######## design 1 ########
design_1/cell_classes.png
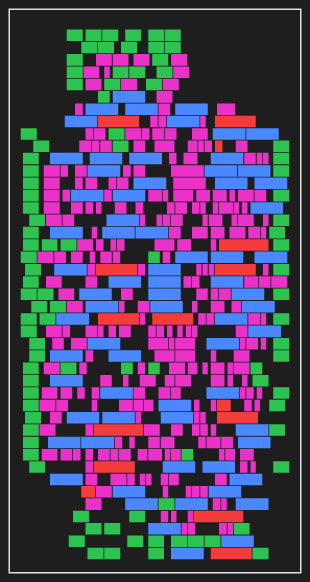

===== src/rtl/nibble_adder_arbiter.sv =====
// nibble_adder_arbiter
// Two requesters share a single 4-bit add slice. A WIDTH-bit addition is
// performed nibble-serially, least significant nibble first, with a registered
// carry between nibbles. Requesters are arbitrated round-robin. The result is
// presented on a valid/ready port, tagged with the owning requester.

module nibble_adder_arbiter #(
  parameter int WIDTH = 16
) (
  input  logic             i_clk,
  input  logic             i_rst,
  input  logic             i_req0_valid,
  input  logic [WIDTH-1:0] i_req0_a,
  input  logic [WIDTH-1:0] i_req0_b,
  output logic             o_req0_ready,
  input  logic             i_req1_valid,
  input  logic [WIDTH-1:0] i_req1_a,
  input  logic [WIDTH-1:0] i_req1_b,
  output logic             o_req1_ready,
  output logic             o_res_valid,
  output logic [WIDTH-1:0] o_res_sum,
  output logic             o_res_carry,
  output logic             o_res_id,
  input  logic             i_res_ready,
  output logic             o_busy
);

  localparam int NIB   = WIDTH / 4;
  localparam int CNT_W = (NIB > 1) ? $clog2(NIB) : 1;
  localparam logic [CNT_W-1:0] LAST_CNT = CNT_W'(NIB - 1);

  typedef enum logic [1:0] {
    IDLE = 2'd0,
    RUN  = 2'd1,
    DONE = 2'd2
  } state_t;

  state_t state;
  state_t state_next;

  logic             rr_ptr;
  logic [CNT_W-1:0] count;
  logic             carry;
  logic [WIDTH-1:0] a_reg;
  logic [WIDTH-1:0] b_reg;
  logic [WIDTH-1:0] sum_reg;
  logic             id_reg;
  logic [WIDTH-1:0] res_sum_q;
  logic             res_carry_q;
  logic             res_id_q;

  logic             grant0;
  logic             grant1;
  logic             accept;
  logic [4:0]       slice_sum;
  logic [WIDTH-1:0] sum_next;
  logic             last_nib;

  // Round-robin pick: a lone requester always wins, a tie goes to rr_ptr.
  always_comb begin
    grant0 = i_req0_valid & (~i_req1_valid | (rr_ptr == 1'b0));
    grant1 = i_req1_valid & (~i_req0_valid | (rr_ptr == 1'b1));
  end

  // The shared 4-bit slice; operands are shifted down so the active nibble is always at [3:0].
  always_comb begin
    slice_sum = {1'b0, a_reg[3:0]} + {1'b0, b_reg[3:0]} + {4'b0000, carry};
    last_nib  = (count == LAST_CNT);
    sum_next  = sum_reg;
    for (int k = 0; k < NIB; k++) begin
      if (count == CNT_W'(k)) begin
        sum_next[4*k +: 4] = slice_sum[3:0];
      end
    end
  end

  // State register; reset aborts any operation in flight.
  always_ff @(posedge i_clk) begin
    if (i_rst) begin
      state <= IDLE;
    end else begin
      state <= state_next;
    end
  end

  // Next-state logic: accept in IDLE, NIB cycles of RUN, hold in DONE until consumed.
  always_comb begin
    state_next = state;
    case (state)
      IDLE:    if (accept)      state_next = RUN;
      RUN:     if (last_nib)    state_next = DONE;
      DONE:    if (i_res_ready) state_next = IDLE;
      default:                  state_next = IDLE;
    endcase
  end

  // Outputs decoded from state; readies are masked by reset so reset wins over a handshake.
  always_comb begin
    o_req0_ready = 1'b0;
    o_req1_ready = 1'b0;
    if (state == IDLE && !i_rst) begin
      o_req0_ready = grant0;
      o_req1_ready = grant1;
    end
    accept      = o_req0_ready | o_req1_ready;
    o_res_valid = (state == DONE);
    o_busy      = (state != IDLE);
    o_res_sum   = res_sum_q;
    o_res_carry = res_carry_q;
    o_res_id    = res_id_q;
  end

  // Datapath: latch operands on accept, add one nibble per RUN cycle, capture the result on the last nibble.
  always_ff @(posedge i_clk) begin
    if (i_rst) begin
      rr_ptr      <= 1'b0;
      count       <= '0;
      carry       <= 1'b0;
      a_reg       <= '0;
      b_reg       <= '0;
      sum_reg     <= '0;
      id_reg      <= 1'b0;
      res_sum_q   <= '0;
      res_carry_q <= 1'b0;
      res_id_q    <= 1'b0;
    end else begin
      case (state)
        IDLE: begin
          if (accept) begin
            a_reg   <= o_req1_ready ? i_req1_a : i_req0_a;
            b_reg   <= o_req1_ready ? i_req1_b : i_req0_b;
            id_reg  <= o_req1_ready;
            rr_ptr  <= ~o_req1_ready;
            sum_reg <= '0;
            carry   <= 1'b0;
            count   <= '0;
          end
        end
        RUN: begin
          sum_reg <= sum_next;
          carry   <= slice_sum[4];
          a_reg   <= a_reg >> 4;
          b_reg   <= b_reg >> 4;
          count   <= count + CNT_W'(1);
          if (last_nib) begin
            res_sum_q   <= sum_next;
            res_carry_q <= slice_sum[4];
            res_id_q    <= id_reg;
          end
        end
        default: begin
        end
      endcase
    end
  end

endmodule


===== config.mk =====
export PLATFORM = sky130hd
export DESIGN_NAME = nibble_adder_arbiter
export DESIGN_NICKNAME = d
export VERILOG_FILES = /design/src/rtl/nibble_adder_arbiter.sv
export SDC_FILE = /design/constraint.sdc
export NUM_CORES = 1
export LEC_CHECK = 0
export CAP_MARGIN = 40
export CORE_ASPECT_RATIO = 2
export CORE_MARGIN = 2
export CORE_UTILIZATION = 45
export CTS_CLUSTER_DIAMETER = 80
export CTS_CLUSTER_SIZE = 25
export DETAILED_ROUTE_END_ITERATION = 10
export PLACE_DENSITY = 0.76
export SLEW_MARGIN = 20
export SYNTH_ARGS = -nofsm -noshare
export SYNTH_HDL_FRONTEND = slang
export SYNTH_SLANG_ARGS = --single-unit

===== constraint.sdc =====
create_clock -name i_clk -period 3.8 [get_ports i_clk]
set_clock_uncertainty 0.2 [all_clocks]
set_input_delay 0.38 -clock i_clk [delete_from_list [all_inputs] [get_ports i_clk]]
set_output_delay 0.38 -clock i_clk [all_outputs]
set_load 0.03 [all_outputs]

######## design 2 ########
<file path="config.mk">
export PLATFORM = sky130hd
export DESIGN_NAME = alu_cmd_sequencer
export DESIGN_NICKNAME = d
export VERILOG_FILES = /design/src/rtl/alu_cmd_sequencer.sv
export SDC_FILE = /design/constraint.sdc
export NUM_CORES = 1
export LEC_CHECK = 0
export ABC_AREA = 1
export ABC_CLOCK_PERIOD_IN_PS = 1400
export CELL_PAD_IN_SITES_DETAIL_PLACEMENT = 0
export CELL_PAD_IN_SITES_GLOBAL_PLACEMENT = 1
export CORE_AREA = 2 2 48 84
export DETAILED_ROUTE_END_ITERATION = 10
export DIE_AREA = 0 0 50 86
export GPL_ROUTABILITY_DRIVEN = 1
export PLACE_DENSITY_LB_ADDON = 0.1
export REMOVE_ABC_BUFFERS = 1
export SETUP_SLACK_MARGIN = 0.3
export SYNTH_ARGS = -nofsm -noshare
export SYNTH_HDL_FRONTEND = slang
export SYNTH_SLANG_ARGS = --single-unit
</file>
<file path="constraint.sdc">
create_clock -name clk -period 1.4 [get_ports clk]
set_input_delay 0.21 -clock clk [delete_from_list [all_inputs] [get_ports clk]]
set_output_delay 0.21 -clock clk [all_outputs]
set_load 0.01 [all_outputs]
</file>
<file path="src/rtl/alu_cmd_sequencer.sv">
// -----------------------------------------------------------------------------
// alu_cmd_sequencer
//   Initiator for the team's combinational ALU. A command (op, x, y, use_acc)
//   is accepted over a valid/ready handshake and registered onto the ALU
//   inputs. After SETTLE cycles the ALU result and flags are captured and
//   returned over a second valid/ready handshake. The captured result is also
//   kept in an accumulator so a following command can take x from it.
//   At most one operation is outstanding at any time.
//
// Parameters
//   WIDTH   operand/result width, must match the attached ALU
//   SETTLE  cycles from command accept to result capture (1..15)
//
// Ports
//   clk, rst_n                  clock, asynchronous active-low reset
//   cmd_valid/cmd_ready         command handshake
//   cmd_op, cmd_x, cmd_y        ALU sel code and operands
//   cmd_use_acc                 take x from the accumulator instead of cmd_x
//   alu_x, alu_y, alu_sel       registered drive to the ALU
//   alu_res, alu_of/cf/zf       ALU result and flags
//   rsp_valid/rsp_ready         response handshake
//   rsp_res, rsp_flags          captured result and {OF,CF,ZF}
//   busy                        high whenever an operation is in progress
//
// Optional feature (macro ALU_STICKY_FLAGS_EN)
//   sticky_clr in, sticky_of/sticky_cf out: accumulated overflow/carry flags
//   over all captures since the last clear.
// -----------------------------------------------------------------------------
module alu_cmd_sequencer #(
    parameter int WIDTH  = 4,
    parameter int SETTLE = 1
) (
    input  logic             clk,
    input  logic             rst_n,
    input  logic             cmd_valid,
    output logic             cmd_ready,
    input  logic [2:0]       cmd_op,
    input  logic [WIDTH-1:0] cmd_x,
    input  logic [WIDTH-1:0] cmd_y,
    input  logic             cmd_use_acc,
    output logic [WIDTH-1:0] alu_x,
    output logic [WIDTH-1:0] alu_y,
    output logic [2:0]       alu_sel,
    input  logic [WIDTH-1:0] alu_res,
    input  logic             alu_of,
    input  logic             alu_cf,
    input  logic             alu_zf,
    output logic             rsp_valid,
    input  logic             rsp_ready,
    output logic [WIDTH-1:0] rsp_res,
    output logic [2:0]       rsp_flags,
    output logic             busy
`ifdef ALU_STICKY_FLAGS_EN
    ,
    input  logic             sticky_clr,
    output logic             sticky_of,
    output logic             sticky_cf
`endif
);

    localparam logic [1:0] IDLE = 2'd0;
    localparam logic [1:0] WAIT = 2'd1;
    localparam logic [1:0] RESP = 2'd2;

    // Counter reload: capture happens when the count reaches zero, so a
    // reload of SETTLE-1 places the capture edge SETTLE edges after accept.
    localparam logic [3:0] CNT_INIT = 4'(SETTLE - 1);

    logic [1:0]       state_q,     state_d;
    logic [3:0]       cnt_q,       cnt_d;
    logic [WIDTH-1:0] alu_x_q,     alu_x_d;
    logic [WIDTH-1:0] alu_y_q,     alu_y_d;
    logic [2:0]       alu_sel_q,   alu_sel_d;
    logic [WIDTH-1:0] acc_q,       acc_d;
    logic [WIDTH-1:0] rsp_res_q,   rsp_res_d;
    logic [2:0]       rsp_flags_q, rsp_flags_d;
    logic             capture;

    assign capture = (state_q == WAIT) && (cnt_q == 4'd0);

    always_comb begin
        state_d     = state_q;
        cnt_d       = cnt_q;
        alu_x_d     = alu_x_q;
        alu_y_d     = alu_y_q;
        alu_sel_d   = alu_sel_q;
        acc_d       = acc_q;
        rsp_res_d   = rsp_res_q;
        rsp_flags_d = rsp_flags_q;
        case (state_q)
            IDLE: begin
                if (cmd_valid) begin
                    alu_x_d   = cmd_use_acc ? acc_q : cmd_x;
                    alu_y_d   = cmd_y;
                    alu_sel_d = cmd_op;
                    cnt_d     = CNT_INIT;
                    state_d   = WAIT;
                end
            end
            WAIT: begin
                if (cnt_q != 4'd0) begin
                    cnt_d = cnt_q - 4'd1;
                end else begin
                    rsp_res_d   = alu_res;
                    rsp_flags_d = {alu_of, alu_cf, alu_zf};
                    acc_d       = alu_res;
                    state_d     = RESP;
                end
            end
            RESP: begin
                if (rsp_ready) begin
                    state_d = IDLE;
                end
            end
            default: state_d = IDLE;
        endcase
    end

    always_ff @(posedge clk or negedge rst_n) begin
        if (!rst_n) begin
            state_q     <= IDLE;
            cnt_q       <= '0;
            alu_x_q     <= '0;
            alu_y_q     <= '0;
            alu_sel_q   <= '0;
            acc_q       <= '0;
            rsp_res_q   <= '0;
            rsp_flags_q <= '0;
        end else begin
            state_q     <= state_d;
            cnt_q       <= cnt_d;
            alu_x_q     <= alu_x_d;
            alu_y_q     <= alu_y_d;
            alu_sel_q   <= alu_sel_d;
            acc_q       <= acc_d;
            rsp_res_q   <= rsp_res_d;
            rsp_flags_q <= rsp_flags_d;
        end
    end

    assign cmd_ready = (state_q == IDLE);
    assign rsp_valid = (state_q == RESP);
    assign busy      = (state_q != IDLE);
    assign alu_x     = alu_x_q;
    assign alu_y     = alu_y_q;
    assign alu_sel   = alu_sel_q;
    assign rsp_res   = rsp_res_q;
    assign rsp_flags = rsp_flags_q;

`ifdef ALU_STICKY_FLAGS_EN
    // Bit 1 = overflow, bit 0 = carry. A clear coinciding with a capture
    // still lets the new capture's flags through.
    logic [1:0] sticky_q, sticky_d;

    always_comb begin
        sticky_d = sticky_clr ? 2'b00 : sticky_q;
        if (capture) begin
            sticky_d = sticky_d | {alu_of, alu_cf};
        end
    end

    always_ff @(posedge clk or negedge rst_n) begin
        if (!rst_n) begin
            sticky_q <= 2'b00;
        end else begin
            sticky_q <= sticky_d;
        end
    end

    assign sticky_of = sticky_q[1];
    assign sticky_cf = sticky_q[0];
`else
    logic unused_capture;
    assign unused_capture = capture;
`endif

endmodule

</file>
######## design 3 ########
## config.mk

```make
export PLATFORM = sky130hd
export DESIGN_NAME = serial_pattern_tx_flat
export DESIGN_NICKNAME = d
export VERILOG_FILES = /design/src/rtl/serial_tx_pkg.sv /design/src/rtl/serial_pattern_tx_if.sv /design/src/rtl/serial_tx_shreg.sv /design/src/rtl/serial_pattern_tx.sv /design/src/flat_wrapper.sv
export SDC_FILE = /design/constraint.sdc
export NUM_CORES = 1
export LEC_CHECK = 0
export ABC_AREA = 1
export ABC_CLOCK_PERIOD_IN_PS = 1500
export CAP_MARGIN = 20
export CORE_MARGIN = 2
export CORE_UTILIZATION = 35
export DETAILED_ROUTE_END_ITERATION = 10
export DONT_BUFFER_PORTS = 1
export GPL_TIMING_DRIVEN = 0
export PLACE_DENSITY = 0.5
export SLEW_MARGIN = 15
export SYNTH_ARGS = -nofsm -noshare
export SYNTH_HDL_FRONTEND = slang
export SYNTH_SLANG_ARGS = --single-unit
```

## constraint.sdc

```tcl
create_clock -name clk -period 1.5 [get_ports clk]
set_input_delay 0.375 -clock clk [delete_from_list [all_inputs] [get_ports clk]]
set_output_delay 0.375 -clock clk [all_outputs]
set_load 0.02 [all_outputs]
```

## src/rtl/serial_tx_pkg.sv

```systemverilog
// Shared types and constants for the serial pattern transmitter.
// Optional parity bit is enabled by defining SERIAL_PATTERN_TX_PARITY_EN.
package serial_tx_pkg;

    localparam int unsigned TX_STATE_W = 2;

    // Reference sequence recognised by the downstream detector
    localparam logic [3:0] PATTERN_1101 = 4'b1101;

    typedef enum logic [TX_STATE_W-1:0] {
        ST_IDLE   = 2'd0,
        ST_SHIFT  = 2'd1,
        ST_PARITY = 2'd2,
        ST_DONE   = 2'd3
    } tx_state_t;

endpackage

```

## src/rtl/serial_pattern_tx_if.sv

```systemverilog
// Control/stream bundle between a pattern source user and the transmitter.
interface serial_pattern_tx_if #(
    parameter int unsigned WIDTH = 8,
    parameter int unsigned LEN_W = $clog2(WIDTH + 1)
);
    import serial_tx_pkg::*;

    logic                  start;
    logic [WIDTH-1:0]      pattern;
    logic [LEN_W-1:0]      len;
    logic                  tx_bit;
    logic                  tx_valid;
    logic                  busy;
    logic                  done;
    logic [TX_STATE_W-1:0] state;

    // Requester side: issues start/pattern/len, observes the stream
    modport master (
        output start, pattern, len,
        input  tx_bit, tx_valid, busy, done, state
    );

    // Transmitter side
    modport slave (
        input  start, pattern, len,
        output tx_bit, tx_valid, busy, done, state
    );

endinterface

```

## src/rtl/serial_tx_shreg.sv

```systemverilog
// WIDTH-bit load / shift-left register exposing its top two bits.
module serial_tx_shreg
    import serial_tx_pkg::*;
#(
    parameter int unsigned WIDTH = 8
) (
    input  logic             clk,
    input  logic             reset,
    input  logic             load,
    input  logic             shift,
    input  logic [WIDTH-1:0] din,
    output logic             msb,
    output logic             next_msb
);

    logic [WIDTH-1:0] q;

    // Load has priority; shifting fills with zeros from the LSB
    always_ff @(posedge clk) begin
        if (reset) begin
            q <= '0;
        end else if (load) begin
            q <= din;
        end else if (shift) begin
            q <= {q[WIDTH-2:0], 1'b0};
        end
    end

    assign msb      = q[WIDTH-1];
    assign next_msb = q[WIDTH-2];

endmodule

```

## src/rtl/serial_pattern_tx.sv

```systemverilog
// Serial pattern transmitter: MSB-first shift-out of a latched pattern
// with valid/busy/done status. Define SERIAL_PATTERN_TX_PARITY_EN to
// append an even-parity bit after the data bits.
module serial_pattern_tx
    import serial_tx_pkg::*;
#(
    parameter int unsigned WIDTH = 8
) (
    input  logic               clk,
    input  logic               reset,
    serial_pattern_tx_if.slave bus
);

    localparam int unsigned LEN_W = $clog2(WIDTH + 1);

    tx_state_t        state_q;
    logic [LEN_W-1:0] count_q;
    logic             tx_bit_q;
    logic             tx_valid_q;
    logic             busy_q;
    logic             done_q;

    logic             shreg_load;
    logic             shreg_shift;
    logic             shreg_msb;
    logic             shreg_next_msb;
    logic [LEN_W-1:0] len_eff;

`ifdef SERIAL_PATTERN_TX_PARITY_EN
    logic             parity_q;
`endif

    // Clamp requested length to the register width
    always_comb begin
        len_eff = bus.len;
        if (bus.len > LEN_W'(WIDTH)) begin
            len_eff = LEN_W'(WIDTH);
        end
    end

    // Shift register is loaded on an accepted start, advanced once per data bit
    assign shreg_load  = (state_q == ST_IDLE) && bus.start;
    assign shreg_shift = (state_q == ST_SHIFT);

    serial_tx_shreg #(
        .WIDTH (WIDTH)
    ) u_shreg (
        .clk      (clk),
        .reset    (reset),
        .load     (shreg_load),
        .shift    (shreg_shift),
        .din      (bus.pattern),
        .msb      (shreg_msb),
        .next_msb (shreg_next_msb)
    );

    // Transfer FSM; outputs are registered so they line up with the state they describe
    always_ff @(posedge clk) begin
        if (reset) begin
            state_q    <= ST_IDLE;
            count_q    <= '0;
            tx_bit_q   <= 1'b0;
            tx_valid_q <= 1'b0;
            busy_q     <= 1'b0;
            done_q     <= 1'b0;
`ifdef SERIAL_PATTERN_TX_PARITY_EN
            parity_q   <= 1'b0;
`endif
        end else begin
            case (state_q)
                ST_IDLE: begin
                    if (bus.start) begin
                        count_q <= len_eff;
`ifdef SERIAL_PATTERN_TX_PARITY_EN
                        parity_q <= 1'b0;
`endif
                        if (len_eff == '0) begin
                            state_q <= ST_DONE;
                            done_q  <= 1'b1;
                        end else begin
                            // First bit comes straight from the pattern being loaded
                            state_q    <= ST_SHIFT;
                            tx_bit_q   <= bus.pattern[WIDTH-1];
                            tx_valid_q <= 1'b1;
                            busy_q     <= 1'b1;
                        end
                    end
                end

                ST_SHIFT: begin
                    // tx_bit_q mirrors shreg_msb during this state
                    count_q <= count_q - LEN_W'(1);
`ifdef SERIAL_PATTERN_TX_PARITY_EN
                    parity_q <= parity_q ^ shreg_msb;
`endif
                    if (count_q == LEN_W'(1)) begin
`ifdef SERIAL_PATTERN_TX_PARITY_EN
                        state_q  <= ST_PARITY;
                        tx_bit_q <= parity_q ^ shreg_msb;
`else
                        state_q    <= ST_DONE;
                        tx_bit_q   <= 1'b0;
                        tx_valid_q <= 1'b0;
                        busy_q     <= 1'b0;
                        done_q     <= 1'b1;
`endif
                    end else begin
                        tx_bit_q <= shreg_next_msb;
                    end
                end

`ifdef SERIAL_PATTERN_TX_PARITY_EN
                ST_PARITY: begin
                    state_q    <= ST_DONE;
                    tx_bit_q   <= 1'b0;
                    tx_valid_q <= 1'b0;
                    busy_q     <= 1'b0;
                    done_q     <= 1'b1;
                end
`endif

                ST_DONE: begin
                    // start is deliberately not looked at here
                    state_q <= ST_IDLE;
                    done_q  <= 1'b0;
                end

                default: begin
                    state_q    <= ST_IDLE;
                    tx_bit_q   <= 1'b0;
                    tx_valid_q <= 1'b0;
                    busy_q     <= 1'b0;
                    done_q     <= 1'b0;
                end
            endcase
        end
    end

    assign bus.tx_bit   = tx_bit_q;
    assign bus.tx_valid = tx_valid_q;
    assign bus.busy     = busy_q;
    assign bus.done     = done_q;
    assign bus.state    = state_q;

endmodule
```

## src/flat_wrapper.sv

```systemverilog
// flat-port wrapper written by rule: the top's interface ports become plain ports
module serial_pattern_tx_flat import serial_tx_pkg::*;
#(
    parameter int unsigned WIDTH = 8
)
  (clk, reset, bus_start, bus_pattern, bus_len, bus_tx_bit, bus_tx_valid, bus_busy, bus_done, bus_state);
  serial_pattern_tx_if #(.WIDTH(WIDTH)) bus_i ();
  input  logic clk;
  input  logic reset;
  input wire logic [$bits(bus_i.start)-1:0] bus_start;
  input wire logic [$bits(bus_i.pattern)-1:0] bus_pattern;
  input wire logic [$bits(bus_i.len)-1:0] bus_len;
  output wire logic [$bits(bus_i.tx_bit)-1:0] bus_tx_bit;
  output wire logic [$bits(bus_i.tx_valid)-1:0] bus_tx_valid;
  output wire logic [$bits(bus_i.busy)-1:0] bus_busy;
  output wire logic [$bits(bus_i.done)-1:0] bus_done;
  output wire logic [$bits(bus_i.state)-1:0] bus_state;
  assign bus_i.start = bus_start;
  assign bus_i.pattern = bus_pattern;
  assign bus_i.len = bus_len;
  assign bus_tx_bit = bus_i.tx_bit;
  assign bus_tx_valid = bus_i.tx_valid;
  assign bus_busy = bus_i.busy;
  assign bus_done = bus_i.done;
  assign bus_state = bus_i.state;
  serial_pattern_tx #(.WIDTH(WIDTH)) u_core (.clk(clk), .reset(reset), .bus(bus_i));
endmodule
```

design_2/final_congestion.png
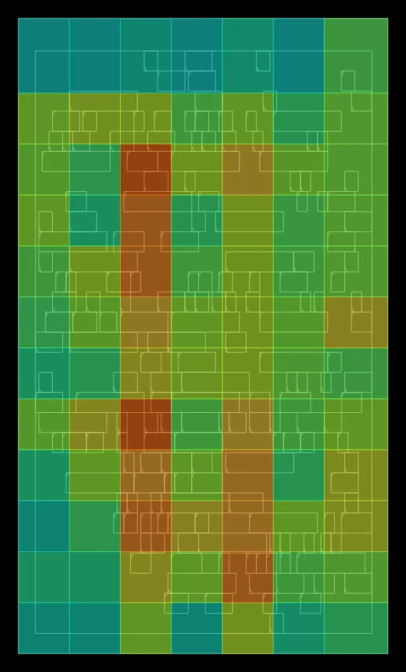
gr busiest metal: met2
met2 GRT Util: 0.232
met3 GRT Util: 0.0226
met1 usage: 0.166

==> flow_summary.yaml, design 2 <==
# synthesis and place-and-route metrics
yosys:
  edf_count: 0
  yosys-top-cells-count: "nand2_1 (42), dfrtp_1 (24), inv_1 (12), o21ai_1 (7), nor2_1 (6)"
  yosys.area_share.simple: 0.235
  xor_area_frac: 0.00827
  yosys.area.top_type: "dfrtp_1"
setup_path:
  worstSetupPathDepth: 3
  critPathKind: "reg2out"
  crit_path_max_fanout: 2
  cp_top_family: "flip-flops"
min_path:
  worstHoldPathType: "in2async"
power:
  seq_power_mw: 1.21
detailed_routing:
  routed_wirelength_um: 2740
  wl_met3_um: 150
  viasPerCell: 4.25
global_routing:
  grt_pass1_vias: 972
  antenna_found_initial: 0
run:
  maxCapViolations: 0
placed_design:
  placed_cell_area_um2: 1550
clocking:
  cts_root_buffer: "clkbuf_8"
  cts_sinks: 24
outcome:
  status: "complete, no violations"
design 2: state kept, by name, indices dropped and copies added, names as in the netlist:
signal     flops
cnt_q          4
rsp_res        4
alu_y          4
state_q        2
alu_sel        3
alu_x          4
rsp_flags      3
design 2: per-stage QoR:
step	std cells	util	hold WS [ns]	setup WS (ns)
after CTS	225	0.487	0.319	0.149
after floorplan	117	-	-0.0856	0.214
after detailed placement	209	0.432	0.469	0.0931
after global placement	209	0.432	0.461	0.111
after global routing	233	0.490	0.340	0.117
final	233	0.490	0.305	0.177
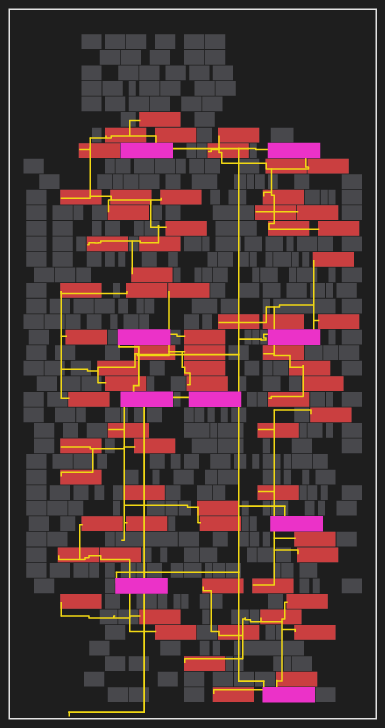
design_1/clock_map.png
[magenta] cells driving clock nets | count: 9
[yellow] clock wires | length: 844 µm
[red] flip-flops | count: 69
routed clock nets: 10
Late-Pin Clk Latency: 0.33 ns
Clk. pwr: 945 µW

design_1/final_congestion.png
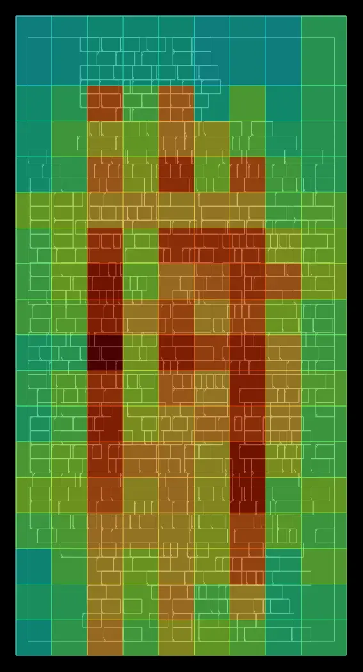
final core occ: 0.645
gr busiest metal: met2

Notes on design_1/cell_classes.png above:
[red] clock drivers and dummy loads | cells: 15
[green] other buffers and delay cells | cells: 95
[magenta] all other logic | cells: 257
[blue] flip-flops | cells: 69
CORE AREA: 6940 µm²
number of core rows: 43
fraction of area in registers: 0.309

==> flow_summary.yaml, design 1 <==
# synthesis and place-and-route metrics
setup_path:
  cp_top_family: "buffers and inverters"
  crit_top_cell: "clkdlybuf4s50_1"
  required_ns: 3.22
  cp.arrival_ns: 2.01
  crit_path_max_incr_delay_ns: 0.69
power:
  p_sw_uw: 485
floorplan:
  fp_util: 0.466
clocking:
  postCtsSetupBuffers: 0
detailed_routing:
  wl_met3_um: 349
  route.met2.wl_um: 4500
outcome:
  status: "complete, no violations"
layout:
  inv_count: 12
  area_delta_synth_final_pct: 38.5
run:
  warnings: 29
yosys:
  ys_cells: 352
  synth.comb.largest_family: "AND-OR/OR-AND gates"
final_timing:
  slew_headroom: 0.440
-- design 1: per-stage QoR --
stage	util	hold slack (ns)	cells
floorplan	-	0.232	352
global placement	0.595	0.240	510
global route	0.645	0.278	526
detailed placement	0.596	0.248	511
CTS	0.645	0.256	526
finish	0.645	0.251	526
-- design 1: metal layers --
layer,vias to the layer above,track usage
li1,1441,-
met1,1339,0.200
met2,101,0.395
met3,26,0.0470
met4,0,0.156
met5,-,0
design_3/cell_classes.png
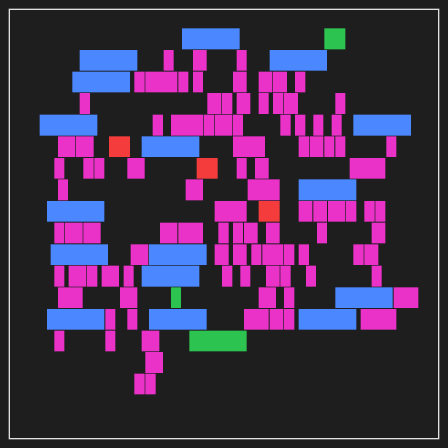
[red] cells driving clock nets | cells: 3
[green] other buffers and delay cells | cells: 3
[magenta] all other logic | cells: 101
[blue] flip-flops | cells: 16
number of core rows: 18
fraction of area in registers: 0.343
post-route cell area: 933 µm²
CORE AREA: 2410 µm²
final core occ: 0.387

==> flow_summary.yaml, design 3 <==
# synthesis and place-and-route metrics
setup_path:
  worstPathCellList: "inv_1, nand2_4, inv_2, nand2_4, nand3_1, nand2_1, a21oi_1"
clocking:
  postCtsSetupBuffers: 0
  cts_sinks: 16
  ctsResizeCount: 0
  numCtsBuffers: 3
global_routing:
  gr-usage-met1: 0.178
  grt_busiest_layer: "met2"
power:
  p_clk_frac: 0.219
  finalPower_mw: 1.02
  seq_power_uw: 521
detailed_routing:
  dr.pass1.iters: 4
  viasPerCell: 4.96
layout:
  n_antenna_cell: 0
min_path:
  worstHoldPathType: "in2reg"
yosys:
  netlist_area_um2: 873
final_timing:
  slew_headroom: 0.669
floorplan:
  ios: 21
outcome:
  status: "complete, no violations"
## design 3: worst min-delay path by stage
| stage | start | end | depth (start not counted) |
|---|---|---|---|
| 6_report | reset | u_core.u_shreg.q[2] | 1 |
| 3_3_place_gp | reset | u_core.u_shreg.q[1] | 1 |
| 5_1_grt | reset | u_core.u_shreg.q[2] | 1 |
| 2_1_floorplan | reset | u_core.u_shreg.q[1] | 1 |
| 4_1_cts | reset | u_core.u_shreg.q[2] | 1 |
| 3_5_place_dp | reset | u_core.u_shreg.q[2] | 1 |

==> gallery <==
Supply network.
Scale bar: 20 µm. Pins as bars on the die edge.
panel A
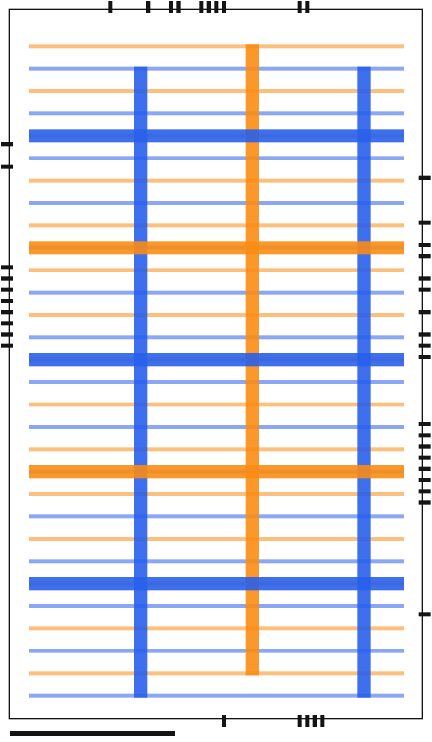
panel B
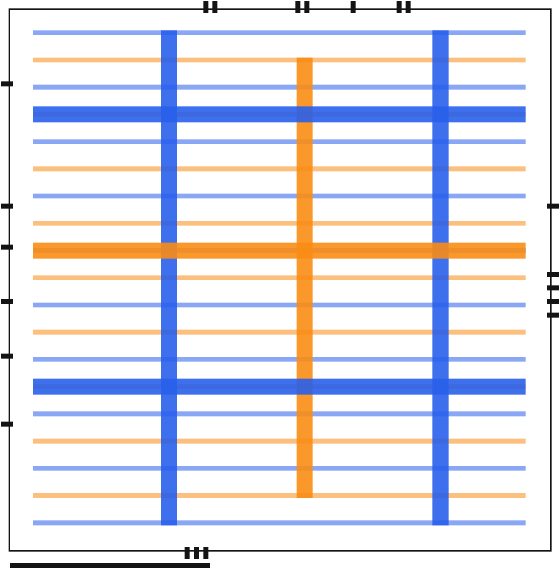
panel C
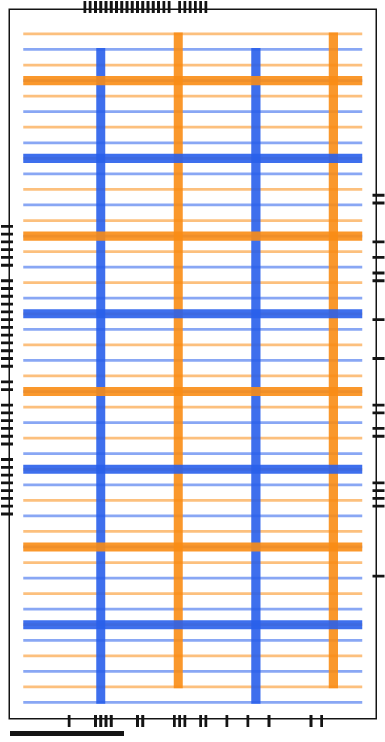
- panel C = design 1
- panel B = design 3
- panel A = design 2
- most pins: panel C
- fewest pins: panel B


######## design 4 ########
[src/rtl/display_pkg.sv]
// Shared definitions for the seven-segment scan controller.
// Contents: scan FSM state encoding, all-off segment/anode patterns and the
// active-low hex segment table ({g,f,e,d,c,b,a}, bit = 0 lights the segment).
package display_pkg;

  typedef enum logic {
    StBlank = 1'b0,
    StDrive = 1'b1
  } scan_state_e;

  localparam logic [6:0] SEG_OFF    = 7'h7F;
  localparam logic [7:0] ANODES_OFF = 8'hFF;

  // Entry i is the pattern for hex digit i (listed from F down to 0).
  localparam logic [15:0][6:0] SEG_TABLE = {
    7'h0E, 7'h06, 7'h21, 7'h46, 7'h03, 7'h08, 7'h10, 7'h00,
    7'h78, 7'h02, 7'h12, 7'h19, 7'h30, 7'h24, 7'h79, 7'h40
  };

endpackage

[src/rtl/display_scan_ctrl_if.sv]
// Update handshake between the processor side and the display scan controller.
// Signals:
//   upd_valid     requester has an update
//   upd_ready     controller can take an update
//   upd_hi        digits 7..4 (digit 7 in [15:12])
//   upd_lo        digits 3..0 (digit 0 in [3:0])
//   upd_blank_lz  leading-zero blanking for this update
interface display_scan_ctrl_if;
  logic        upd_valid;
  logic        upd_ready;
  logic [15:0] upd_hi;
  logic [15:0] upd_lo;
  logic        upd_blank_lz;

  modport master (
    output upd_valid,
    output upd_hi,
    output upd_lo,
    output upd_blank_lz,
    input  upd_ready
  );

  modport slave (
    input  upd_valid,
    input  upd_hi,
    input  upd_lo,
    input  upd_blank_lz,
    output upd_ready
  );
endinterface

[src/rtl/hex_to_seg7.sv]
// Combinational hex nibble to active-low seven-segment decoder.
// Ports:
//   nibble  in  4  hex value
//   seg     out 7  {g,f,e,d,c,b,a}, active-low
module hex_to_seg7
  import display_pkg::*;
(
  input  logic [3:0] nibble,
  output logic [6:0] seg
);

  assign seg = SEG_TABLE[nibble];

endmodule

[src/rtl/display_scan_ctrl.sv]
// Time-multiplexed scan controller for an 8-digit common-anode display.
// Updates are taken over a valid/ready handshake into a pending buffer and
// promoted to the displayed value only at the frame boundary (end of the
// digit-7 drive slot), so a frame never mixes old and new data. Each digit
// slot is preceded by an all-off blanking gap to suppress ghosting.
// Ports:
//   clk         in   board clock
//   reset       in   synchronous, active-high
//   upd         slave modport of display_scan_ctrl_if (update handshake)
//   out7        out  segments {g,f,e,d,c,b,a}, active-low, registered
//   en_out      out  anodes, active-low, bit i = digit i, registered
//   frame_done  out  one-cycle pulse with the first blank cycle of digit 0
module display_scan_ctrl
  import display_pkg::*;
#(
  parameter int unsigned DRIVE_CYCLES = 4000,
  parameter int unsigned BLANK_CYCLES = 400
) (
  input  logic                      clk,
  input  logic                      reset,
  display_scan_ctrl_if.slave        upd,
  output logic [6:0]                out7,
  output logic [7:0]                en_out,
  output logic                      frame_done
);

  localparam int unsigned MaxCycles = (DRIVE_CYCLES > BLANK_CYCLES) ? DRIVE_CYCLES : BLANK_CYCLES;
  localparam int unsigned CntW      = (MaxCycles > 1) ? $clog2(MaxCycles) : 1;
  localparam logic [CntW-1:0] BlankLast = CntW'(BLANK_CYCLES - 1);
  localparam logic [CntW-1:0] DriveLast = CntW'(DRIVE_CYCLES - 1);

  // Update buffers
  logic [15:0] pend_hi_q, pend_lo_q, act_hi_q, act_lo_q;
  logic        pend_lz_q, act_lz_q, pend_full_q;

  // Scan state
  scan_state_e     state_q;
  logic [2:0]      digit_q;
  logic [CntW-1:0] cnt_q;
  logic            wrap_q;

  // Output registers
  logic [6:0] out7_q, out7_d;
  logic [7:0] en_out_q, en_out_d;
  logic       frame_done_q;

  logic        accept, blank_done, drive_done, boundary;
  logic [31:0] disp_word;
  logic [3:0]  nibble;
  logic [6:0]  seg_raw;
  logic        lz_blank;

  assign upd.upd_ready = ~pend_full_q;
  assign accept        = upd.upd_valid & ~pend_full_q;

  assign blank_done = (state_q == StBlank) && (cnt_q == BlankLast);
  assign drive_done = (state_q == StDrive) && (cnt_q == DriveLast);
  assign boundary   = drive_done && (digit_q == 3'd7);

  // Handshake and pending/active buffers. Accept and transfer are mutually
  // exclusive because accept needs an empty pending buffer.
  always_ff @(posedge clk) begin
    if (reset) begin
      pend_hi_q   <= '0;
      pend_lo_q   <= '0;
      pend_lz_q   <= 1'b0;
      pend_full_q <= 1'b0;
      act_hi_q    <= '0;
      act_lo_q    <= '0;
      act_lz_q    <= 1'b0;
    end else begin
      if (boundary && pend_full_q) begin
        act_hi_q    <= pend_hi_q;
        act_lo_q    <= pend_lo_q;
        act_lz_q    <= pend_lz_q;
        pend_full_q <= 1'b0;
      end
      if (accept) begin
        pend_hi_q   <= upd.upd_hi;
        pend_lo_q   <= upd.upd_lo;
        pend_lz_q   <= upd.upd_blank_lz;
        pend_full_q <= 1'b1;
      end
    end
  end

  assign disp_word = {act_hi_q, act_lo_q};
  assign nibble    = disp_word[{digit_q, 2'b00} +: 4];

  hex_to_seg7 u_dec (
    .nibble (nibble),
    .seg    (seg_raw)
  );

  // Blank a digit when it and every higher digit of its 4-digit group are
  // zero; the lowest digit of each group always shows.
  always_comb begin
    lz_blank = 1'b0;
    if (act_lz_q && (digit_q[1:0] != 2'd0)) begin
      lz_blank = 1'b1;
      for (int p = 0; p < 4; p++) begin
        if ((p >= int'(digit_q[1:0])) &&
            (disp_word[{digit_q[2], p[1:0], 2'b00} +: 4] != 4'h0)) begin
          lz_blank = 1'b0;
        end
      end
    end
  end

  always_comb begin
    out7_d   = SEG_OFF;
    en_out_d = ANODES_OFF;
    if (state_q == StDrive) begin
      en_out_d = ~(8'b1 << digit_q);
      out7_d   = lz_blank ? SEG_OFF : seg_raw;
    end
  end

  // Scan FSM, counter and output registers. Outputs lag the state by one
  // cycle; wrap_q delays frame_done by the same amount so it lines up with
  // the first visible blank cycle of digit 0.
  always_ff @(posedge clk) begin
    if (reset) begin
      state_q      <= StBlank;
      digit_q      <= 3'd0;
      cnt_q        <= '0;
      wrap_q       <= 1'b0;
      out7_q       <= SEG_OFF;
      en_out_q     <= ANODES_OFF;
      frame_done_q <= 1'b0;
    end else begin
      wrap_q       <= boundary;
      frame_done_q <= wrap_q;
      out7_q       <= out7_d;
      en_out_q     <= en_out_d;
      unique case (state_q)
        StBlank: begin
          if (blank_done) begin
            state_q <= StDrive;
            cnt_q   <= '0;
          end else begin
            cnt_q <= cnt_q + CntW'(1);
          end
        end
        StDrive: begin
          if (drive_done) begin
            state_q <= StBlank;
            cnt_q   <= '0;
            digit_q <= digit_q + 3'd1;
          end else begin
            cnt_q <= cnt_q + CntW'(1);
          end
        end
      endcase
    end
  end

  assign out7       = out7_q;
  assign en_out     = en_out_q;
  assign frame_done = frame_done_q;

endmodule
[src/flat_wrapper.sv]
// flat-port wrapper written by rule: the top's interface ports become plain ports
module display_scan_ctrl_flat import display_pkg::*;
#(
  parameter int unsigned DRIVE_CYCLES = 4000,
  parameter int unsigned BLANK_CYCLES = 400
)
  (clk, reset, out7, en_out, frame_done, upd_upd_valid, upd_upd_hi, upd_upd_lo, upd_upd_blank_lz, upd_upd_ready);
  display_scan_ctrl_if upd_i ();
  input  logic clk;
  input  logic reset;
  output logic [6:0] out7;
  output logic [7:0] en_out;
  output logic frame_done;
  input wire logic [$bits(upd_i.upd_valid)-1:0] upd_upd_valid;
  input wire logic [$bits(upd_i.upd_hi)-1:0] upd_upd_hi;
  input wire logic [$bits(upd_i.upd_lo)-1:0] upd_upd_lo;
  input wire logic [$bits(upd_i.upd_blank_lz)-1:0] upd_upd_blank_lz;
  output wire logic [$bits(upd_i.upd_ready)-1:0] upd_upd_ready;
  assign upd_i.upd_valid = upd_upd_valid;
  assign upd_i.upd_hi = upd_upd_hi;
  assign upd_i.upd_lo = upd_upd_lo;
  assign upd_i.upd_blank_lz = upd_upd_blank_lz;
  assign upd_upd_ready = upd_i.upd_ready;
  display_scan_ctrl #(.DRIVE_CYCLES(DRIVE_CYCLES), .BLANK_CYCLES(BLANK_CYCLES)) u_core (.clk(clk), .reset(reset), .upd(upd_i), .out7(out7), .en_out(en_out), .frame_done(frame_done));
endmodule
[config.mk]
export PLATFORM = sky130hd
export DESIGN_NAME = display_scan_ctrl_flat
export DESIGN_NICKNAME = d
export VERILOG_FILES = /design/src/rtl/display_pkg.sv /design/src/rtl/display_scan_ctrl_if.sv /design/src/rtl/hex_to_seg7.sv /design/src/rtl/display_scan_ctrl.sv /design/src/flat_wrapper.sv
export SDC_FILE = /design/constraint.sdc
export NUM_CORES = 1
export LEC_CHECK = 0
export ABC_AREA = 1
export CAP_MARGIN = 20
export CELL_PAD_IN_SITES_DETAIL_PLACEMENT = 0
export CELL_PAD_IN_SITES_GLOBAL_PLACEMENT = 2
export CORE_UTILIZATION = 30
export CTS_BUF_LIST = sky130_fd_sc_hd__clkbuf_4 sky130_fd_sc_hd__clkbuf_8
export DETAILED_ROUTE_END_ITERATION = 12
export PLACE_DENSITY = 0.74
export RECOVER_POWER = 25
export SLEW_MARGIN = 20
export SYNTH_ARGS = -nofsm -noshare
export SYNTH_HDL_FRONTEND = slang
export SYNTH_SLANG_ARGS = --single-unit
export TNS_END_PERCENT = 5
[constraint.sdc]
create_clock -name clk -period 2.49 [get_ports clk]
set_input_delay 0.3735 -clock clk [delete_from_list [all_inputs] [get_ports clk]]
set_output_delay 0.3735 -clock clk [all_outputs]
set_load 0.02 [all_outputs]
######## design 5 ########
File: src/rtl/reorder_buffer_pkg.sv
// Entry type encodings, entry layout and default sizing shared by the reorder buffer and its users.
package reorder_buffer_pkg;

    localparam int ROB_WIDTH_DEFAULT = 4;

    typedef enum logic [1:0] {
        ROB_TYPE_REG    = 2'd0,
        ROB_TYPE_STORE  = 2'd1,
        ROB_TYPE_BRANCH = 2'd2,
        ROB_TYPE_EXIT   = 2'd3
    } rob_type_e;

    typedef struct packed {
        logic        busy;
        logic        ready;
        rob_type_e   kind;
        logic [4:0]  dest;
        logic [31:0] value;
        logic [31:0] pred_pc;
    } rob_entry_t;

endpackage

File: src/rtl/reorder_buffer.sv
// Circular in-order retirement buffer: allocates at tail, captures CDB results,
// commits the head in program order and forwards operands by ROB id.
module reorder_buffer
    import reorder_buffer_pkg::*;
#(
    parameter int ROB_WIDTH = ROB_WIDTH_DEFAULT
) (
    input  logic                 clockIn,
    input  logic                 resetIn,
    input  logic                 clearIn,
    input  logic                 readyIn,
    input  logic                 robAddValid,
    input  logic [1:0]           robAddType,
    input  logic [4:0]           robAddDest,
    input  logic [31:0]          robAddValue,
    input  logic                 robAddReady,
    input  logic [31:0]          robAddPredPc,
    output logic [ROB_WIDTH-1:0] robTailId,
    output logic                 robFull,
    input  logic                 cdbValid,
    input  logic [ROB_WIDTH-1:0] cdbRobId,
    input  logic [31:0]          cdbValue,
    input  logic [ROB_WIDTH-1:0] robRs1Dep,
    input  logic [ROB_WIDTH-1:0] robRs2Dep,
    output logic                 robRs1Ready,
    output logic                 robRs2Ready,
    output logic [31:0]          robRs1Value,
    output logic [31:0]          robRs2Value,
    output logic                 regUpdateValid,
    output logic [4:0]           regUpdateDest,
    output logic [31:0]          regUpdateValue,
    output logic [ROB_WIDTH-1:0] regUpdateRobId,
    output logic                 storeCommitValid,
    output logic [ROB_WIDTH-1:0] storeCommitRobId,
    output logic                 clearOut,
    output logic [31:0]          newPc,
    output logic                 haltOut
);

    localparam int DEPTH = 1 << ROB_WIDTH;

    rob_entry_t           entries [DEPTH];
    logic [ROB_WIDTH-1:0] head;
    logic [ROB_WIDTH-1:0] tail;
    logic [ROB_WIDTH:0]   count;
    logic                 pending_flush;

    rob_entry_t           head_entry;
    rob_entry_t           new_entry;
    logic                 do_issue;
    logic                 do_commit;
    logic                 mispredict;
    logic                 rs1_hit;
    logic                 rs2_hit;

    assign robFull    = (count == (ROB_WIDTH + 1)'(DEPTH));
    assign robTailId  = tail;
    assign head_entry = entries[head];

    // Issue and commit both freeze while a mispredict flush waits for clearIn.
    assign do_issue   = robAddValid && !robFull && !pending_flush;
    assign do_commit  = (count != '0) && head_entry.busy && head_entry.ready
                        && !pending_flush && !haltOut;
    assign mispredict = (head_entry.value != head_entry.pred_pc);

    // A broadcast in flight this cycle counts as ready so dependents need not wait an edge.
    assign rs1_hit     = cdbValid && (cdbRobId == robRs1Dep);
    assign rs2_hit     = cdbValid && (cdbRobId == robRs2Dep);
    assign robRs1Ready = entries[robRs1Dep].ready || rs1_hit;
    assign robRs2Ready = entries[robRs2Dep].ready || rs2_hit;
    assign robRs1Value = rs1_hit ? cdbValue : entries[robRs1Dep].value;
    assign robRs2Value = rs2_hit ? cdbValue : entries[robRs2Dep].value;

    // NOTE: every field gets a value here, so this block cannot infer a latch.
    always_comb begin
        new_entry         = '0;
        new_entry.busy    = 1'b1;
        new_entry.ready   = robAddReady;
        new_entry.kind    = rob_type_e'(robAddType);
        new_entry.dest    = robAddDest;
        new_entry.value   = robAddValue;
        new_entry.pred_pc = robAddPredPc;
    end

    // NOTE: state uses non-blocking assignments so every read below sees pre-edge values;
    // the issue write is last so it wins over a same-slot writeback or commit.
    always_ff @(posedge clockIn) begin
        if (resetIn) begin
            // NOTE: the entry array is reset too, so forwarded values read as zero after reset.
            for (int i = 0; i < DEPTH; i++) entries[i] <= '0;
            head             <= '0;
            tail             <= '0;
            count            <= '0;
            pending_flush    <= 1'b0;
            regUpdateValid   <= 1'b0;
            regUpdateDest    <= '0;
            regUpdateValue   <= '0;
            regUpdateRobId   <= '0;
            storeCommitValid <= 1'b0;
            storeCommitRobId <= '0;
            clearOut         <= 1'b0;
            newPc            <= '0;
            haltOut          <= 1'b0;
        end else if (clearIn) begin
            for (int i = 0; i < DEPTH; i++) entries[i].busy <= 1'b0;
            head             <= '0;
            tail             <= '0;
            count            <= '0;
            pending_flush    <= 1'b0;
            regUpdateValid   <= 1'b0;
            storeCommitValid <= 1'b0;
            clearOut         <= 1'b0;
        end else begin
            regUpdateValid   <= 1'b0;
            storeCommitValid <= 1'b0;
            clearOut         <= 1'b0;
            if (readyIn) begin
                if (cdbValid && entries[cdbRobId].busy) begin
                    entries[cdbRobId].ready <= 1'b1;
                    entries[cdbRobId].value <= cdbValue;
                end
                if (do_commit) begin
                    entries[head].busy <= 1'b0;
                    head               <= head + 1'b1;
                    case (head_entry.kind)
                        ROB_TYPE_REG: begin
                            regUpdateValid <= 1'b1;
                            regUpdateDest  <= head_entry.dest;
                            regUpdateValue <= head_entry.value;
                            regUpdateRobId <= head;
                        end
                        ROB_TYPE_STORE: begin
                            storeCommitValid <= 1'b1;
                            storeCommitRobId <= head;
                        end
                        ROB_TYPE_BRANCH: begin
                            if (mispredict) begin
                                clearOut      <= 1'b1;
                                newPc         <= head_entry.value;
                                pending_flush <= 1'b1;
                            end
                        end
                        ROB_TYPE_EXIT: haltOut <= 1'b1;
                    endcase
                end
                if (do_issue) begin
                    entries[tail] <= new_entry;
                    tail          <= tail + 1'b1;
                end
                count <= count + (ROB_WIDTH + 1)'(do_issue) - (ROB_WIDTH + 1)'(do_commit);
            end
        end
    end

endmodule

File: config.mk
export PLATFORM = sky130hd
export DESIGN_NAME = reorder_buffer
export DESIGN_NICKNAME = d
export VERILOG_FILES = /design/src/rtl/reorder_buffer_pkg.sv /design/src/rtl/reorder_buffer.sv
export SDC_FILE = /design/constraint.sdc
export NUM_CORES = 2
export LEC_CHECK = 0
export ABC_CLOCK_PERIOD_IN_PS = 12500
export CAP_MARGIN = 30
export CORE_MARGIN = 4
export CORE_UTILIZATION = 50
export CTS_CLUSTER_SIZE = 12
export DETAILED_ROUTE_END_ITERATION = 7
export MAX_ROUTING_LAYER = met4
export PLACE_DENSITY = 0.68
export SETUP_SLACK_MARGIN = 0.05
export SLEW_MARGIN = 20
export SYNTH_ARGS = -nofsm -noshare
export SYNTH_HDL_FRONTEND = slang
export SYNTH_SLANG_ARGS = --single-unit
File: constraint.sdc
create_clock -name clockIn -period 12.5 [get_ports clockIn]
set_input_delay 2.5 -clock clockIn [delete_from_list [all_inputs] [get_ports clockIn]]
set_output_delay 2.5 -clock clockIn [all_outputs]
set_load 0.02 [all_outputs]

## Gallery

Cells coloured by class.
Plate I
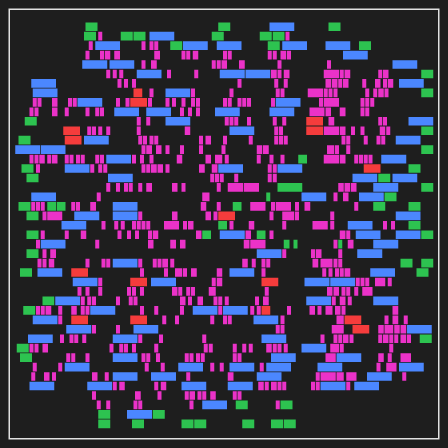
Plate II
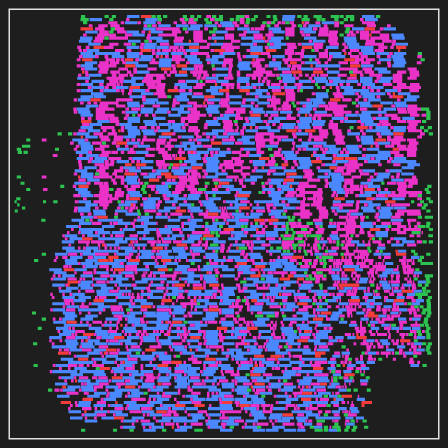
design 5 -> Plate II
design 4 -> Plate I

design_5/final_congestion.png
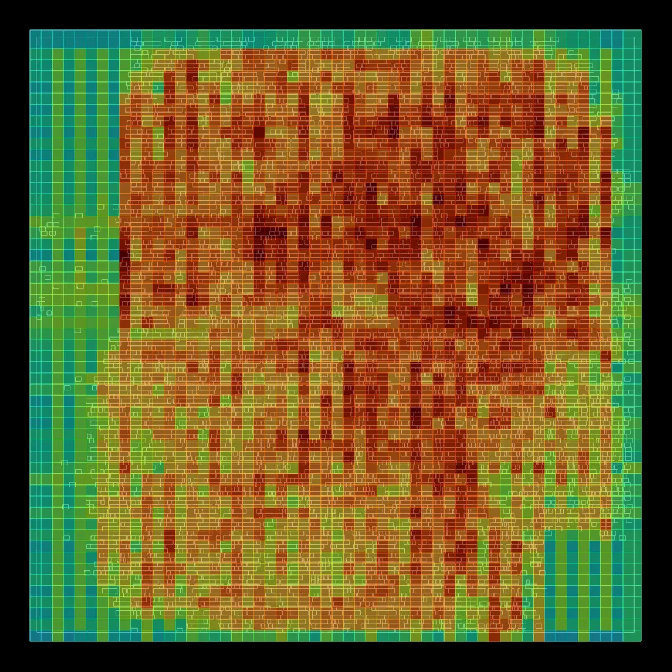
gr busiest metal: met2
met3 GRT Util: 0.106
GR Util All Layers: 0.355
final core occ: 0.564

==> flow_summary.yaml, design 5 <==
# synthesis and place-and-route metrics
outcome:
  status: "complete, no violations"
yosys:
  ys_sh_mux: 0.229
  top_area_frac: 0.501
  edf_count: 1136
floorplan:
  die_h_um: 377
final_timing:
  timing.hold.ws_ns: 0.464
layout:
  sh_comb_area: 0.382
  buffer_area_frac: 0.0505
clocking:
  clk_pin_slew_ns: 0.06
  cts_hold_buf: 0
global_routing:
  grt_pass1_wl_um: 346000
  gr-usage-met1: 0.461
run:
  maxCapViolations: 0
setup_path:
  required_ns: 10.00
  worstPathCellList: "buf_8, buf_4, xor2_1, nor4_2, buf_4, mux2_2, clkdlybuf4s50_1"
power:
  power_top_consumer: "registers"
detailed_routing:
  routedWlPerCell_um: 38.4
design 5: worst min-delay path, cell delays in order, from the launching register on:
cell and delay (ns):
dfxtp_1 0.31, inv_1 0.06, a211oi_2 0.05
design 5: final timing paths:
check	to	from	cells after the start	slack [ns]
setup / recovery	robRs1Value[13]	robRs1Dep[0]	7	3.92
hold / removal	newPc[15]	newPc[15]	2	0.46
hold reg to reg	newPc[15]	newPc[15]	2	0.46
setup reg to reg	newPc[5]	register	12	5.76
design_4/clock_map.png
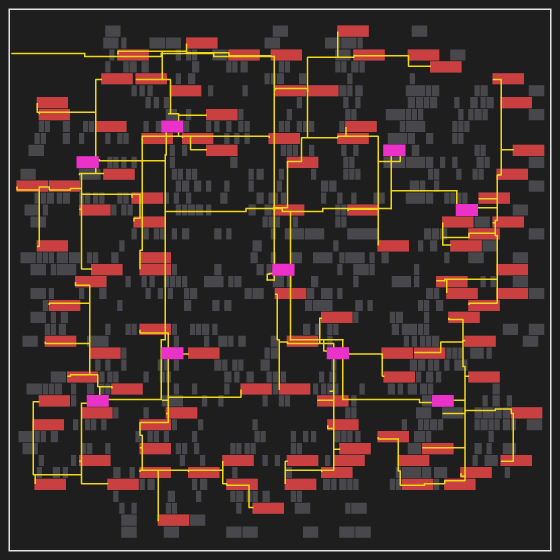
[magenta] cells driving clock nets | count: 9
[yellow] clock wires | length: 1390 µm
[red] flip-flops | count: 100
routed clock nets: 10
flops lie: all over the die
Clk. pwr: 1.07 mW
clock skew: 0.00700 ns
Late-Pin Clk Latency: 0.38 ns
clock network power share: 0.369

==> flow_summary.yaml, design 4 <==
# synthesis and place-and-route metrics
outcome:
  status: "complete, no violations"
setup_path:
  rrSetupSlack_ns: 0.45
  startpoint: "u_core.digit_q[0]"
yosys:
  yosys-top-cells-count: "nor2_1 (170), nand2_1 (144), dfxtp_1 (100), nand3_1 (55), inv_1 (52)"
  yosysSeqAreaShare: 0.455
  top_area_frac: 0.455
global_routing:
  grt_usage: 0.148
  grt_busiest_layer: "met2"
power:
  pwr-share-comb: 0.057
  netSwitchingFraction: 0.226
  powerComb_uw: 166
  ir_drop_mv: 0.336
detailed_routing:
  dr.pass1.iters: 4
floorplan:
  dieArea_um2: 15200
  core_area_um2: 14100
  die_h_um: 123
layout:
  final_layout_top_logic_cell: "nor2_1"
  fin_nets: 735
  final_layout_size_suffix_gt1_frac: 0.0551
final_timing:
  clock.fmax_mhz: 490
  slew_headroom: 0.263
  timing.hold.ws_ns: 0.410
  hold_violations: 0
min_path:
  worstHoldPathType: "reg2reg"
## design 4: logic make-up after synthesis
group | count (synthesis) | synth area share
simple gates | 388 | 0.359
flops | 100 | 0.455
buf+inv | 84 | 0.0819
compound gates | 45 | 0.0529
fa+ha+maj | 14 | 0.0398
xor+xnor | 6 | 0.0119
## design 4: area by class of cell
cell class	count	area (µm²)
fill	1558	8800
multi-input combinational	453	2040
tap	180	225
clock buffer	16	208
sequential	100	2000
timing repair buffer	64	609
inverter	57	214

######## design 6 ########
<file path="src/rtl/regfile_wb_arbiter_pkg.sv">
// wb_pkg: shared constants and types for the register-file writeback arbiter.
//   WB_SIZE / WB_ADDR_W : default write-data and register-index widths
//   wb_req_t            : one producer's write request (index + data)
//   reg_idx_t           : register index type
//   rr_next()           : round-robin pointer successor with wrap-around
package wb_pkg;

  localparam int unsigned WB_SIZE   = 64;
  localparam int unsigned WB_ADDR_W = 5;

  typedef logic [WB_ADDR_W-1:0] reg_idx_t;

  typedef struct packed {
    logic [WB_ADDR_W-1:0] addr;
    logic [WB_SIZE-1:0]   data;
  } wb_req_t;

  // Successor of requester index g among n requesters.
  function automatic int unsigned rr_next(input int unsigned g, input int unsigned n);
    return (g == n - 1) ? 0 : g + 1;
  endfunction

endpackage

</file>
<file path="src/rtl/regfile_wb_arbiter_rr_priority_picker.sv">
// rr_priority_picker: combinational round-robin selector.
//   req   [N-1:0]    : request vector
//   ptr   [IdxW-1:0] : highest-priority index (must be < N)
//   grant [N-1:0]    : one-hot grant, zero when no request
//   idx   [IdxW-1:0] : encoded index of the granted request (0 when none)
//   any              : at least one request present
module rr_priority_picker
  import wb_pkg::*;
#(
  parameter int unsigned N    = 2,
  parameter int unsigned IdxW = (N > 1) ? $clog2(N) : 1
) (
  input  logic [N-1:0]    req,
  input  logic [IdxW-1:0] ptr,
  output logic [N-1:0]    grant,
  output logic [IdxW-1:0] idx,
  output logic            any
);

  always_comb begin
    int unsigned j;
    grant = '0;
    idx   = '0;
    any   = 1'b0;
    j     = 0;
    // Scan N positions starting at ptr, wrapping; first hit wins.
    for (int unsigned i = 0; i < N; i++) begin
      j = 32'(ptr) + i;
      if (j >= N) j = j - N;
      if (!any && req[j]) begin
        any      = 1'b1;
        grant[j] = 1'b1;
        idx      = IdxW'(j);
      end
    end
  end

endmodule

</file>
<file path="src/rtl/regfile_wb_arbiter.sv">
// regfile_wb_arbiter: shares one register-file write port among NumReq
// producers with round-robin arbitration and a registered write.
//   clk          : clock, rising edge
//   reset        : asynchronous, active-low reset
//   stall_i      : register file cannot accept a write; no grants
//   req_valid_i  : per-requester write present
//   req_addr_i   : packed destination indices, slice i = [i*AddrWidth +: AddrWidth]
//   req_data_i   : packed write data, slice i = [i*Size +: Size]
//   req_ready_o  : one-hot (or zero) acceptance this cycle
//   we_o/waddr_o/wdata_o : registered register-file write, one cycle after accept
//   grant_id_o   : requester that produced the current write
module regfile_wb_arbiter
  import wb_pkg::*;
#(
  parameter int unsigned Size      = WB_SIZE,
  parameter int unsigned AddrWidth = WB_ADDR_W,
  parameter int unsigned NumReq    = 2,
  parameter bit          ZeroReg   = 1'b1,
  localparam int unsigned IdxW     = $clog2(NumReq)
) (
  input  logic                        clk,
  input  logic                        reset,
  input  logic                        stall_i,
  input  logic [NumReq-1:0]           req_valid_i,
  input  logic [NumReq*AddrWidth-1:0] req_addr_i,
  input  logic [NumReq*Size-1:0]      req_data_i,
  output logic [NumReq-1:0]           req_ready_o,
  output logic                        we_o,
  output logic [AddrWidth-1:0]        waddr_o,
  output logic [Size-1:0]             wdata_o,
  output logic [IdxW-1:0]             grant_id_o
);

  typedef struct packed {
    logic [AddrWidth-1:0] addr;
    logic [Size-1:0]      data;
  } req_t;

  logic [IdxW-1:0]   rr_q;
  logic [NumReq-1:0] pick_grant;
  logic [IdxW-1:0]   pick_idx;
  logic              pick_any;
  logic              accept;
  req_t              win;

  rr_priority_picker #(
    .N    (NumReq),
    .IdxW (IdxW)
  ) u_picker (
    .req   (req_valid_i),
    .ptr   (rr_q),
    .grant (pick_grant),
    .idx   (pick_idx),
    .any   (pick_any)
  );

  // Ready is gated by reset so producers never retire while the arbiter is held.
  assign accept      = reset && !stall_i && pick_any;
  assign req_ready_o = accept ? pick_grant : '0;

  always_comb begin
    win = '0;
    for (int unsigned i = 0; i < NumReq; i++) begin
      if (32'(pick_idx) == i) begin
        win.addr = req_addr_i[i*AddrWidth +: AddrWidth];
        win.data = req_data_i[i*Size +: Size];
      end
    end
  end

  always_ff @(posedge clk or negedge reset) begin
    if (!reset) begin
      rr_q       <= '0;
      we_o       <= 1'b0;
      waddr_o    <= '0;
      wdata_o    <= '0;
      grant_id_o <= '0;
    end else if (accept) begin
      // Writes to x0 are still accepted and advance the pointer, but never reach the file.
      we_o       <= !(ZeroReg && (win.addr == '0));
      waddr_o    <= win.addr;
      wdata_o    <= win.data;
      grant_id_o <= pick_idx;
      rr_q       <= IdxW'(rr_next(32'(pick_idx), NumReq));
    end else begin
      we_o <= 1'b0;
    end
  end

endmodule
</file>
<file path="config.mk">
export PLATFORM = sky130hd
export DESIGN_NAME = regfile_wb_arbiter
export DESIGN_NICKNAME = d
export VERILOG_FILES = /design/src/rtl/regfile_wb_arbiter_pkg.sv /design/src/rtl/regfile_wb_arbiter_rr_priority_picker.sv /design/src/rtl/regfile_wb_arbiter.sv
export SDC_FILE = /design/constraint.sdc
export NUM_CORES = 1
export LEC_CHECK = 0
export ABC_AREA = 1
export ABC_CLOCK_PERIOD_IN_PS = 1800
export CORE_ASPECT_RATIO = 0.6
export CORE_MARGIN = 2
export CORE_UTILIZATION = 36
export CTS_BUF_LIST = sky130_fd_sc_hd__clkbuf_16
export DETAILED_ROUTE_END_ITERATION = 16
export PLACE_DENSITY = 0.86
export SYNTH_ARGS = -nofsm -noshare
export SYNTH_HDL_FRONTEND = slang
export SYNTH_HIERARCHICAL = 1
export SYNTH_SLANG_ARGS = --single-unit
</file>
<file path="constraint.sdc">
create_clock -name clk -period 1.8 [get_ports clk]
set_input_delay 0.36 -clock clk [delete_from_list [all_inputs] [get_ports clk]]
set_output_delay 0.36 -clock clk [all_outputs]
set_load 0.03 [all_outputs]
</file>
######## design 7 ########
## src/rtl/reset_seq_pkg.sv

```systemverilog
// Shared definitions for the reset sequencer: state encoding, lock-loss
// counter width and the hold-counter width helper.
package reset_seq_pkg;

    localparam int STATE_W     = 3;
    localparam int LOCK_LOSS_W = 8;

    typedef enum logic [STATE_W-1:0] {
        ST_WAIT_LOCK = 3'd0,
        ST_WAIT_GBT  = 3'd1,
        ST_TRIG_HOLD = 3'd2,
        ST_RUN       = 3'd3,
        ST_SOFT      = 3'd4
    } state_e;

    // The counter only ever holds (param - 1), so clog2 of the largest
    // parameter is enough; keep at least one bit when every parameter is 1.
    function automatic int hold_cnt_width(input int a, input int b, input int c, input int d);
        int m;
        m = a;
        if (b > m) m = b;
        if (c > m) m = c;
        if (d > m) m = d;
        return (m > 1) ? $clog2(m) : 1;
    endfunction

endpackage

```

## src/rtl/stable_counter.sv

```systemverilog
// Consecutive-cycle qualifier: counts enabled cycles, drops to zero when the
// enable falls or on clear, and flags the cycle it sits at the terminal count.
module stable_counter #(
    parameter int WIDTH = 4
) (
    input  logic             clock_i,
    input  logic             reset_i,
    input  logic             enable_i,
    input  logic             clear_i,
    input  logic [WIDTH-1:0] threshold_i,
    output logic             done_o
);

    logic [WIDTH-1:0] count_q;
    logic [WIDTH-1:0] count_d;

    // threshold_i is the terminal count (hold length - 1), so a hold of one
    // cycle completes on the first enabled cycle.
    assign done_o = enable_i && (count_q == threshold_i);

    always_comb begin
        count_d = count_q;
        if (clear_i || !enable_i) begin
            count_d = '0;
        end else if (count_q != threshold_i) begin
            count_d = count_q + WIDTH'(1);
        end
    end

    always_ff @(posedge clock_i) begin
        if (reset_i) begin
            count_q <= '0;
        end else begin
            count_q <= count_d;
        end
    end

endmodule

```

## src/rtl/reset_sequencer.sv

```systemverilog
// Power-up / link reset sequencer: holds core and trigger resets until the
// MMCMs lock and the GBT link is stable, with soft-reset and lock-loss handling.
module reset_sequencer
    import reset_seq_pkg::*;
#(
    parameter int CORE_HOLD    = 1024,
    parameter int GBT_STABLE   = 64,
    parameter int TRIG_HOLD    = 256,
    parameter int SOFT_HOLD    = 16,
    parameter int TMR_INSTANCE = 0
) (
    input  logic                   clock_i,
    input  logic                   reset_i,
    input  logic                   soft_reset_i,
    input  logic                   mmcms_locked_i,
    input  logic                   gbt_rxready_i,
    input  logic                   gbt_rxvalid_i,
    input  logic                   gbt_txready_i,
    output logic                   core_reset_o,
    output logic                   trigger_reset_o,
    output logic                   ready_o,
    output logic [STATE_W-1:0]     state_o,
    output logic [LOCK_LOSS_W-1:0] lock_loss_cnt_o
);

    localparam int CNT_W = hold_cnt_width(CORE_HOLD, GBT_STABLE, TRIG_HOLD, SOFT_HOLD);

    localparam logic [CNT_W-1:0] CORE_LAST = CNT_W'(CORE_HOLD - 1);
    localparam logic [CNT_W-1:0] GBT_LAST  = CNT_W'(GBT_STABLE - 1);
    localparam logic [CNT_W-1:0] TRIG_LAST = CNT_W'(TRIG_HOLD - 1);
    localparam logic [CNT_W-1:0] SOFT_LAST = CNT_W'(SOFT_HOLD - 1);

    // TMR_INSTANCE only distinguishes replicas for the voting wrapper; it
    // carries no function, so the block below is deliberately empty.
    if (TMR_INSTANCE < 0) begin : g_tmr_instance_unused
    end

    state_e                   state_q;
    state_e                   state_d;
    logic [LOCK_LOSS_W-1:0]   lock_loss_q;
    logic [LOCK_LOSS_W-1:0]   lock_loss_d;

    logic                     gbt_ok;
    logic                     cnt_enable;
    logic                     cnt_clear;
    logic                     cnt_restart;
    logic                     cnt_done;
    logic                     lock_lost;
    logic [CNT_W-1:0]         cnt_threshold;

    assign gbt_ok = gbt_rxready_i && gbt_rxvalid_i && gbt_txready_i;

    stable_counter #(
        .WIDTH (CNT_W)
    ) u_stable_counter (
        .clock_i     (clock_i),
        .reset_i     (reset_i),
        .enable_i    (cnt_enable),
        .clear_i     (cnt_clear),
        .threshold_i (cnt_threshold),
        .done_o      (cnt_done)
    );

    always_comb begin
        state_d       = state_q;
        cnt_enable    = 1'b0;
        cnt_threshold = '0;
        cnt_restart   = 1'b0;
        lock_lost     = 1'b0;

        case (state_q)
            ST_WAIT_LOCK: begin
                cnt_enable    = mmcms_locked_i;
                cnt_threshold = CORE_LAST;
            end
            ST_WAIT_GBT: begin
                cnt_enable    = gbt_ok;
                cnt_threshold = GBT_LAST;
            end
            ST_TRIG_HOLD: begin
                cnt_enable    = 1'b1;
                cnt_threshold = TRIG_LAST;
            end
            ST_SOFT: begin
                cnt_enable    = 1'b1;
                cnt_threshold = SOFT_LAST;
            end
            default: begin
                cnt_enable    = 1'b0;
                cnt_threshold = '0;
            end
        endcase

        // Event priority: lock loss, soft reset, GBT loss, count completion.
        if (state_q == ST_WAIT_LOCK) begin
            if (cnt_done) begin
                state_d = ST_WAIT_GBT;
            end
        end else if (!mmcms_locked_i) begin
            state_d   = ST_WAIT_LOCK;
            lock_lost = 1'b1;
        end else if (soft_reset_i) begin
            state_d     = ST_SOFT;
            cnt_restart = (state_q == ST_SOFT);
        end else if (!gbt_ok && (state_q == ST_TRIG_HOLD || state_q == ST_RUN)) begin
            state_d = ST_WAIT_GBT;
        end else if (cnt_done) begin
            case (state_q)
                ST_WAIT_GBT:  state_d = ST_TRIG_HOLD;
                ST_TRIG_HOLD: state_d = ST_RUN;
                ST_SOFT:      state_d = ST_WAIT_GBT;
                default:      state_d = state_q;
            endcase
        end

        cnt_clear = (state_d != state_q) || cnt_restart;
    end

    always_comb begin
        lock_loss_d = lock_loss_q;
        if (lock_lost && (lock_loss_q != {LOCK_LOSS_W{1'b1}})) begin
            lock_loss_d = lock_loss_q + LOCK_LOSS_W'(1);
        end
    end

    always_ff @(posedge clock_i) begin
        if (reset_i) begin
            state_q     <= ST_WAIT_LOCK;
            lock_loss_q <= '0;
        end else begin
            state_q     <= state_d;
            lock_loss_q <= lock_loss_d;
        end
    end

    always_comb begin
        core_reset_o    = 1'b0;
        trigger_reset_o = 1'b1;
        ready_o         = 1'b0;
        case (state_q)
            ST_WAIT_LOCK: core_reset_o = 1'b1;
            ST_RUN: begin
                trigger_reset_o = 1'b0;
                ready_o         = 1'b1;
            end
            default: begin
                core_reset_o    = 1'b0;
                trigger_reset_o = 1'b1;
            end
        endcase
    end

    assign state_o         = state_q;
    assign lock_loss_cnt_o = lock_loss_q;

endmodule

```

## config.mk

```make
export PLATFORM = sky130hd
export DESIGN_NAME = reset_sequencer
export DESIGN_NICKNAME = d
export VERILOG_FILES = /design/src/rtl/reset_seq_pkg.sv /design/src/rtl/stable_counter.sv /design/src/rtl/reset_sequencer.sv
export SDC_FILE = /design/constraint.sdc
export NUM_CORES = 1
export LEC_CHECK = 0
export CORE_MARGIN = 2
export CORE_UTILIZATION = 45
export CTS_CLUSTER_SIZE = 25
export DETAILED_ROUTE_END_ITERATION = 10
export PLACE_DENSITY = 0.79
export SLEW_MARGIN = 20
export SYNTH_ARGS = -nofsm -noshare
export SYNTH_HDL_FRONTEND = slang
export SYNTH_HIERARCHICAL = 1
export SYNTH_SLANG_ARGS = --single-unit
```

## constraint.sdc

```tcl
create_clock -name clock_i -period 4.7 [get_ports clock_i]
set_input_delay 0.47 -clock clock_i [delete_from_list [all_inputs] [get_ports clock_i]]
set_output_delay 0.47 -clock clock_i [all_outputs]
set_load 0.1 [all_outputs]
```

######## design 8 ########
[config.mk]
export PLATFORM = sky130hd
export DESIGN_NAME = game_control
export DESIGN_NICKNAME = d
export VERILOG_FILES = /design/src/rtl/game_pkg.sv /design/src/rtl/button_sync.sv /design/src/rtl/game_control.sv
export SDC_FILE = /design/constraint.sdc
export NUM_CORES = 1
export LEC_CHECK = 0
export ABC_AREA = 1
export CORE_ASPECT_RATIO = 1.5
export CORE_MARGIN = 1.5
export CORE_UTILIZATION = 47
export CTS_CLUSTER_SIZE = 14
export DETAILED_ROUTE_END_ITERATION = 10
export HOLD_SLACK_MARGIN = 0.03
export PLACE_DENSITY = 0.74
export REMOVE_ABC_BUFFERS = 1
export SLEW_MARGIN = 25
export SYNTH_ARGS = -nofsm -noshare
export SYNTH_HDL_FRONTEND = slang
export SYNTH_SLANG_ARGS = --single-unit
[constraint.sdc]
create_clock -name clock -period 1.2 [get_ports clock]
set_input_delay 0.12 -clock clock [delete_from_list [all_inputs] [get_ports clock]]
set_output_delay 0.12 -clock clock [all_outputs]
set_load 0.02 [all_outputs]
[src/rtl/game_pkg.sv]
// Shared constants for the game sequencer: one-hot state indices, button indices,
// default parameters and a helper that builds a one-hot state vector.
package game_pkg;

  typedef enum logic [3:0] {
    S_INIT      = 4'd0,
    S_DRAW_MAP  = 4'd1,
    S_DRAW_LINK = 4'd2,
    S_IDLE      = 4'd3,
    S_ATTACK    = 4'd4,
    S_UP        = 4'd5,
    S_DOWN      = 4'd6,
    S_LEFT      = 4'd7,
    S_RIGHT     = 4'd8
  } state_e;

  localparam int N_STATES = 9;

  localparam int BTN_UP     = 0;
  localparam int BTN_DOWN   = 1;
  localparam int BTN_LEFT   = 2;
  localparam int BTN_RIGHT  = 3;
  localparam int BTN_ATTACK = 4;
  localparam int N_BTNS     = 5;

  localparam int          DEFAULT_ATTACK_FRAMES  = 8;
  localparam logic [20:0] DEFAULT_TIMEOUT_CYCLES = 21'd200000;

  function automatic logic [N_STATES-1:0] state_bit(input state_e s);
    state_bit    = '0;
    state_bit[s] = 1'b1;
  endfunction

endpackage

[src/rtl/button_sync.sv]
// Two-flop synchroniser bringing the asynchronous push-buttons into the clock domain.
module button_sync
  import game_pkg::*;
(
  input  logic              clock,
  input  logic              reset,
  input  logic [N_BTNS-1:0] raw,
  output logic [N_BTNS-1:0] synced
);

  logic [N_BTNS-1:0] meta;

  // NOTE: non-blocking assignments make both stages sample the old values, giving a true 2-flop chain.
  always_ff @(posedge clock or posedge reset) begin
    if (reset) begin
      meta   <= '0;
      synced <= '0;
    end else begin
      meta   <= raw;
      synced <= meta;
    end
  end

endmodule

[src/rtl/game_control.sv]
// Frame sequencer: map draw, Link draw, idle wait, then at most one button action per frame.
// Optional draw-state watchdog enabled by defining GAME_CTRL_DRAW_TIMEOUT_EN.
module game_control
  import game_pkg::*;
#(
  parameter int          ATTACK_FRAMES  = DEFAULT_ATTACK_FRAMES,
  parameter logic [20:0] TIMEOUT_CYCLES = DEFAULT_TIMEOUT_CYCLES
) (
  input  logic clock,
  input  logic reset,
  input  logic btn_up,
  input  logic btn_down,
  input  logic btn_left,
  input  logic btn_right,
  input  logic btn_attack,
  input  logic draw_map_done,
  input  logic draw_link_done,
  input  logic idle_done,
  output logic init,
  output logic idle,
  output logic attack,
  output logic up,
  output logic down,
  output logic left,
  output logic right,
  output logic draw_map,
  output logic draw_link,
  output logic draw_timeout
);

  localparam logic [7:0] LOCK_RELOAD = 8'(ATTACK_FRAMES - 1);

  logic [N_STATES-1:0] state;
  logic [7:0]          lock_cnt;
  logic [N_BTNS-1:0]   btn_raw;
  logic [N_BTNS-1:0]   btn;
  logic                wd_expire;

  always_comb begin
    btn_raw             = '0;
    btn_raw[BTN_UP]     = btn_up;
    btn_raw[BTN_DOWN]   = btn_down;
    btn_raw[BTN_LEFT]   = btn_left;
    btn_raw[BTN_RIGHT]  = btn_right;
    btn_raw[BTN_ATTACK] = btn_attack;
  end

  button_sync u_sync (
    .clock  (clock),
    .reset  (reset),
    .raw    (btn_raw),
    .synced (btn)
  );

  always_ff @(posedge clock or posedge reset) begin
    if (reset) begin
      state    <= state_bit(S_INIT);
      lock_cnt <= '0;
    end else begin
      if (state[S_INIT]) begin
        state <= state_bit(S_DRAW_MAP);
      end else if (state[S_DRAW_MAP]) begin
        if (draw_map_done || wd_expire) state <= state_bit(S_DRAW_LINK);
      end else if (state[S_DRAW_LINK]) begin
        if (draw_link_done || wd_expire) state <= state_bit(S_IDLE);
      end else if (state[S_IDLE]) begin
        if (idle_done) begin
          // A pending lockout swallows the whole frame, buttons included.
          if (lock_cnt != 8'd0) begin
            lock_cnt <= lock_cnt - 8'd1;
            state    <= state_bit(S_DRAW_MAP);
          end else if (btn[BTN_ATTACK]) begin
            lock_cnt <= LOCK_RELOAD;
            state    <= state_bit(S_ATTACK);
          end else if (btn[BTN_UP]) begin
            state <= state_bit(S_UP);
          end else if (btn[BTN_DOWN]) begin
            state <= state_bit(S_DOWN);
          end else if (btn[BTN_LEFT]) begin
            state <= state_bit(S_LEFT);
          end else if (btn[BTN_RIGHT]) begin
            state <= state_bit(S_RIGHT);
          end else begin
            state <= state_bit(S_DRAW_MAP);
          end
        end
      end else begin
        // Action states last one cycle; an all-zero state also recovers here.
        state <= state_bit(S_DRAW_MAP);
      end
    end
  end

`ifdef GAME_CTRL_DRAW_TIMEOUT_EN
  logic [20:0] wd_cnt;
  logic        in_draw;
  logic        draw_adv;
  logic        timeout_flag;

  assign in_draw   = state[S_DRAW_MAP] | state[S_DRAW_LINK];
  assign wd_expire = in_draw && (wd_cnt == TIMEOUT_CYCLES - 21'd1);
  assign draw_adv  = (state[S_DRAW_MAP]  && (draw_map_done  || wd_expire)) ||
                     (state[S_DRAW_LINK] && (draw_link_done || wd_expire));

  always_ff @(posedge clock or posedge reset) begin
    if (reset) begin
      wd_cnt       <= '0;
      timeout_flag <= 1'b0;
    end else begin
      // Clearing on every draw advance restarts the count on entry to the next draw state.
      if (!in_draw || draw_adv) wd_cnt <= '0;
      else                      wd_cnt <= wd_cnt + 21'd1;
      if ((state[S_DRAW_MAP]  && !draw_map_done  && wd_expire) ||
          (state[S_DRAW_LINK] && !draw_link_done && wd_expire))
        timeout_flag <= 1'b1;
    end
  end

  assign draw_timeout = timeout_flag;
`else
  logic unused_timeout;
  assign unused_timeout = ^TIMEOUT_CYCLES;
  assign wd_expire      = 1'b0;
  assign draw_timeout   = 1'b0;
`endif

  assign init      = state[S_INIT];
  assign draw_map  = state[S_DRAW_MAP];
  assign draw_link = state[S_DRAW_LINK];
  assign idle      = state[S_IDLE];
  assign attack    = state[S_ATTACK];
  assign up        = state[S_UP];
  assign down      = state[S_DOWN];
  assign left      = state[S_LEFT];
  assign right     = state[S_RIGHT];

endmodule

######## design 9 ########
--- src/rtl/counter_pkg.sv ---
// Shared constants for the BCD counter bank: digit width,
// largest legal digit value and FSM state encodings.
package counter_pkg;

    localparam int DIGIT_W = 4;
    localparam logic [DIGIT_W-1:0] BCD_MAX = 4'd9;

    localparam logic [1:0] IDLE = 2'b00;
    localparam logic [1:0] ADD  = 2'b01;
    localparam logic [1:0] DONE = 2'b10;

endpackage

--- src/rtl/bcd_counter_bank_if.sv ---
// Control and display bundle between the trigger stage,
// the counter bank and the output stage.
interface bcd_counter_bank_if #(
    parameter int DIGITS = 6
);

    logic              inc;
    logic [DIGITS-1:0] inc_sel;
    logic              refresh;
    logic              clr;
    logic [4*DIGITS-1:0] count_q;
    logic              busy;
    logic              overflow;

    modport master (
        output inc, inc_sel, refresh, clr,
        input  count_q, busy, overflow
    );

    modport slave (
        input  inc, inc_sel, refresh, clr,
        output count_q, busy, overflow
    );

endinterface

--- src/rtl/bcd_digit_add.sv ---
// Single-digit BCD adder: q = d + s + ci, wrapped at ten.
// Inputs are legal BCD digits, so the raw sum never exceeds 11.
module bcd_digit_add
    import counter_pkg::*;
(
    input  logic [DIGIT_W-1:0] d,
    input  logic               s,
    input  logic               ci,
    output logic [DIGIT_W-1:0] q,
    output logic               co
);

    logic [DIGIT_W-1:0] sum;

    always_comb begin
        sum = d + {{(DIGIT_W-1){1'b0}}, s}
                + {{(DIGIT_W-1){1'b0}}, ci};
        co  = (sum > BCD_MAX);
        q   = co ? (sum - 4'd10) : sum;
    end

endmodule

--- src/rtl/bcd_counter_bank.sv ---
// Decimal counter bank: one digit added per clock with rippled carry;
// the displayed value only changes on refresh and never mid-carry.
module bcd_counter_bank
    import counter_pkg::*;
#(
    parameter int DIGITS = 6
) (
    input  logic clk,
    input  logic reset,
    bcd_counter_bank_if.slave bus
);

    localparam int IDX_W = $clog2(DIGITS) + 1;
    localparam int CW    = DIGIT_W * DIGITS;

    logic [1:0]        state;
    logic [CW-1:0]     cnt;
    logic [CW-1:0]     count_r;
    logic [DIGITS-1:0] mask;
    logic [IDX_W-1:0]  idx;
    logic              carry;
    logic              ref_pend;
    logic              ovf;

    logic [DIGIT_W-1:0] cur_d;
    logic               cur_s;
    logic [DIGIT_W-1:0] nxt_d;
    logic               nxt_c;
    logic               last;

    // Select the digit currently being processed
    always_comb begin
        cur_d = '0;
        cur_s = 1'b0;
        for (int i = 0; i < DIGITS; i++) begin
            if (idx == IDX_W'(i)) begin
                cur_d = cnt[DIGIT_W*i +: DIGIT_W];
                cur_s = mask[i];
            end
        end
        last = (idx == IDX_W'(DIGITS-1));
    end

    bcd_digit_add u_add (
        .d  (cur_d),
        .s  (cur_s),
        .ci (carry),
        .q  (nxt_d),
        .co (nxt_c)
    );

    always_ff @(posedge clk or posedge reset) begin
        if (reset) begin
            state    <= IDLE;
            cnt      <= '0;
            count_r  <= '0;
            mask     <= '0;
            idx      <= '0;
            carry    <= 1'b0;
            ref_pend <= 1'b0;
            ovf      <= 1'b0;
        end else if (bus.clr) begin
            state    <= IDLE;
            cnt      <= '0;
            count_r  <= '0;
            mask     <= '0;
            idx      <= '0;
            carry    <= 1'b0;
            ref_pend <= 1'b0;
            ovf      <= 1'b0;
        end else begin
            case (state)
                IDLE: begin
                    if (bus.refresh)
                        count_r <= cnt;
                    if (bus.inc) begin
                        mask  <= bus.inc_sel;
                        idx   <= '0;
                        carry <= 1'b0;
                        state <= ADD;
                    end
                end
                ADD: begin
                    if (bus.refresh)
                        ref_pend <= 1'b1;
                    for (int i = 0; i < DIGITS; i++) begin
                        if (idx == IDX_W'(i))
                            cnt[DIGIT_W*i +: DIGIT_W] <= nxt_d;
                    end
                    carry <= nxt_c;
                    idx   <= idx + IDX_W'(1);
                    if (last) begin
                        if (nxt_c)
                            ovf <= 1'b1;
                        state <= DONE;
                    end
                end
                DONE: begin
                    if (ref_pend || bus.refresh) begin
                        count_r  <= cnt;
                        ref_pend <= 1'b0;
                    end
                    state <= IDLE;
                end
                default: state <= IDLE;
            endcase
        end
    end

    assign bus.count_q  = count_r;
    assign bus.busy     = (state != IDLE);
    assign bus.overflow = ovf;

endmodule

--- src/flat_wrapper.sv ---
// flat-port wrapper written by rule: the top's interface ports become plain ports
module bcd_counter_bank_flat import counter_pkg::*;
#(
    parameter int DIGITS = 6
)
  (clk, reset, bus_inc, bus_inc_sel, bus_refresh, bus_clr, bus_count_q, bus_busy, bus_overflow);
  bcd_counter_bank_if #(.DIGITS(DIGITS)) bus_i ();
  input  logic clk;
  input  logic reset;
  input wire logic [$bits(bus_i.inc)-1:0] bus_inc;
  input wire logic [$bits(bus_i.inc_sel)-1:0] bus_inc_sel;
  input wire logic [$bits(bus_i.refresh)-1:0] bus_refresh;
  input wire logic [$bits(bus_i.clr)-1:0] bus_clr;
  output wire logic [$bits(bus_i.count_q)-1:0] bus_count_q;
  output wire logic [$bits(bus_i.busy)-1:0] bus_busy;
  output wire logic [$bits(bus_i.overflow)-1:0] bus_overflow;
  assign bus_i.inc = bus_inc;
  assign bus_i.inc_sel = bus_inc_sel;
  assign bus_i.refresh = bus_refresh;
  assign bus_i.clr = bus_clr;
  assign bus_count_q = bus_i.count_q;
  assign bus_busy = bus_i.busy;
  assign bus_overflow = bus_i.overflow;
  bcd_counter_bank #(.DIGITS(DIGITS)) u_core (.clk(clk), .reset(reset), .bus(bus_i));
endmodule
--- config.mk ---
export PLATFORM = sky130hd
export DESIGN_NAME = bcd_counter_bank_flat
export DESIGN_NICKNAME = d
export VERILOG_FILES = /design/src/rtl/counter_pkg.sv /design/src/rtl/bcd_counter_bank_if.sv /design/src/rtl/bcd_digit_add.sv /design/src/rtl/bcd_counter_bank.sv /design/src/flat_wrapper.sv
export SDC_FILE = /design/constraint.sdc
export NUM_CORES = 1
export LEC_CHECK = 0
export CAP_MARGIN = 0
export CORE_MARGIN = 5
export CORE_UTILIZATION = 35
export CTS_BUF_LIST = sky130_fd_sc_hd__clkbuf_8
export CTS_CLUSTER_DIAMETER = 40
export DETAILED_ROUTE_END_ITERATION = 10
export GPL_ROUTABILITY_DRIVEN = 0
export SETUP_SLACK_MARGIN = 0.02
export SLEW_MARGIN = 15
export SYNTH_ARGS = -nofsm -noshare
export SYNTH_HDL_FRONTEND = slang
export SYNTH_SLANG_ARGS = --single-unit
--- constraint.sdc ---
create_clock -name clk -period 9.9 [get_ports clk]
set_input_delay 1.98 -clock clk [delete_from_list [all_inputs] [get_ports clk]]
set_output_delay 1.98 -clock clk [all_outputs]
set_load 0.03 [all_outputs]

==> screenshots <==
Metal layers overlaid.
shot_01.png
Scale bar: 20 µm.
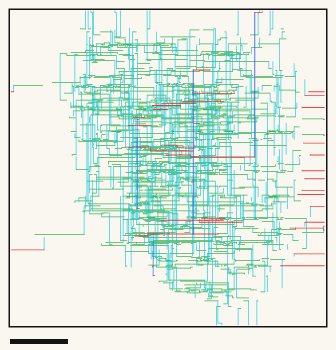
shot_02.png
Scale bar: 50 µm.
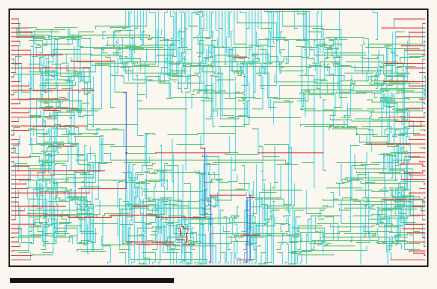
shot_03.png
Scale bar: 10 µm.
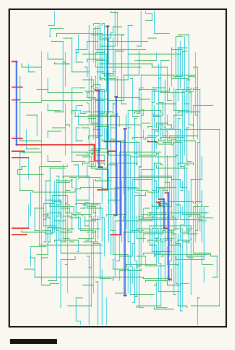
shot_04.png
Scale bar: 20 µm.
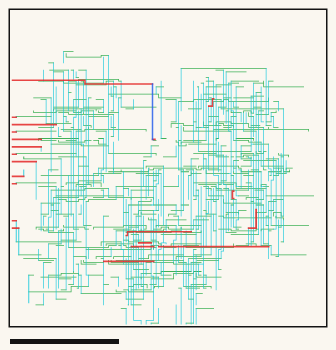
shot_04.png comes from design 7.
shot_02.png comes from design 6.
shot_03.png comes from design 8.
shot_01.png comes from design 9.

Key to shot_01.png:
[red] met3 | wire length: 342 µm
[blue] met4 | wire length: 151 µm
[green] met1 | wire length: 3990 µm
[cyan] met2 | wire length: 3810 µm

design_8/final_congestion.png
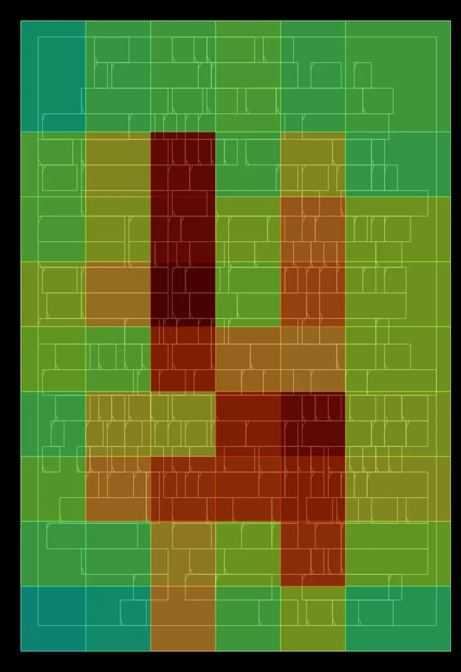
GR Util All Layers: 0.245
met3 GRT Util: 0.0271

design_8/clock_map.png
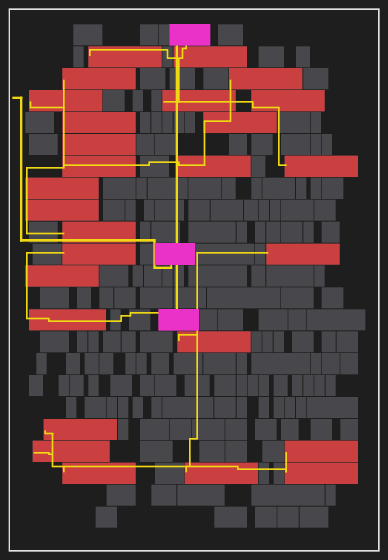
[magenta] cells driving clock nets | count: 3
[red] flip-flops | count: 27
[yellow] clock wires | length: 311 µm
flops lie: all over the die
routed clock nets: 4
clock network power share: 0.280
Clk. pwr: 529 µW
clock skew: 0.00413 ns

==> flow_summary.yaml, design 8 <==
# synthesis and place-and-route metrics
layout:
  instances_no_fill: 244
  lay_top_cells: "nand2_1 (33), buf_4 (26), dfrtp_1 (25)"
  nClkBuffers: 3
clocking:
  cts.path.max_buffers: 2
  htree_levels: 1
  clk_pin_slew_ns: 0.09
placed_design:
  dpl.cell_count: 226
final_timing:
  timing.hold.ws_ns: 0.0882
  setup_violations: 14
  worst_slack_ns: -0.216
  tns_ns: -2.65
outcome:
  violations: "negative setup slack"
  status: "finished, violations left"
yosys:
  synthTopCellsByArea: "dfrtp_1 (51%), nand2_1 (11%), inv_1 (6.4%), nand3_1 (6.2%), nor2_1 (4.1%)"
  netlist_area_um2: 1280
global_routing:
  antenna_found_initial: 0
power:
  ir_drop_mv: 0.762
detailed_routing:
  drtIter0Drc: 53
  wl_met3_um: 59
setup_path:
  cp_num_buf_inv: 3
## design 8: routing by layer
metal / global-route usage / up-vias
met5: 0 / -
met4: 0.147 / 0
met3: 0.0271 / 17
met2: 0.461 / 27
met1: 0.236 / 600
li1: - / 584
## design 8: state kept, by name, summed over array words and instances, names as in the netlist
| name | flops |
|---|---|
| state | 9 |
| lock_cnt | 8 |
| u_sync.meta | 5 |
| u_sync.synced | 5 |
## design 8: stage by stage
step                power (mW)  area, µm²
finish                    1.89       2030
global route              1.96       2030
CTS                       1.85       1940
detailed placement        1.27       1660
global placement          1.26       1660
floorplan                 1.14       1280
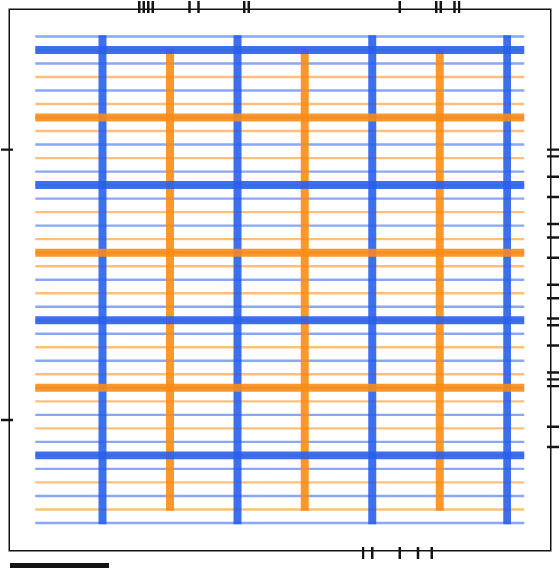
design_9/pdn.png
Scale bar: 20 µm. Pins as bars on the die edge.
[orange] VDD
[blue] VSS
met1 rails: 37
met4 straps: 7
signal pins: 37
met5 straps: 7
rows: 36
Max rail drop VDD: 0.0852 mV
CORE AREA: 9640 µm²

==> flow_summary.yaml, design 9 <==
# synthesis and place-and-route metrics
layout:
  buffers: 40
  nClkBuffers: 9
  ff_count: 63
  area_delta_synth_final_pct: 18.9
  fin_nets: 419
  largest_cell_class: "multi-input combinational cells"
  fin_area_um2: 4050
power:
  p_leak_nw: 1.74
  p_clk_frac: 0.399
  finalPower_uw: 563
  netSwitchingFraction: 0.283
final_timing:
  worst_pin_slew_ns: 0.813
  rsz0062_at_grt: "no"
  skew_ns: 0.00747
  tns_ns: 0
  timing.hold.ws_ns: 0.464
yosys:
  synth_top_cell_by_count: "nand2_1"
  synthTopCellsByArea: "dfrtp_1 (46%), nand2_1 (9.1%), nand3b_1 (5.3%), nor2_1 (4.0%), a21oi_1 (3.4%)"
  postSynthAreaPerCell_um2: 9.16
clocking:
  ctsResizeCount: 0
min_path:
  hp-start: "u_core.bus.count_q[10]"
  worstHoldPathCells: 2
detailed_routing:
  top_layer: "met4"
  route.detailed.drc: 0
  routedWlPerCell_um: 15.4
setup_path:
  worstSetupPathDepth: 15
  reg2regPathDepth: 15
  worstPathCellList: "inv_1, ha_1, nand3b_1, a21oi_1, a21oi_1, o221ai_1, o21a_1, fa_1, ha_1, clkinv_1, ha_1, inv_1, o21a_1, o21ai_2, a311oi_1"
global_routing:
  grt_pass1_wl_um: 14000
  grt_use_met2: 0.230
  gr-usage-met1: 0.216
outcome:
  status: "complete, no violations"
==> design 9: worst min-delay path, cell delays in order, from the launching register on <==
cell     delay [ns]
dfrtp_1        0.34
nand2_1        0.05
nand2_1        0.05
==> design 9: cells by family (layout without fill, tap and decap cells) <==
logic type / Yosys count / count (layout) / share of synthesized area
compound gates: 79 / 79 / 0.178
fa+ha+maj: 7 / 7 / 0.0279
flops: 63 / 63 / 0.463
simple gates: 180 / 180 / 0.258
xor+xnor: 3 / 3 / 0.0121
buf+inv: 34 / 68 / 0.0437
mux: 6 / 6 / 0.0176
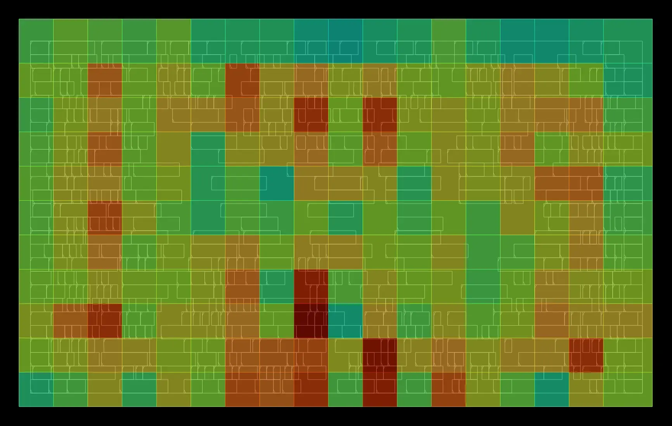
design_6/final_congestion.png
WL per Instance: 14.5 µm
met2 GRT Util: 0.394
met3 GRT Util: 0.0690
met1 usage: 0.261
gr busiest metal: met2

design_6/pdn.png
Scale bar: 50 µm. Pins as bars on the die edge.
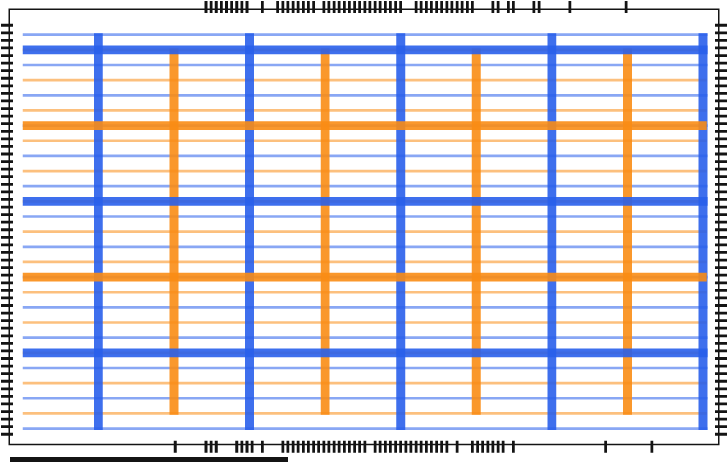
[orange] VDD
[blue] VSS
rows: 26
signal pins: 216
met4 straps: 9
die width: 127 µm
Die Height: 77.9 µm
CORE AREA: 8690 µm²
Max rail drop VDD: 0.751 mV

==> flow_summary.yaml, design 6 <==
# synthesis and place-and-route metrics
global_routing:
  grt_usage: 0.221
  grt_pass1_vias: 3579
  antenna_found_initial: 0
placed_design:
  gp_congestion: 0.812
final_timing:
  maxSlewViolCount: 0
  setup_violations: 0
  worst_slack_ns: 0.0483
  skew_ns: 0.00411
outcome:
  status: "complete, no violations"
yosys:
  synth_nets: 554
  flop_cell: "dfrtp_1"
  ys_chip_area_um2: 3270
layout:
  top_regs: "wdata_o (64), waddr_o (5)"
  lay_top_cells: "nand2_1 (215), clkdlybuf4s50_1 (208), dfrtp_1 (71)"
  fin_area_um2: 5970
  fillers: 670
power:
  p_leak_nw: 2.74
  p_clk_frac: 0.237
setup_path:
  reg2reg_from: "rr_q"
  crit_path_max_incr_delay_ns: 0.69
  critPathKind: "reg2out"
  cp_top_family: "buffers and inverters"
  startpoint: "wdata_o[36]"
detailed_routing:
  drtIter0Drc: 135
clocking:
  clk_pin_slew_ns: 0.06
  cts.path.max_buffers: 2
design 6: area by class of cell:
type,instances,share of cell area
clock inverter,7,0.0187
sequential,72,0.302
timing repair buffer,229,0.392
multi-input combinational,302,0.217
clock buffer,9,0.0377
tap,112,0.0235
inverter,15,0.00943
design 6: power groups by stage:
stage	clock network [mW]	logic (mW)	registers [mW]
after global placement	0	3.76	2.54
after floorplan	0	0.780	3.74
after CTS	2.05	3.85	2.57
after global routing	2.12	4.05	2.65
final	1.98	3.82	2.57
after detailed placement	0	3.82	2.58
design_7/cell_classes.png
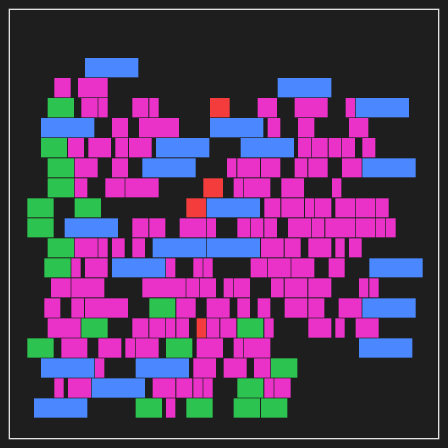
[red] clock drivers and dummy loads | cells: 4
[green] other buffers and delay cells | cells: 20
[magenta] all other logic | cells: 129
[blue] flip-flops | cells: 21
fraction of area in registers: 0.271
post-route cell area: 1550 µm²
number of core rows: 19
CORE AREA: 2780 µm²
final core occ: 0.557

==> flow_summary.yaml, design 7 <==
# synthesis and place-and-route metrics
yosys:
  netlist_area_um2: 1320
  yosys_warnings: 6
  ys_chip_area_um2: 1320
  top_area_frac: 0.318
  async_flop_share: 0
  ys_sh_mux: 0.0427
  xor_area_frac: 0.0929
  postSynthAreaPerCell_um2: 8.46
  synth_top_cell_by_count: "dfxtp_1"
layout:
  buffer_area_frac: 0.129
  largest_cell_class: "multi-input combinational cells"
  buffers: 20
  inv_count: 6
setup_path:
  crit_path_max_incr_delay_ns: 0.65
  start_kind: "register"
  cp_num_buf_inv: 0
  startpoint: "state_o[1]"
  crit_end: "u_stable_counter/count_q[5]"
  required_ns: 4.89
final_timing:
  skew_ns: 0.00187
  maxSlewViolCount: 0
  timing.hold.ws_ns: 0.519
  setup_violations: 0
outcome:
  status: "complete, no violations"
global_routing:
  grt_pass1_wl_um: 5290
  grt_usage: 0.197
  grt_pass1_vias: 1182
  met3_usage: 0.0335
  grt_use_met2: 0.356
detailed_routing:
  route.met2.wl_um: 1620
  drtIter0Drc: 39
  viasPerCell: 6.06
min_path:
  worstHoldPathCells: 2
  min_to: "u_stable_counter/count_q[9]"
placed_design:
  port_buffers: 20
clocking:
  cts_tree: "built"
[design 7: worst register-to-register path: stages (launching register included)]
cell and delay, ns:
dfxtp_1 0.65, a21oi_1 0.22, or2_2 0.40, xor2_1 0.16
nor4_1 0.53, and3_4 0.37, and2_1 0.28, nand2_1 0.08
a32o_1 0.21, o22ai_1 0.16, nor2_1 0.07, nand2_1 0.28
a21oi_1 0.09
[design 7: registers in the layout, summed over array words and instances (netlist names)]
register                  count
state_o                       3
u_stable_counter/count_q     10
lock_loss_cnt_o               8

######## design 10 ########
design_10/pdn.png
Scale bar: 20 µm. Pins as bars on the die edge.
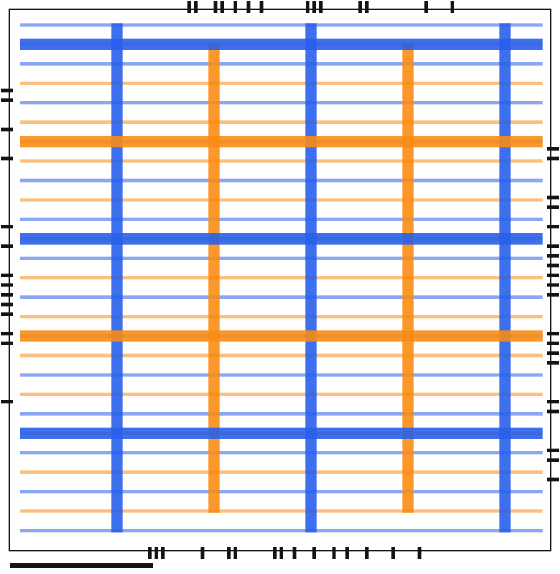

### src/rtl/bram_input_1x1_reader_pkg.sv
// Shared types and helpers for the 1x1-conv input BRAM reader.
//   rd_state_e : reader sequencer states
//   beat_tag_t : per-beat tags carried next to the pixel word
//   pix_count / addr_w / word_w : size helpers used for derived localparams
package bram_input_1x1_reader_pkg;

  typedef enum logic [1:0] {
    ST_IDLE  = 2'd0,
    ST_RUN   = 2'd1,
    ST_DRAIN = 2'd2
  } rd_state_e;

  typedef struct packed {
    logic last_pixel;
    logic last;
  } beat_tag_t;

  localparam int TAG_W = 2;

  function automatic int pix_count(input int w, input int h);
    return w * h;
  endfunction

  // Never returns 0 so single-entry ranges still get a 1-bit register.
  function automatic int addr_w(input int n);
    return (n > 1) ? $clog2(n) : 1;
  endfunction

  function automatic int word_w(input int dw, input int ch);
    return dw * ch;
  endfunction

endpackage

### src/rtl/bram_input_1x1_reader_if.sv
// Bus bundle between the reader, its BRAM read port and the conv datapath.
//   rd_addr/rd_en/rd_data           : BRAM read port
//   o_data/o_valid/o_ready          : pixel stream to the consumer
//   o_last_pixel/o_last             : beat tags (end of pass / end of job)
// master = reader side, slave = BRAM + consumer side.
interface bram_input_1x1_reader_if #(
  parameter int ADDR_W = 5,
  parameter int WORD_W = 24
) ();
  logic [ADDR_W-1:0] rd_addr;
  logic              rd_en;
  logic [WORD_W-1:0] rd_data;
  logic [WORD_W-1:0] o_data;
  logic              o_valid;
  logic              o_ready;
  logic              o_last_pixel;
  logic              o_last;

  modport master (
    output rd_addr, rd_en, o_data, o_valid, o_last_pixel, o_last,
    input  rd_data, o_ready
  );

  modport slave (
    input  rd_addr, rd_en, o_data, o_valid, o_last_pixel, o_last,
    output rd_data, o_ready
  );
endinterface

### src/rtl/bram_input_1x1_reader_skid_fifo.sv
// Two-entry FIFO between the BRAM capture point and the output stream.
//   clk, rst_n : clock, async active-low reset (contents cleared to zero)
//   push_i     : write wdata_i this cycle (caller guarantees space)
//   pop_i      : drop the head entry this cycle (caller guarantees valid_o)
//   rdata_o    : head entry, valid_o : non-empty, count_o : occupancy 0..2
module bram_reader_skid_fifo
  import bram_input_1x1_reader_pkg::*;
#(
  parameter int WIDTH = 26
) (
  input  logic             clk,
  input  logic             rst_n,
  input  logic             push_i,
  input  logic [WIDTH-1:0] wdata_i,
  input  logic             pop_i,
  output logic [WIDTH-1:0] rdata_o,
  output logic             valid_o,
  output logic [1:0]       count_o
);

  logic [WIDTH-1:0] mem_q [2];
  logic             wptr_q;
  logic             rptr_q;
  logic [1:0]       cnt_q;
  logic [1:0]       cnt_d;

  assign cnt_d = cnt_q + {1'b0, push_i} - {1'b0, pop_i};

  always_ff @(posedge clk or negedge rst_n) begin
    if (!rst_n) begin
      mem_q[0] <= '0;
      mem_q[1] <= '0;
      wptr_q   <= 1'b0;
      rptr_q   <= 1'b0;
      cnt_q    <= 2'd0;
    end else begin
      // A push into a full FIFO only happens together with a pop, and then
      // the write slot is the head being retired at this same edge.
      if (push_i) begin
        mem_q[wptr_q] <= wdata_i;
        wptr_q        <= ~wptr_q;
      end
      if (pop_i) begin
        rptr_q <= ~rptr_q;
      end
      cnt_q <= cnt_d;
    end
  end

  assign rdata_o = mem_q[rptr_q];
  assign valid_o = (cnt_q != 2'd0);
  assign count_o = cnt_q;

endmodule

### src/rtl/bram_input_1x1_reader.sv
// Read-side sequencer for the 1x1-conv input feature-map BRAM.
// Sweeps pixel addresses 0..N-1 (N = IN_WIDTH*IN_HEIGHT) NUM_PASSES times per
// start, absorbs the BRAM read latency (0 or 1) and streams each packed pixel
// word on a valid/ready interface through a 2-entry skid FIFO.
//   clk, rst_n   : clock, asynchronous active-low reset
//   start        : one-cycle pulse, accepted only when idle
//   busy         : high from the cycle after an accepted start until done
//   done         : one-cycle pulse the cycle after the o_last beat is taken
//   stall_cycles : (only with BRAM_READER_STALL_CNT_EN) busy cycles with
//                  o_valid && !o_ready, cleared on start, saturating
//   bus          : BRAM read port + output stream (master modport)
// Optional feature macro: BRAM_READER_STALL_CNT_EN
module bram_input_1x1_reader
  import bram_input_1x1_reader_pkg::*;
#(
  parameter int DATA_WIDTH   = 8,
  parameter int IN_CHANNELS  = 3,
  parameter int IN_WIDTH     = 5,
  parameter int IN_HEIGHT    = 5,
  parameter int READ_LATENCY = 0,
  parameter int NUM_PASSES   = 1
) (
  input  logic clk,
  input  logic rst_n,
  input  logic start,
  output logic busy,
  output logic done,
`ifdef BRAM_READER_STALL_CNT_EN
  output logic [31:0] stall_cycles,
`endif
  bram_input_1x1_reader_if.master bus
);

  localparam int N  = pix_count(IN_WIDTH, IN_HEIGHT);
  localparam int AW = addr_w(N);
  localparam int PW = addr_w(NUM_PASSES);
  localparam int WW = word_w(DATA_WIDTH, IN_CHANNELS);

  rd_state_e        state_q;
  logic [AW-1:0]    pix_q, pix_d;
  logic [PW-1:0]    pass_q;
  logic             busy_q, done_q;

  logic             pop, push, infl, rd_en_c;
  logic             last_pix_c, last_pass_c;
  logic [2:0]       credit_used;
  beat_tag_t        rd_tag, push_tag, head_tag;
  logic [WW+1:0]    fifo_wdata, fifo_rdata;
  logic             fifo_valid;
  logic [1:0]       fifo_count;

  assign pop         = fifo_valid && bus.o_ready;
  assign last_pix_c  = (pix_q == AW'(N - 1));
  assign last_pass_c = (pass_q == PW'(NUM_PASSES - 1));
  assign pix_d       = last_pix_c ? '0 : pix_q + AW'(1);

  // Entries held plus reads still on their way, after this cycle's pop.
  assign credit_used = {1'b0, fifo_count} + {2'b0, infl} - {2'b0, pop};
  assign rd_en_c     = (state_q == ST_RUN) && (credit_used < 3'd2);

  always_comb begin
    rd_tag            = '0;
    rd_tag.last_pixel = last_pix_c;
    rd_tag.last       = last_pix_c && last_pass_c;
  end

  generate
    if (READ_LATENCY == 0) begin : g_rl0
      // Combinational BRAM port: the word is on rd_data while rd_en is high.
      assign infl     = 1'b0;
      assign push     = rd_en_c;
      assign push_tag = rd_tag;
    end else begin : g_rl1
      // Registered BRAM port: the word arrives one cycle after rd_en, so the
      // tags ride along with the in-flight flag.
      logic      infl_q;
      beat_tag_t tag_q;
      always_ff @(posedge clk or negedge rst_n) begin
        if (!rst_n) begin
          infl_q <= 1'b0;
          tag_q  <= '0;
        end else begin
          infl_q <= rd_en_c;
          tag_q  <= rd_tag;
        end
      end
      assign infl     = infl_q;
      assign push     = infl_q;
      assign push_tag = tag_q;
    end
  endgenerate

  assign fifo_wdata = {push_tag, bus.rd_data};

  bram_reader_skid_fifo #(
    .WIDTH (WW + TAG_W)
  ) u_fifo (
    .clk     (clk),
    .rst_n   (rst_n),
    .push_i  (push),
    .wdata_i (fifo_wdata),
    .pop_i   (pop),
    .rdata_o (fifo_rdata),
    .valid_o (fifo_valid),
    .count_o (fifo_count)
  );

  assign head_tag = fifo_rdata[WW+1:WW];

  always_ff @(posedge clk or negedge rst_n) begin
    if (!rst_n) begin
      state_q <= ST_IDLE;
      pix_q   <= '0;
      pass_q  <= '0;
      busy_q  <= 1'b0;
      done_q  <= 1'b0;
    end else begin
      done_q <= 1'b0;
      case (state_q)
        ST_IDLE: begin
          if (start) begin
            state_q <= ST_RUN;
            pix_q   <= '0;
            pass_q  <= '0;
            busy_q  <= 1'b1;
          end
        end
        ST_RUN: begin
          if (rd_en_c) begin
            pix_q <= pix_d;
            if (last_pix_c) begin
              if (last_pass_c) begin
                pass_q  <= '0;
                state_q <= ST_DRAIN;
              end else begin
                pass_q <= pass_q + PW'(1);
              end
            end
          end
        end
        ST_DRAIN: begin
          // The job's final beat is the last entry ever written, so taking
          // it means the FIFO is empty and nothing is in flight.
          if (pop && head_tag.last) begin
            state_q <= ST_IDLE;
            busy_q  <= 1'b0;
            done_q  <= 1'b1;
          end
        end
        default: state_q <= ST_IDLE;
      endcase
    end
  end

`ifdef BRAM_READER_STALL_CNT_EN
  logic [31:0] stall_q;
  always_ff @(posedge clk or negedge rst_n) begin
    if (!rst_n) begin
      stall_q <= '0;
    end else if (state_q == ST_IDLE && start) begin
      stall_q <= '0;
    end else if (busy_q && fifo_valid && !bus.o_ready && stall_q != '1) begin
      stall_q <= stall_q + 32'd1;
    end
  end
  assign stall_cycles = stall_q;
`endif

  assign busy             = busy_q;
  assign done             = done_q;
  assign bus.rd_en        = rd_en_c;
  assign bus.rd_addr      = pix_q;
  assign bus.o_data       = fifo_rdata[WW-1:0];
  assign bus.o_valid      = fifo_valid;
  assign bus.o_last_pixel = fifo_valid && head_tag.last_pixel;
  assign bus.o_last       = fifo_valid && head_tag.last;

endmodule

### src/flat_wrapper.sv
// flat-port wrapper written by rule: the top's interface ports become plain ports
module bram_input_1x1_reader_flat import bram_input_1x1_reader_pkg::*;
#(
  parameter int DATA_WIDTH   = 8,
  parameter int IN_CHANNELS  = 3,
  parameter int IN_WIDTH     = 5,
  parameter int IN_HEIGHT    = 5,
  parameter int READ_LATENCY = 0,
  parameter int NUM_PASSES   = 1
)
  (clk, rst_n, start, busy, done, bus_rd_addr, bus_rd_en, bus_o_data, bus_o_valid, bus_o_last_pixel, bus_o_last, bus_rd_data, bus_o_ready);
  bram_input_1x1_reader_if #(.ADDR_W((5)), .WORD_W(((8) * (3)))) bus_i ();
  input  logic clk;
  input  logic rst_n;
  input  logic start;
  output logic busy;
  output logic done;
  output wire logic [$bits(bus_i.rd_addr)-1:0] bus_rd_addr;
  output wire logic [$bits(bus_i.rd_en)-1:0] bus_rd_en;
  output wire logic [$bits(bus_i.o_data)-1:0] bus_o_data;
  output wire logic [$bits(bus_i.o_valid)-1:0] bus_o_valid;
  output wire logic [$bits(bus_i.o_last_pixel)-1:0] bus_o_last_pixel;
  output wire logic [$bits(bus_i.o_last)-1:0] bus_o_last;
  input wire logic [$bits(bus_i.rd_data)-1:0] bus_rd_data;
  input wire logic [$bits(bus_i.o_ready)-1:0] bus_o_ready;
  assign bus_rd_addr = bus_i.rd_addr;
  assign bus_rd_en = bus_i.rd_en;
  assign bus_o_data = bus_i.o_data;
  assign bus_o_valid = bus_i.o_valid;
  assign bus_o_last_pixel = bus_i.o_last_pixel;
  assign bus_o_last = bus_i.o_last;
  assign bus_i.rd_data = bus_rd_data;
  assign bus_i.o_ready = bus_o_ready;
  bram_input_1x1_reader #(.DATA_WIDTH(DATA_WIDTH), .IN_CHANNELS(IN_CHANNELS), .IN_WIDTH(IN_WIDTH), .IN_HEIGHT(IN_HEIGHT), .READ_LATENCY(READ_LATENCY), .NUM_PASSES(NUM_PASSES)) u_core (.clk(clk), .rst_n(rst_n), .start(start), .busy(busy), .done(done), .bus(bus_i));
endmodule
### config.mk
export PLATFORM = sky130hd
export DESIGN_NAME = bram_input_1x1_reader_flat
export DESIGN_NICKNAME = d
export VERILOG_FILES = /design/src/rtl/bram_input_1x1_reader_pkg.sv /design/src/rtl/bram_input_1x1_reader_if.sv /design/src/rtl/bram_input_1x1_reader_skid_fifo.sv /design/src/rtl/bram_input_1x1_reader.sv /design/src/flat_wrapper.sv
export SDC_FILE = /design/constraint.sdc
export NUM_CORES = 1
export LEC_CHECK = 0
export ABC_AREA = 1
export ABC_CLOCK_PERIOD_IN_PS = 3350
export CORE_UTILIZATION = 54
export DETAILED_ROUTE_END_ITERATION = 10
export PLACE_DENSITY = 0.81
export SYNTH_ARGS = -nofsm -noshare
export SYNTH_HDL_FRONTEND = slang
export SYNTH_SLANG_ARGS = --single-unit
### constraint.sdc
create_clock -name clk -period 3.35 [get_ports clk]
set_input_delay 0.5025 -clock clk [delete_from_list [all_inputs] [get_ports clk]]
set_output_delay 0.5025 -clock clk [all_outputs]
set_load 0.05 [all_outputs]
######## design 11 ########
$ cat src/rtl/pulse_stretcher.sv
// Stretches single-cycle event pulses into fixed-length high bursts separated by a minimum
// low gap, queueing events that arrive while a burst is in progress.
module pulse_stretcher #(
  parameter int unsigned HOLD_CYCLES = 4,
  parameter int unsigned GAP_CYCLES  = 2,
  parameter int unsigned MAX_PENDING = 3
) (
  input  logic                               CLK,
  input  logic                               RST,
  input  logic                               in,
  output logic                               out,
  output logic                               busy,
  output logic [$clog2(MAX_PENDING+1)-1:0]   pending,
  output logic                               overflow
);

  localparam int unsigned CntMax = (HOLD_CYCLES > GAP_CYCLES) ? HOLD_CYCLES : GAP_CYCLES;
  localparam int unsigned CntW   = $clog2(CntMax + 1);
  localparam int unsigned PendW  = $clog2(MAX_PENDING + 1);

  localparam logic [CntW-1:0]  HoldLoad = CntW'(HOLD_CYCLES - 1);
  localparam logic [CntW-1:0]  GapLoad  = CntW'((GAP_CYCLES > 0) ? GAP_CYCLES - 1 : 0);
  localparam logic [PendW-1:0] PendMax  = PendW'(MAX_PENDING);

  localparam logic [1:0] StIdle = 2'd0;
  localparam logic [1:0] StHold = 2'd1;
  localparam logic [1:0] StGap  = 2'd2;

  logic [1:0]       state_q, state_d;
  logic [CntW-1:0]  cnt_q, cnt_d;
  logic [PendW-1:0] pending_d;
  logic             overflow_d;
  logic             end_burst;
  logic             consumed;
  logic             pend_inc;
  logic             pend_dec;

  always_comb begin
    state_d    = state_q;
    cnt_d      = cnt_q;
    overflow_d = overflow;
    end_burst  = 1'b0;
    consumed   = 1'b0;
    pend_inc   = 1'b0;
    pend_dec   = 1'b0;

    case (state_q)
      StIdle: begin
        if (in) begin
          state_d = StHold;
          cnt_d   = HoldLoad;
        end
      end
      StHold: begin
        if (cnt_q != '0) begin
          cnt_d = cnt_q - 1'b1;
        end else if (GAP_CYCLES > 0) begin
          state_d = StGap;
          cnt_d   = GapLoad;
        end else begin
          end_burst = 1'b1;
        end
      end
      StGap: begin
        if (cnt_q != '0) begin
          cnt_d = cnt_q - 1'b1;
        end else begin
          end_burst = 1'b1;
        end
      end
      default: begin
        state_d = StIdle;
        cnt_d   = '0;
      end
    endcase

    // Queued events take precedence over a fresh pulse at the end of a burst.
    if (end_burst) begin
      if (pending != '0) begin
        state_d  = StHold;
        cnt_d    = HoldLoad;
        pend_dec = 1'b1;
      end else if (in) begin
        state_d  = StHold;
        cnt_d    = HoldLoad;
        consumed = 1'b1;
      end else begin
        state_d = StIdle;
        cnt_d   = '0;
      end
    end

    if (in && (state_q != StIdle) && !consumed) begin
      if (pending < PendMax) begin
        pend_inc = 1'b1;
      end else begin
        overflow_d = 1'b1;
      end
    end

    unique case ({pend_inc, pend_dec})
      2'b10:   pending_d = pending + 1'b1;
      2'b01:   pending_d = pending - 1'b1;
      default: pending_d = pending;
    endcase
  end

  always_ff @(posedge CLK) begin
    if (RST) begin
      state_q  <= StIdle;
      cnt_q    <= '0;
      pending  <= '0;
      overflow <= 1'b0;
      out      <= 1'b0;
      busy     <= 1'b0;
    end else begin
      state_q  <= state_d;
      cnt_q    <= cnt_d;
      pending  <= pending_d;
      overflow <= overflow_d;
      out      <= (state_d == StHold);
      busy     <= (state_d != StIdle);
    end
  end

endmodule

$ cat config.mk
export PLATFORM = sky130hd
export DESIGN_NAME = pulse_stretcher
export DESIGN_NICKNAME = d
export VERILOG_FILES = /design/src/rtl/pulse_stretcher.sv
export SDC_FILE = /design/constraint.sdc
export NUM_CORES = 1
export LEC_CHECK = 0
export CAP_MARGIN = 5
export CORE_AREA = 2 2 39 41
export DETAILED_ROUTE_END_ITERATION = 7
export DIE_AREA = 0 0 41 43
export PLACE_DENSITY = 0.67
export SLEW_MARGIN = 40
export SYNTH_ARGS = -nofsm -noshare
export SYNTH_HDL_FRONTEND = slang
export SYNTH_SLANG_ARGS = --single-unit
$ cat constraint.sdc
create_clock -name CLK -period 4.5 [get_ports CLK]
set_input_delay 0.9 -clock CLK [delete_from_list [all_inputs] [get_ports CLK]]
set_output_delay 0.9 -clock CLK [all_outputs]
set_load 0.005 [all_outputs]
design_11/metal_stack.png
Scale bar: 10 µm.
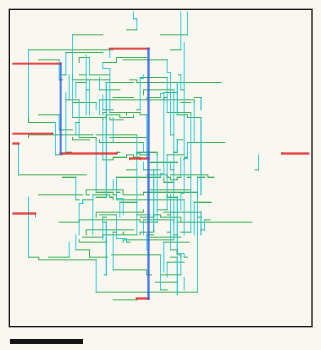
[cyan] met2 | wire length: 437 µm
[green] met1 | wire length: 459 µm
[blue] met4 | wire length: 46.2 µm
[red] met3 | wire length: 36.0 µm
GR Util All Layers: 0.150
WL final: 978 µm
routed vias: 440
WL per Instance: 12.4 µm

design_11/pdn.png
Scale bar: 10 µm. Pins as bars on the die edge.
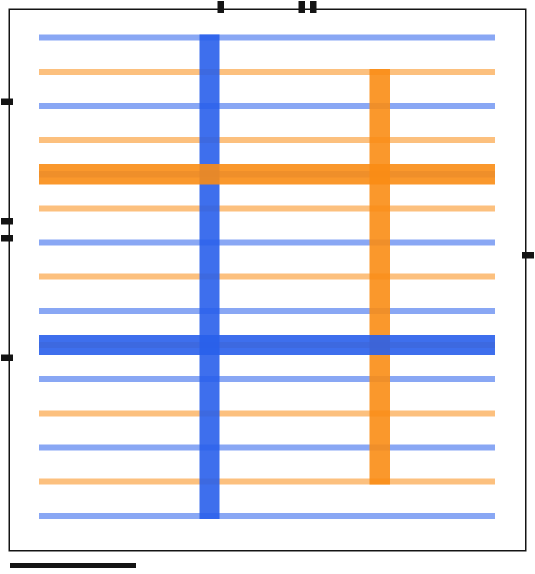
[blue] VSS
[orange] VDD
met1 rails: 15
met5 straps: 2
met4 straps: 2
rows: 14
signal pins: 8
CORE AREA: 1380 µm²
Die Height: 43 µm

==> flow_summary.yaml, design 11 <==
# synthesis and place-and-route metrics
outcome:
  status: "complete, no violations"
layout:
  largest_cell_class: "multi-input combinational cells"
  fin_area_um2: 627
  lay_top_cells: "dfxtp_1 (10), clkdlybuf4s50_1 (7), nor2_1 (5)"
setup_path:
  cp_num_buf_inv: 1
  start_kind: "primary input"
  end_kind: "register"
final_timing:
  period_minus_slack_ns: 2.30
  post-route-period-util: 0.510
global_routing:
  grt_busiest_layer: "met1"
  gr-usage-met1: 0.191
  antenna_found_initial: 0
floorplan:
  ios: 8
placed_design:
  gp_congestion: 0.753
  dpl.hpwl_um: 678
yosys:
  yosys.area_share.simple: 0.192
  ys_chip_area_um2: 554
-- design 11: state kept, by name, indices dropped and copies added, names as in the netlist --
| name | count |
|---|---|
| cnt_q | 3 |
| state_q | 2 |
| overflow | 1 |
| pending | 2 |
| out | 1 |
| busy | 1 |
-- design 11: final timing paths --
| check | from | to | slack [ns] | depth (start not counted) |
|---|---|---|---|---|
| worst max register to register | cnt_q[0] | pending[1] | 2.27 | 8 |
| worst min register to register | overflow | overflow | 0.49 | 2 |
| worst max-delay path | in | pending[1] | 2.20 | 5 |
| worst min-delay path | overflow | overflow | 0.49 | 2 |
design_10/metal_stack.png
Scale bar: 20 µm.
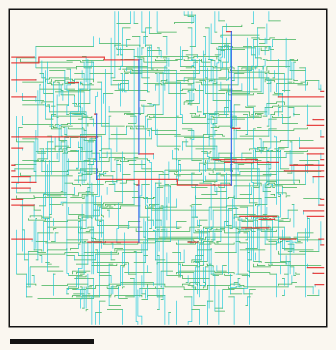
[green] met1 | wire length: 2720 µm
[red] met3 | wire length: 276 µm
[blue] met4 | wire length: 88.4 µm
[cyan] met2 | wire length: 2810 µm
GR Util All Layers: 0.230
WL per Instance: 12.2 µm
WL final: 5890 µm
routed vias: 2459

design_10/final_congestion.png
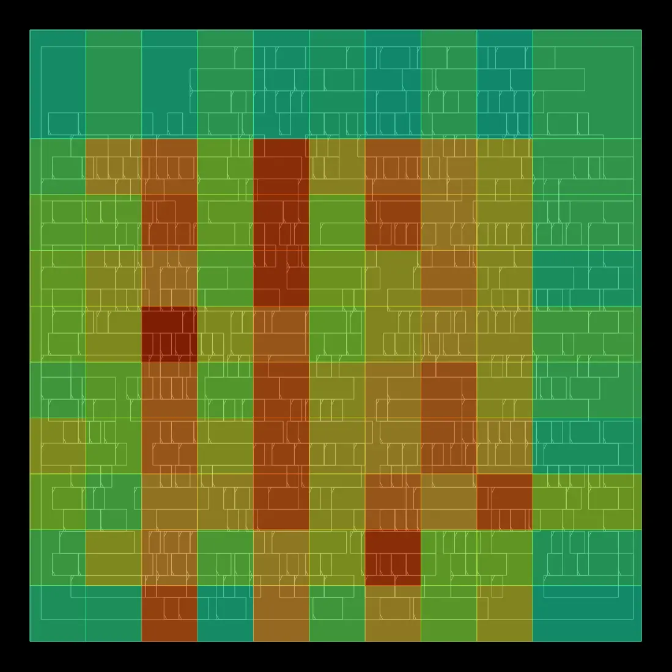
gr busiest metal: met2
final core occ: 0.718

## Picture notes: design_10/pdn.png
[blue] VSS
[orange] VDD
met4 straps: 5
rows: 26
met1 rails: 27
signal pins: 63
die width: 75.5 µm
CORE AREA: 5170 µm²
Die Height: 75.5 µm

==> flow_summary.yaml, design 10 <==
# synthesis and place-and-route metrics
outcome:
  status: "complete, no violations"
placed_design:
  dpl.cell_count: 467
layout:
  logic_gates: 230
  lay_top_cells: "nand2_1 (114), o21ai_0 (75), dfrtp_1 (63)"
  ff_count: 63
  fin_area_um2: 3710
  buffer_area_frac: 0.177
  fin_nets: 439
detailed_routing:
  ant_nets: 0
  route.detailed.drc: 0
clocking:
  clk_pin_slew_ns: 0.06
  cts_tree: "built"
  clk_latency_ns: 0.33
  ctsResizeCount: 0
setup_path:
  crit_path_max_incr_delay_ns: 0.85
  crit_end: "bus_o_data[10]"
  rr_endpoint: "u_core.u_fifo.mem_q[31]"
  cp.arrival_ns: 2.27
  cp_top_family: "buffers and inverters"
yosys:
  xor_area_frac: 0.0120
  yosys_warnings: 0
global_routing:
  met3_usage: 0.0516
  grt_pass1_vias: 2267
  gr-total-overflow: 0
final_timing:
  worst_pin_slew_ns: 0.812
floorplan:
  ios: 63
run:
  warnings: 27
-- design 10: sequential cells by signal (all words and copies together), names as in the netlist --
name / cells
u_core.u_fifo.count_o: 2
u_core.done: 1
u_core.busy: 1
u_core.state_q: 2
u_core.u_fifo.wptr_q: 1
u_core.u_fifo.rptr_q: 1
u_core.u_fifo.mem_q: 50
u_core.bus.rd_addr: 5

==> layout pictures side by side <==
Clock distribution.
(a)
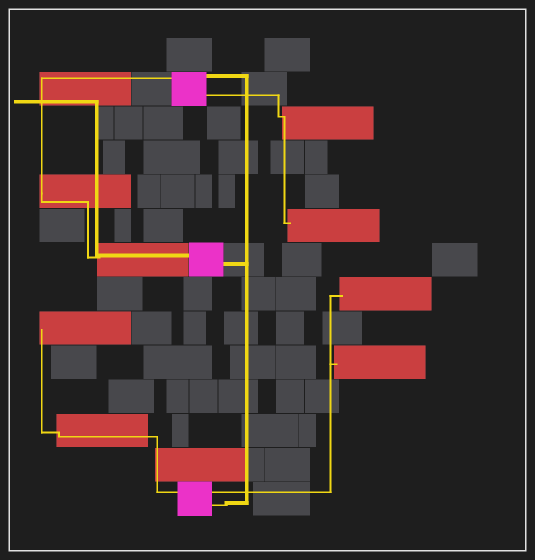
(b)
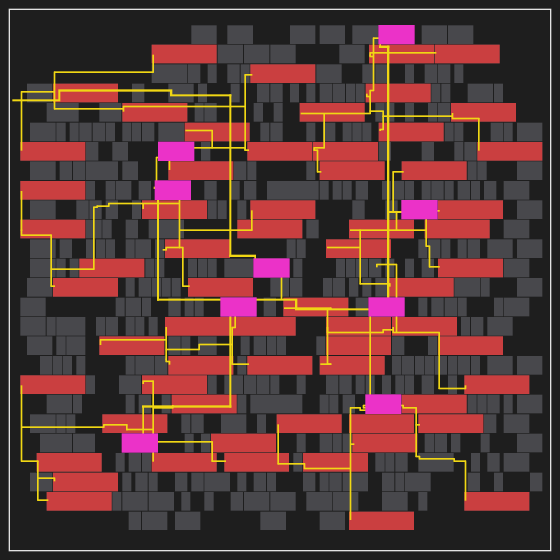
- most sequential cells: (b)
For design 11, see (a).
For design 10, see (b).

Key to (b):
[yellow] clock wires | length: 733 µm
[magenta] cells driving clock nets | count: 9
[red] flip-flops | count: 63
flops lie: all over the die



==> gallery <==
Congestion heat map.
image #1
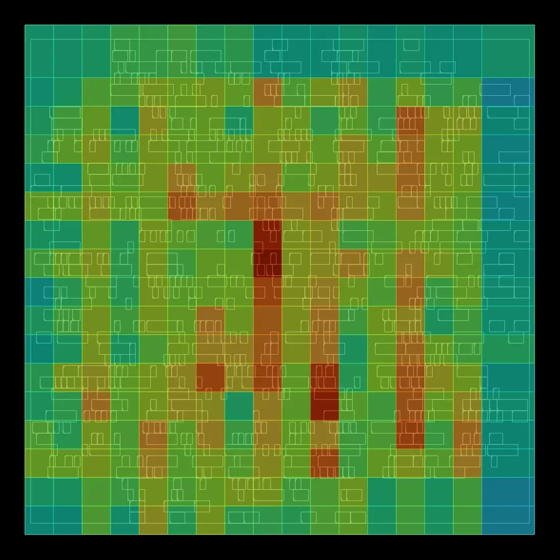
image #2
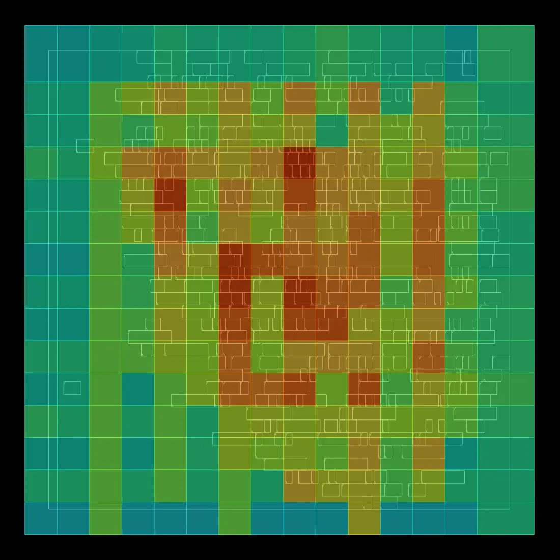
image #3
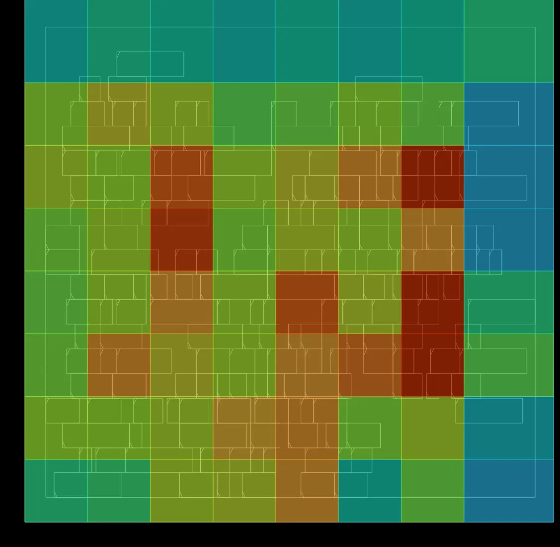
image #4
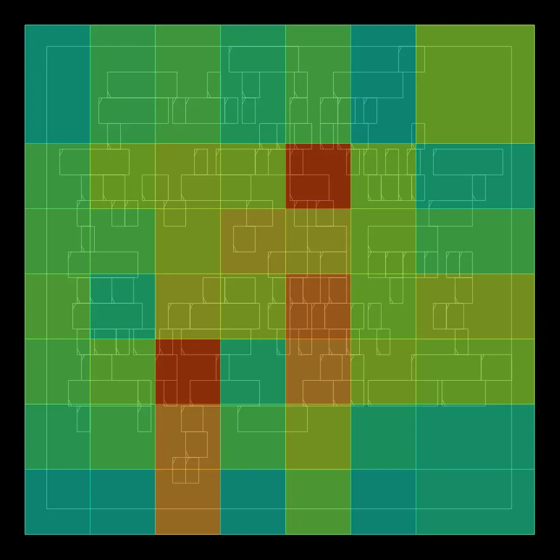
For design 9, see image #2.
For design 3, see image #4.
For design 4, see image #1.
For design 7, see image #3.
The one with the highest track usage is image #3.


## Gallery

Supply network.
picture 1
Scale bar: 100 µm. Pins as bars on the die edge.
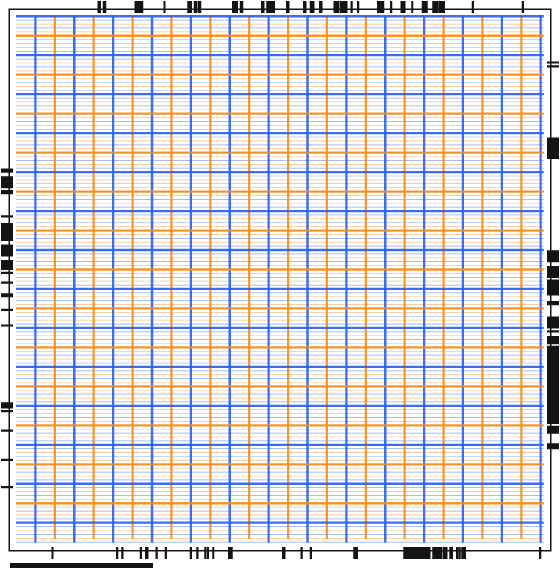
picture 2
Scale bar: 10 µm. Pins as bars on the die edge.
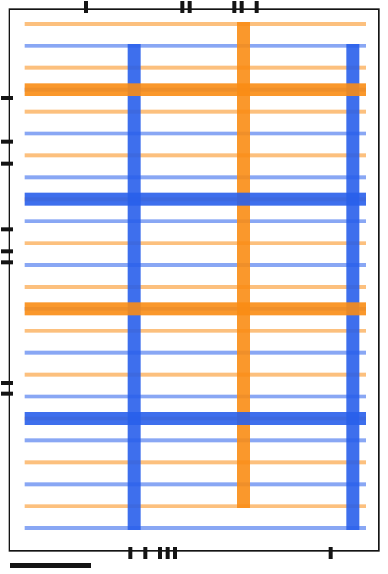
picture 3
Scale bar: 20 µm. Pins as bars on the die edge.
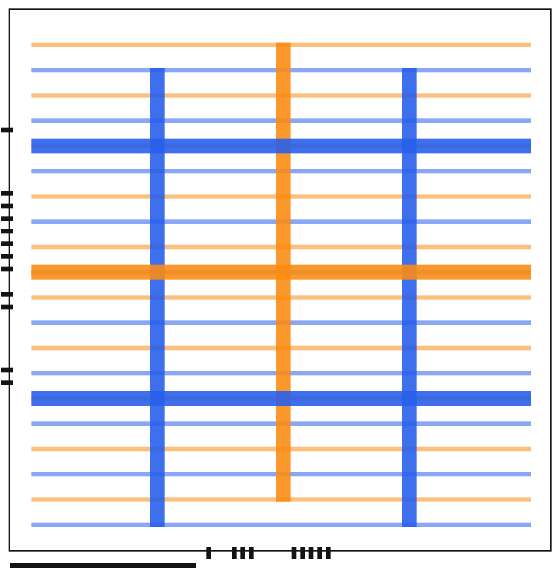
picture 4
Scale bar: 20 µm. Pins as bars on the die edge.
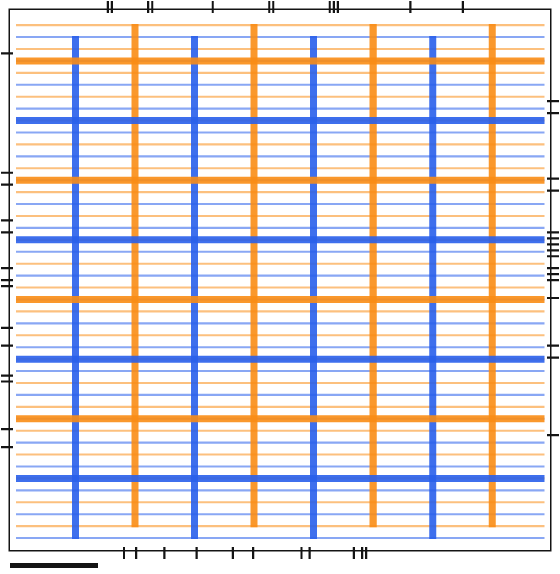
The one with the largest die is picture 1.
The one with the most pins is picture 1.
picture 2 -> design 8
picture 3 -> design 7
picture 1 -> design 5
picture 4 -> design 4

Power figures rest on the tool's default switching activity, not on a simulated workload.
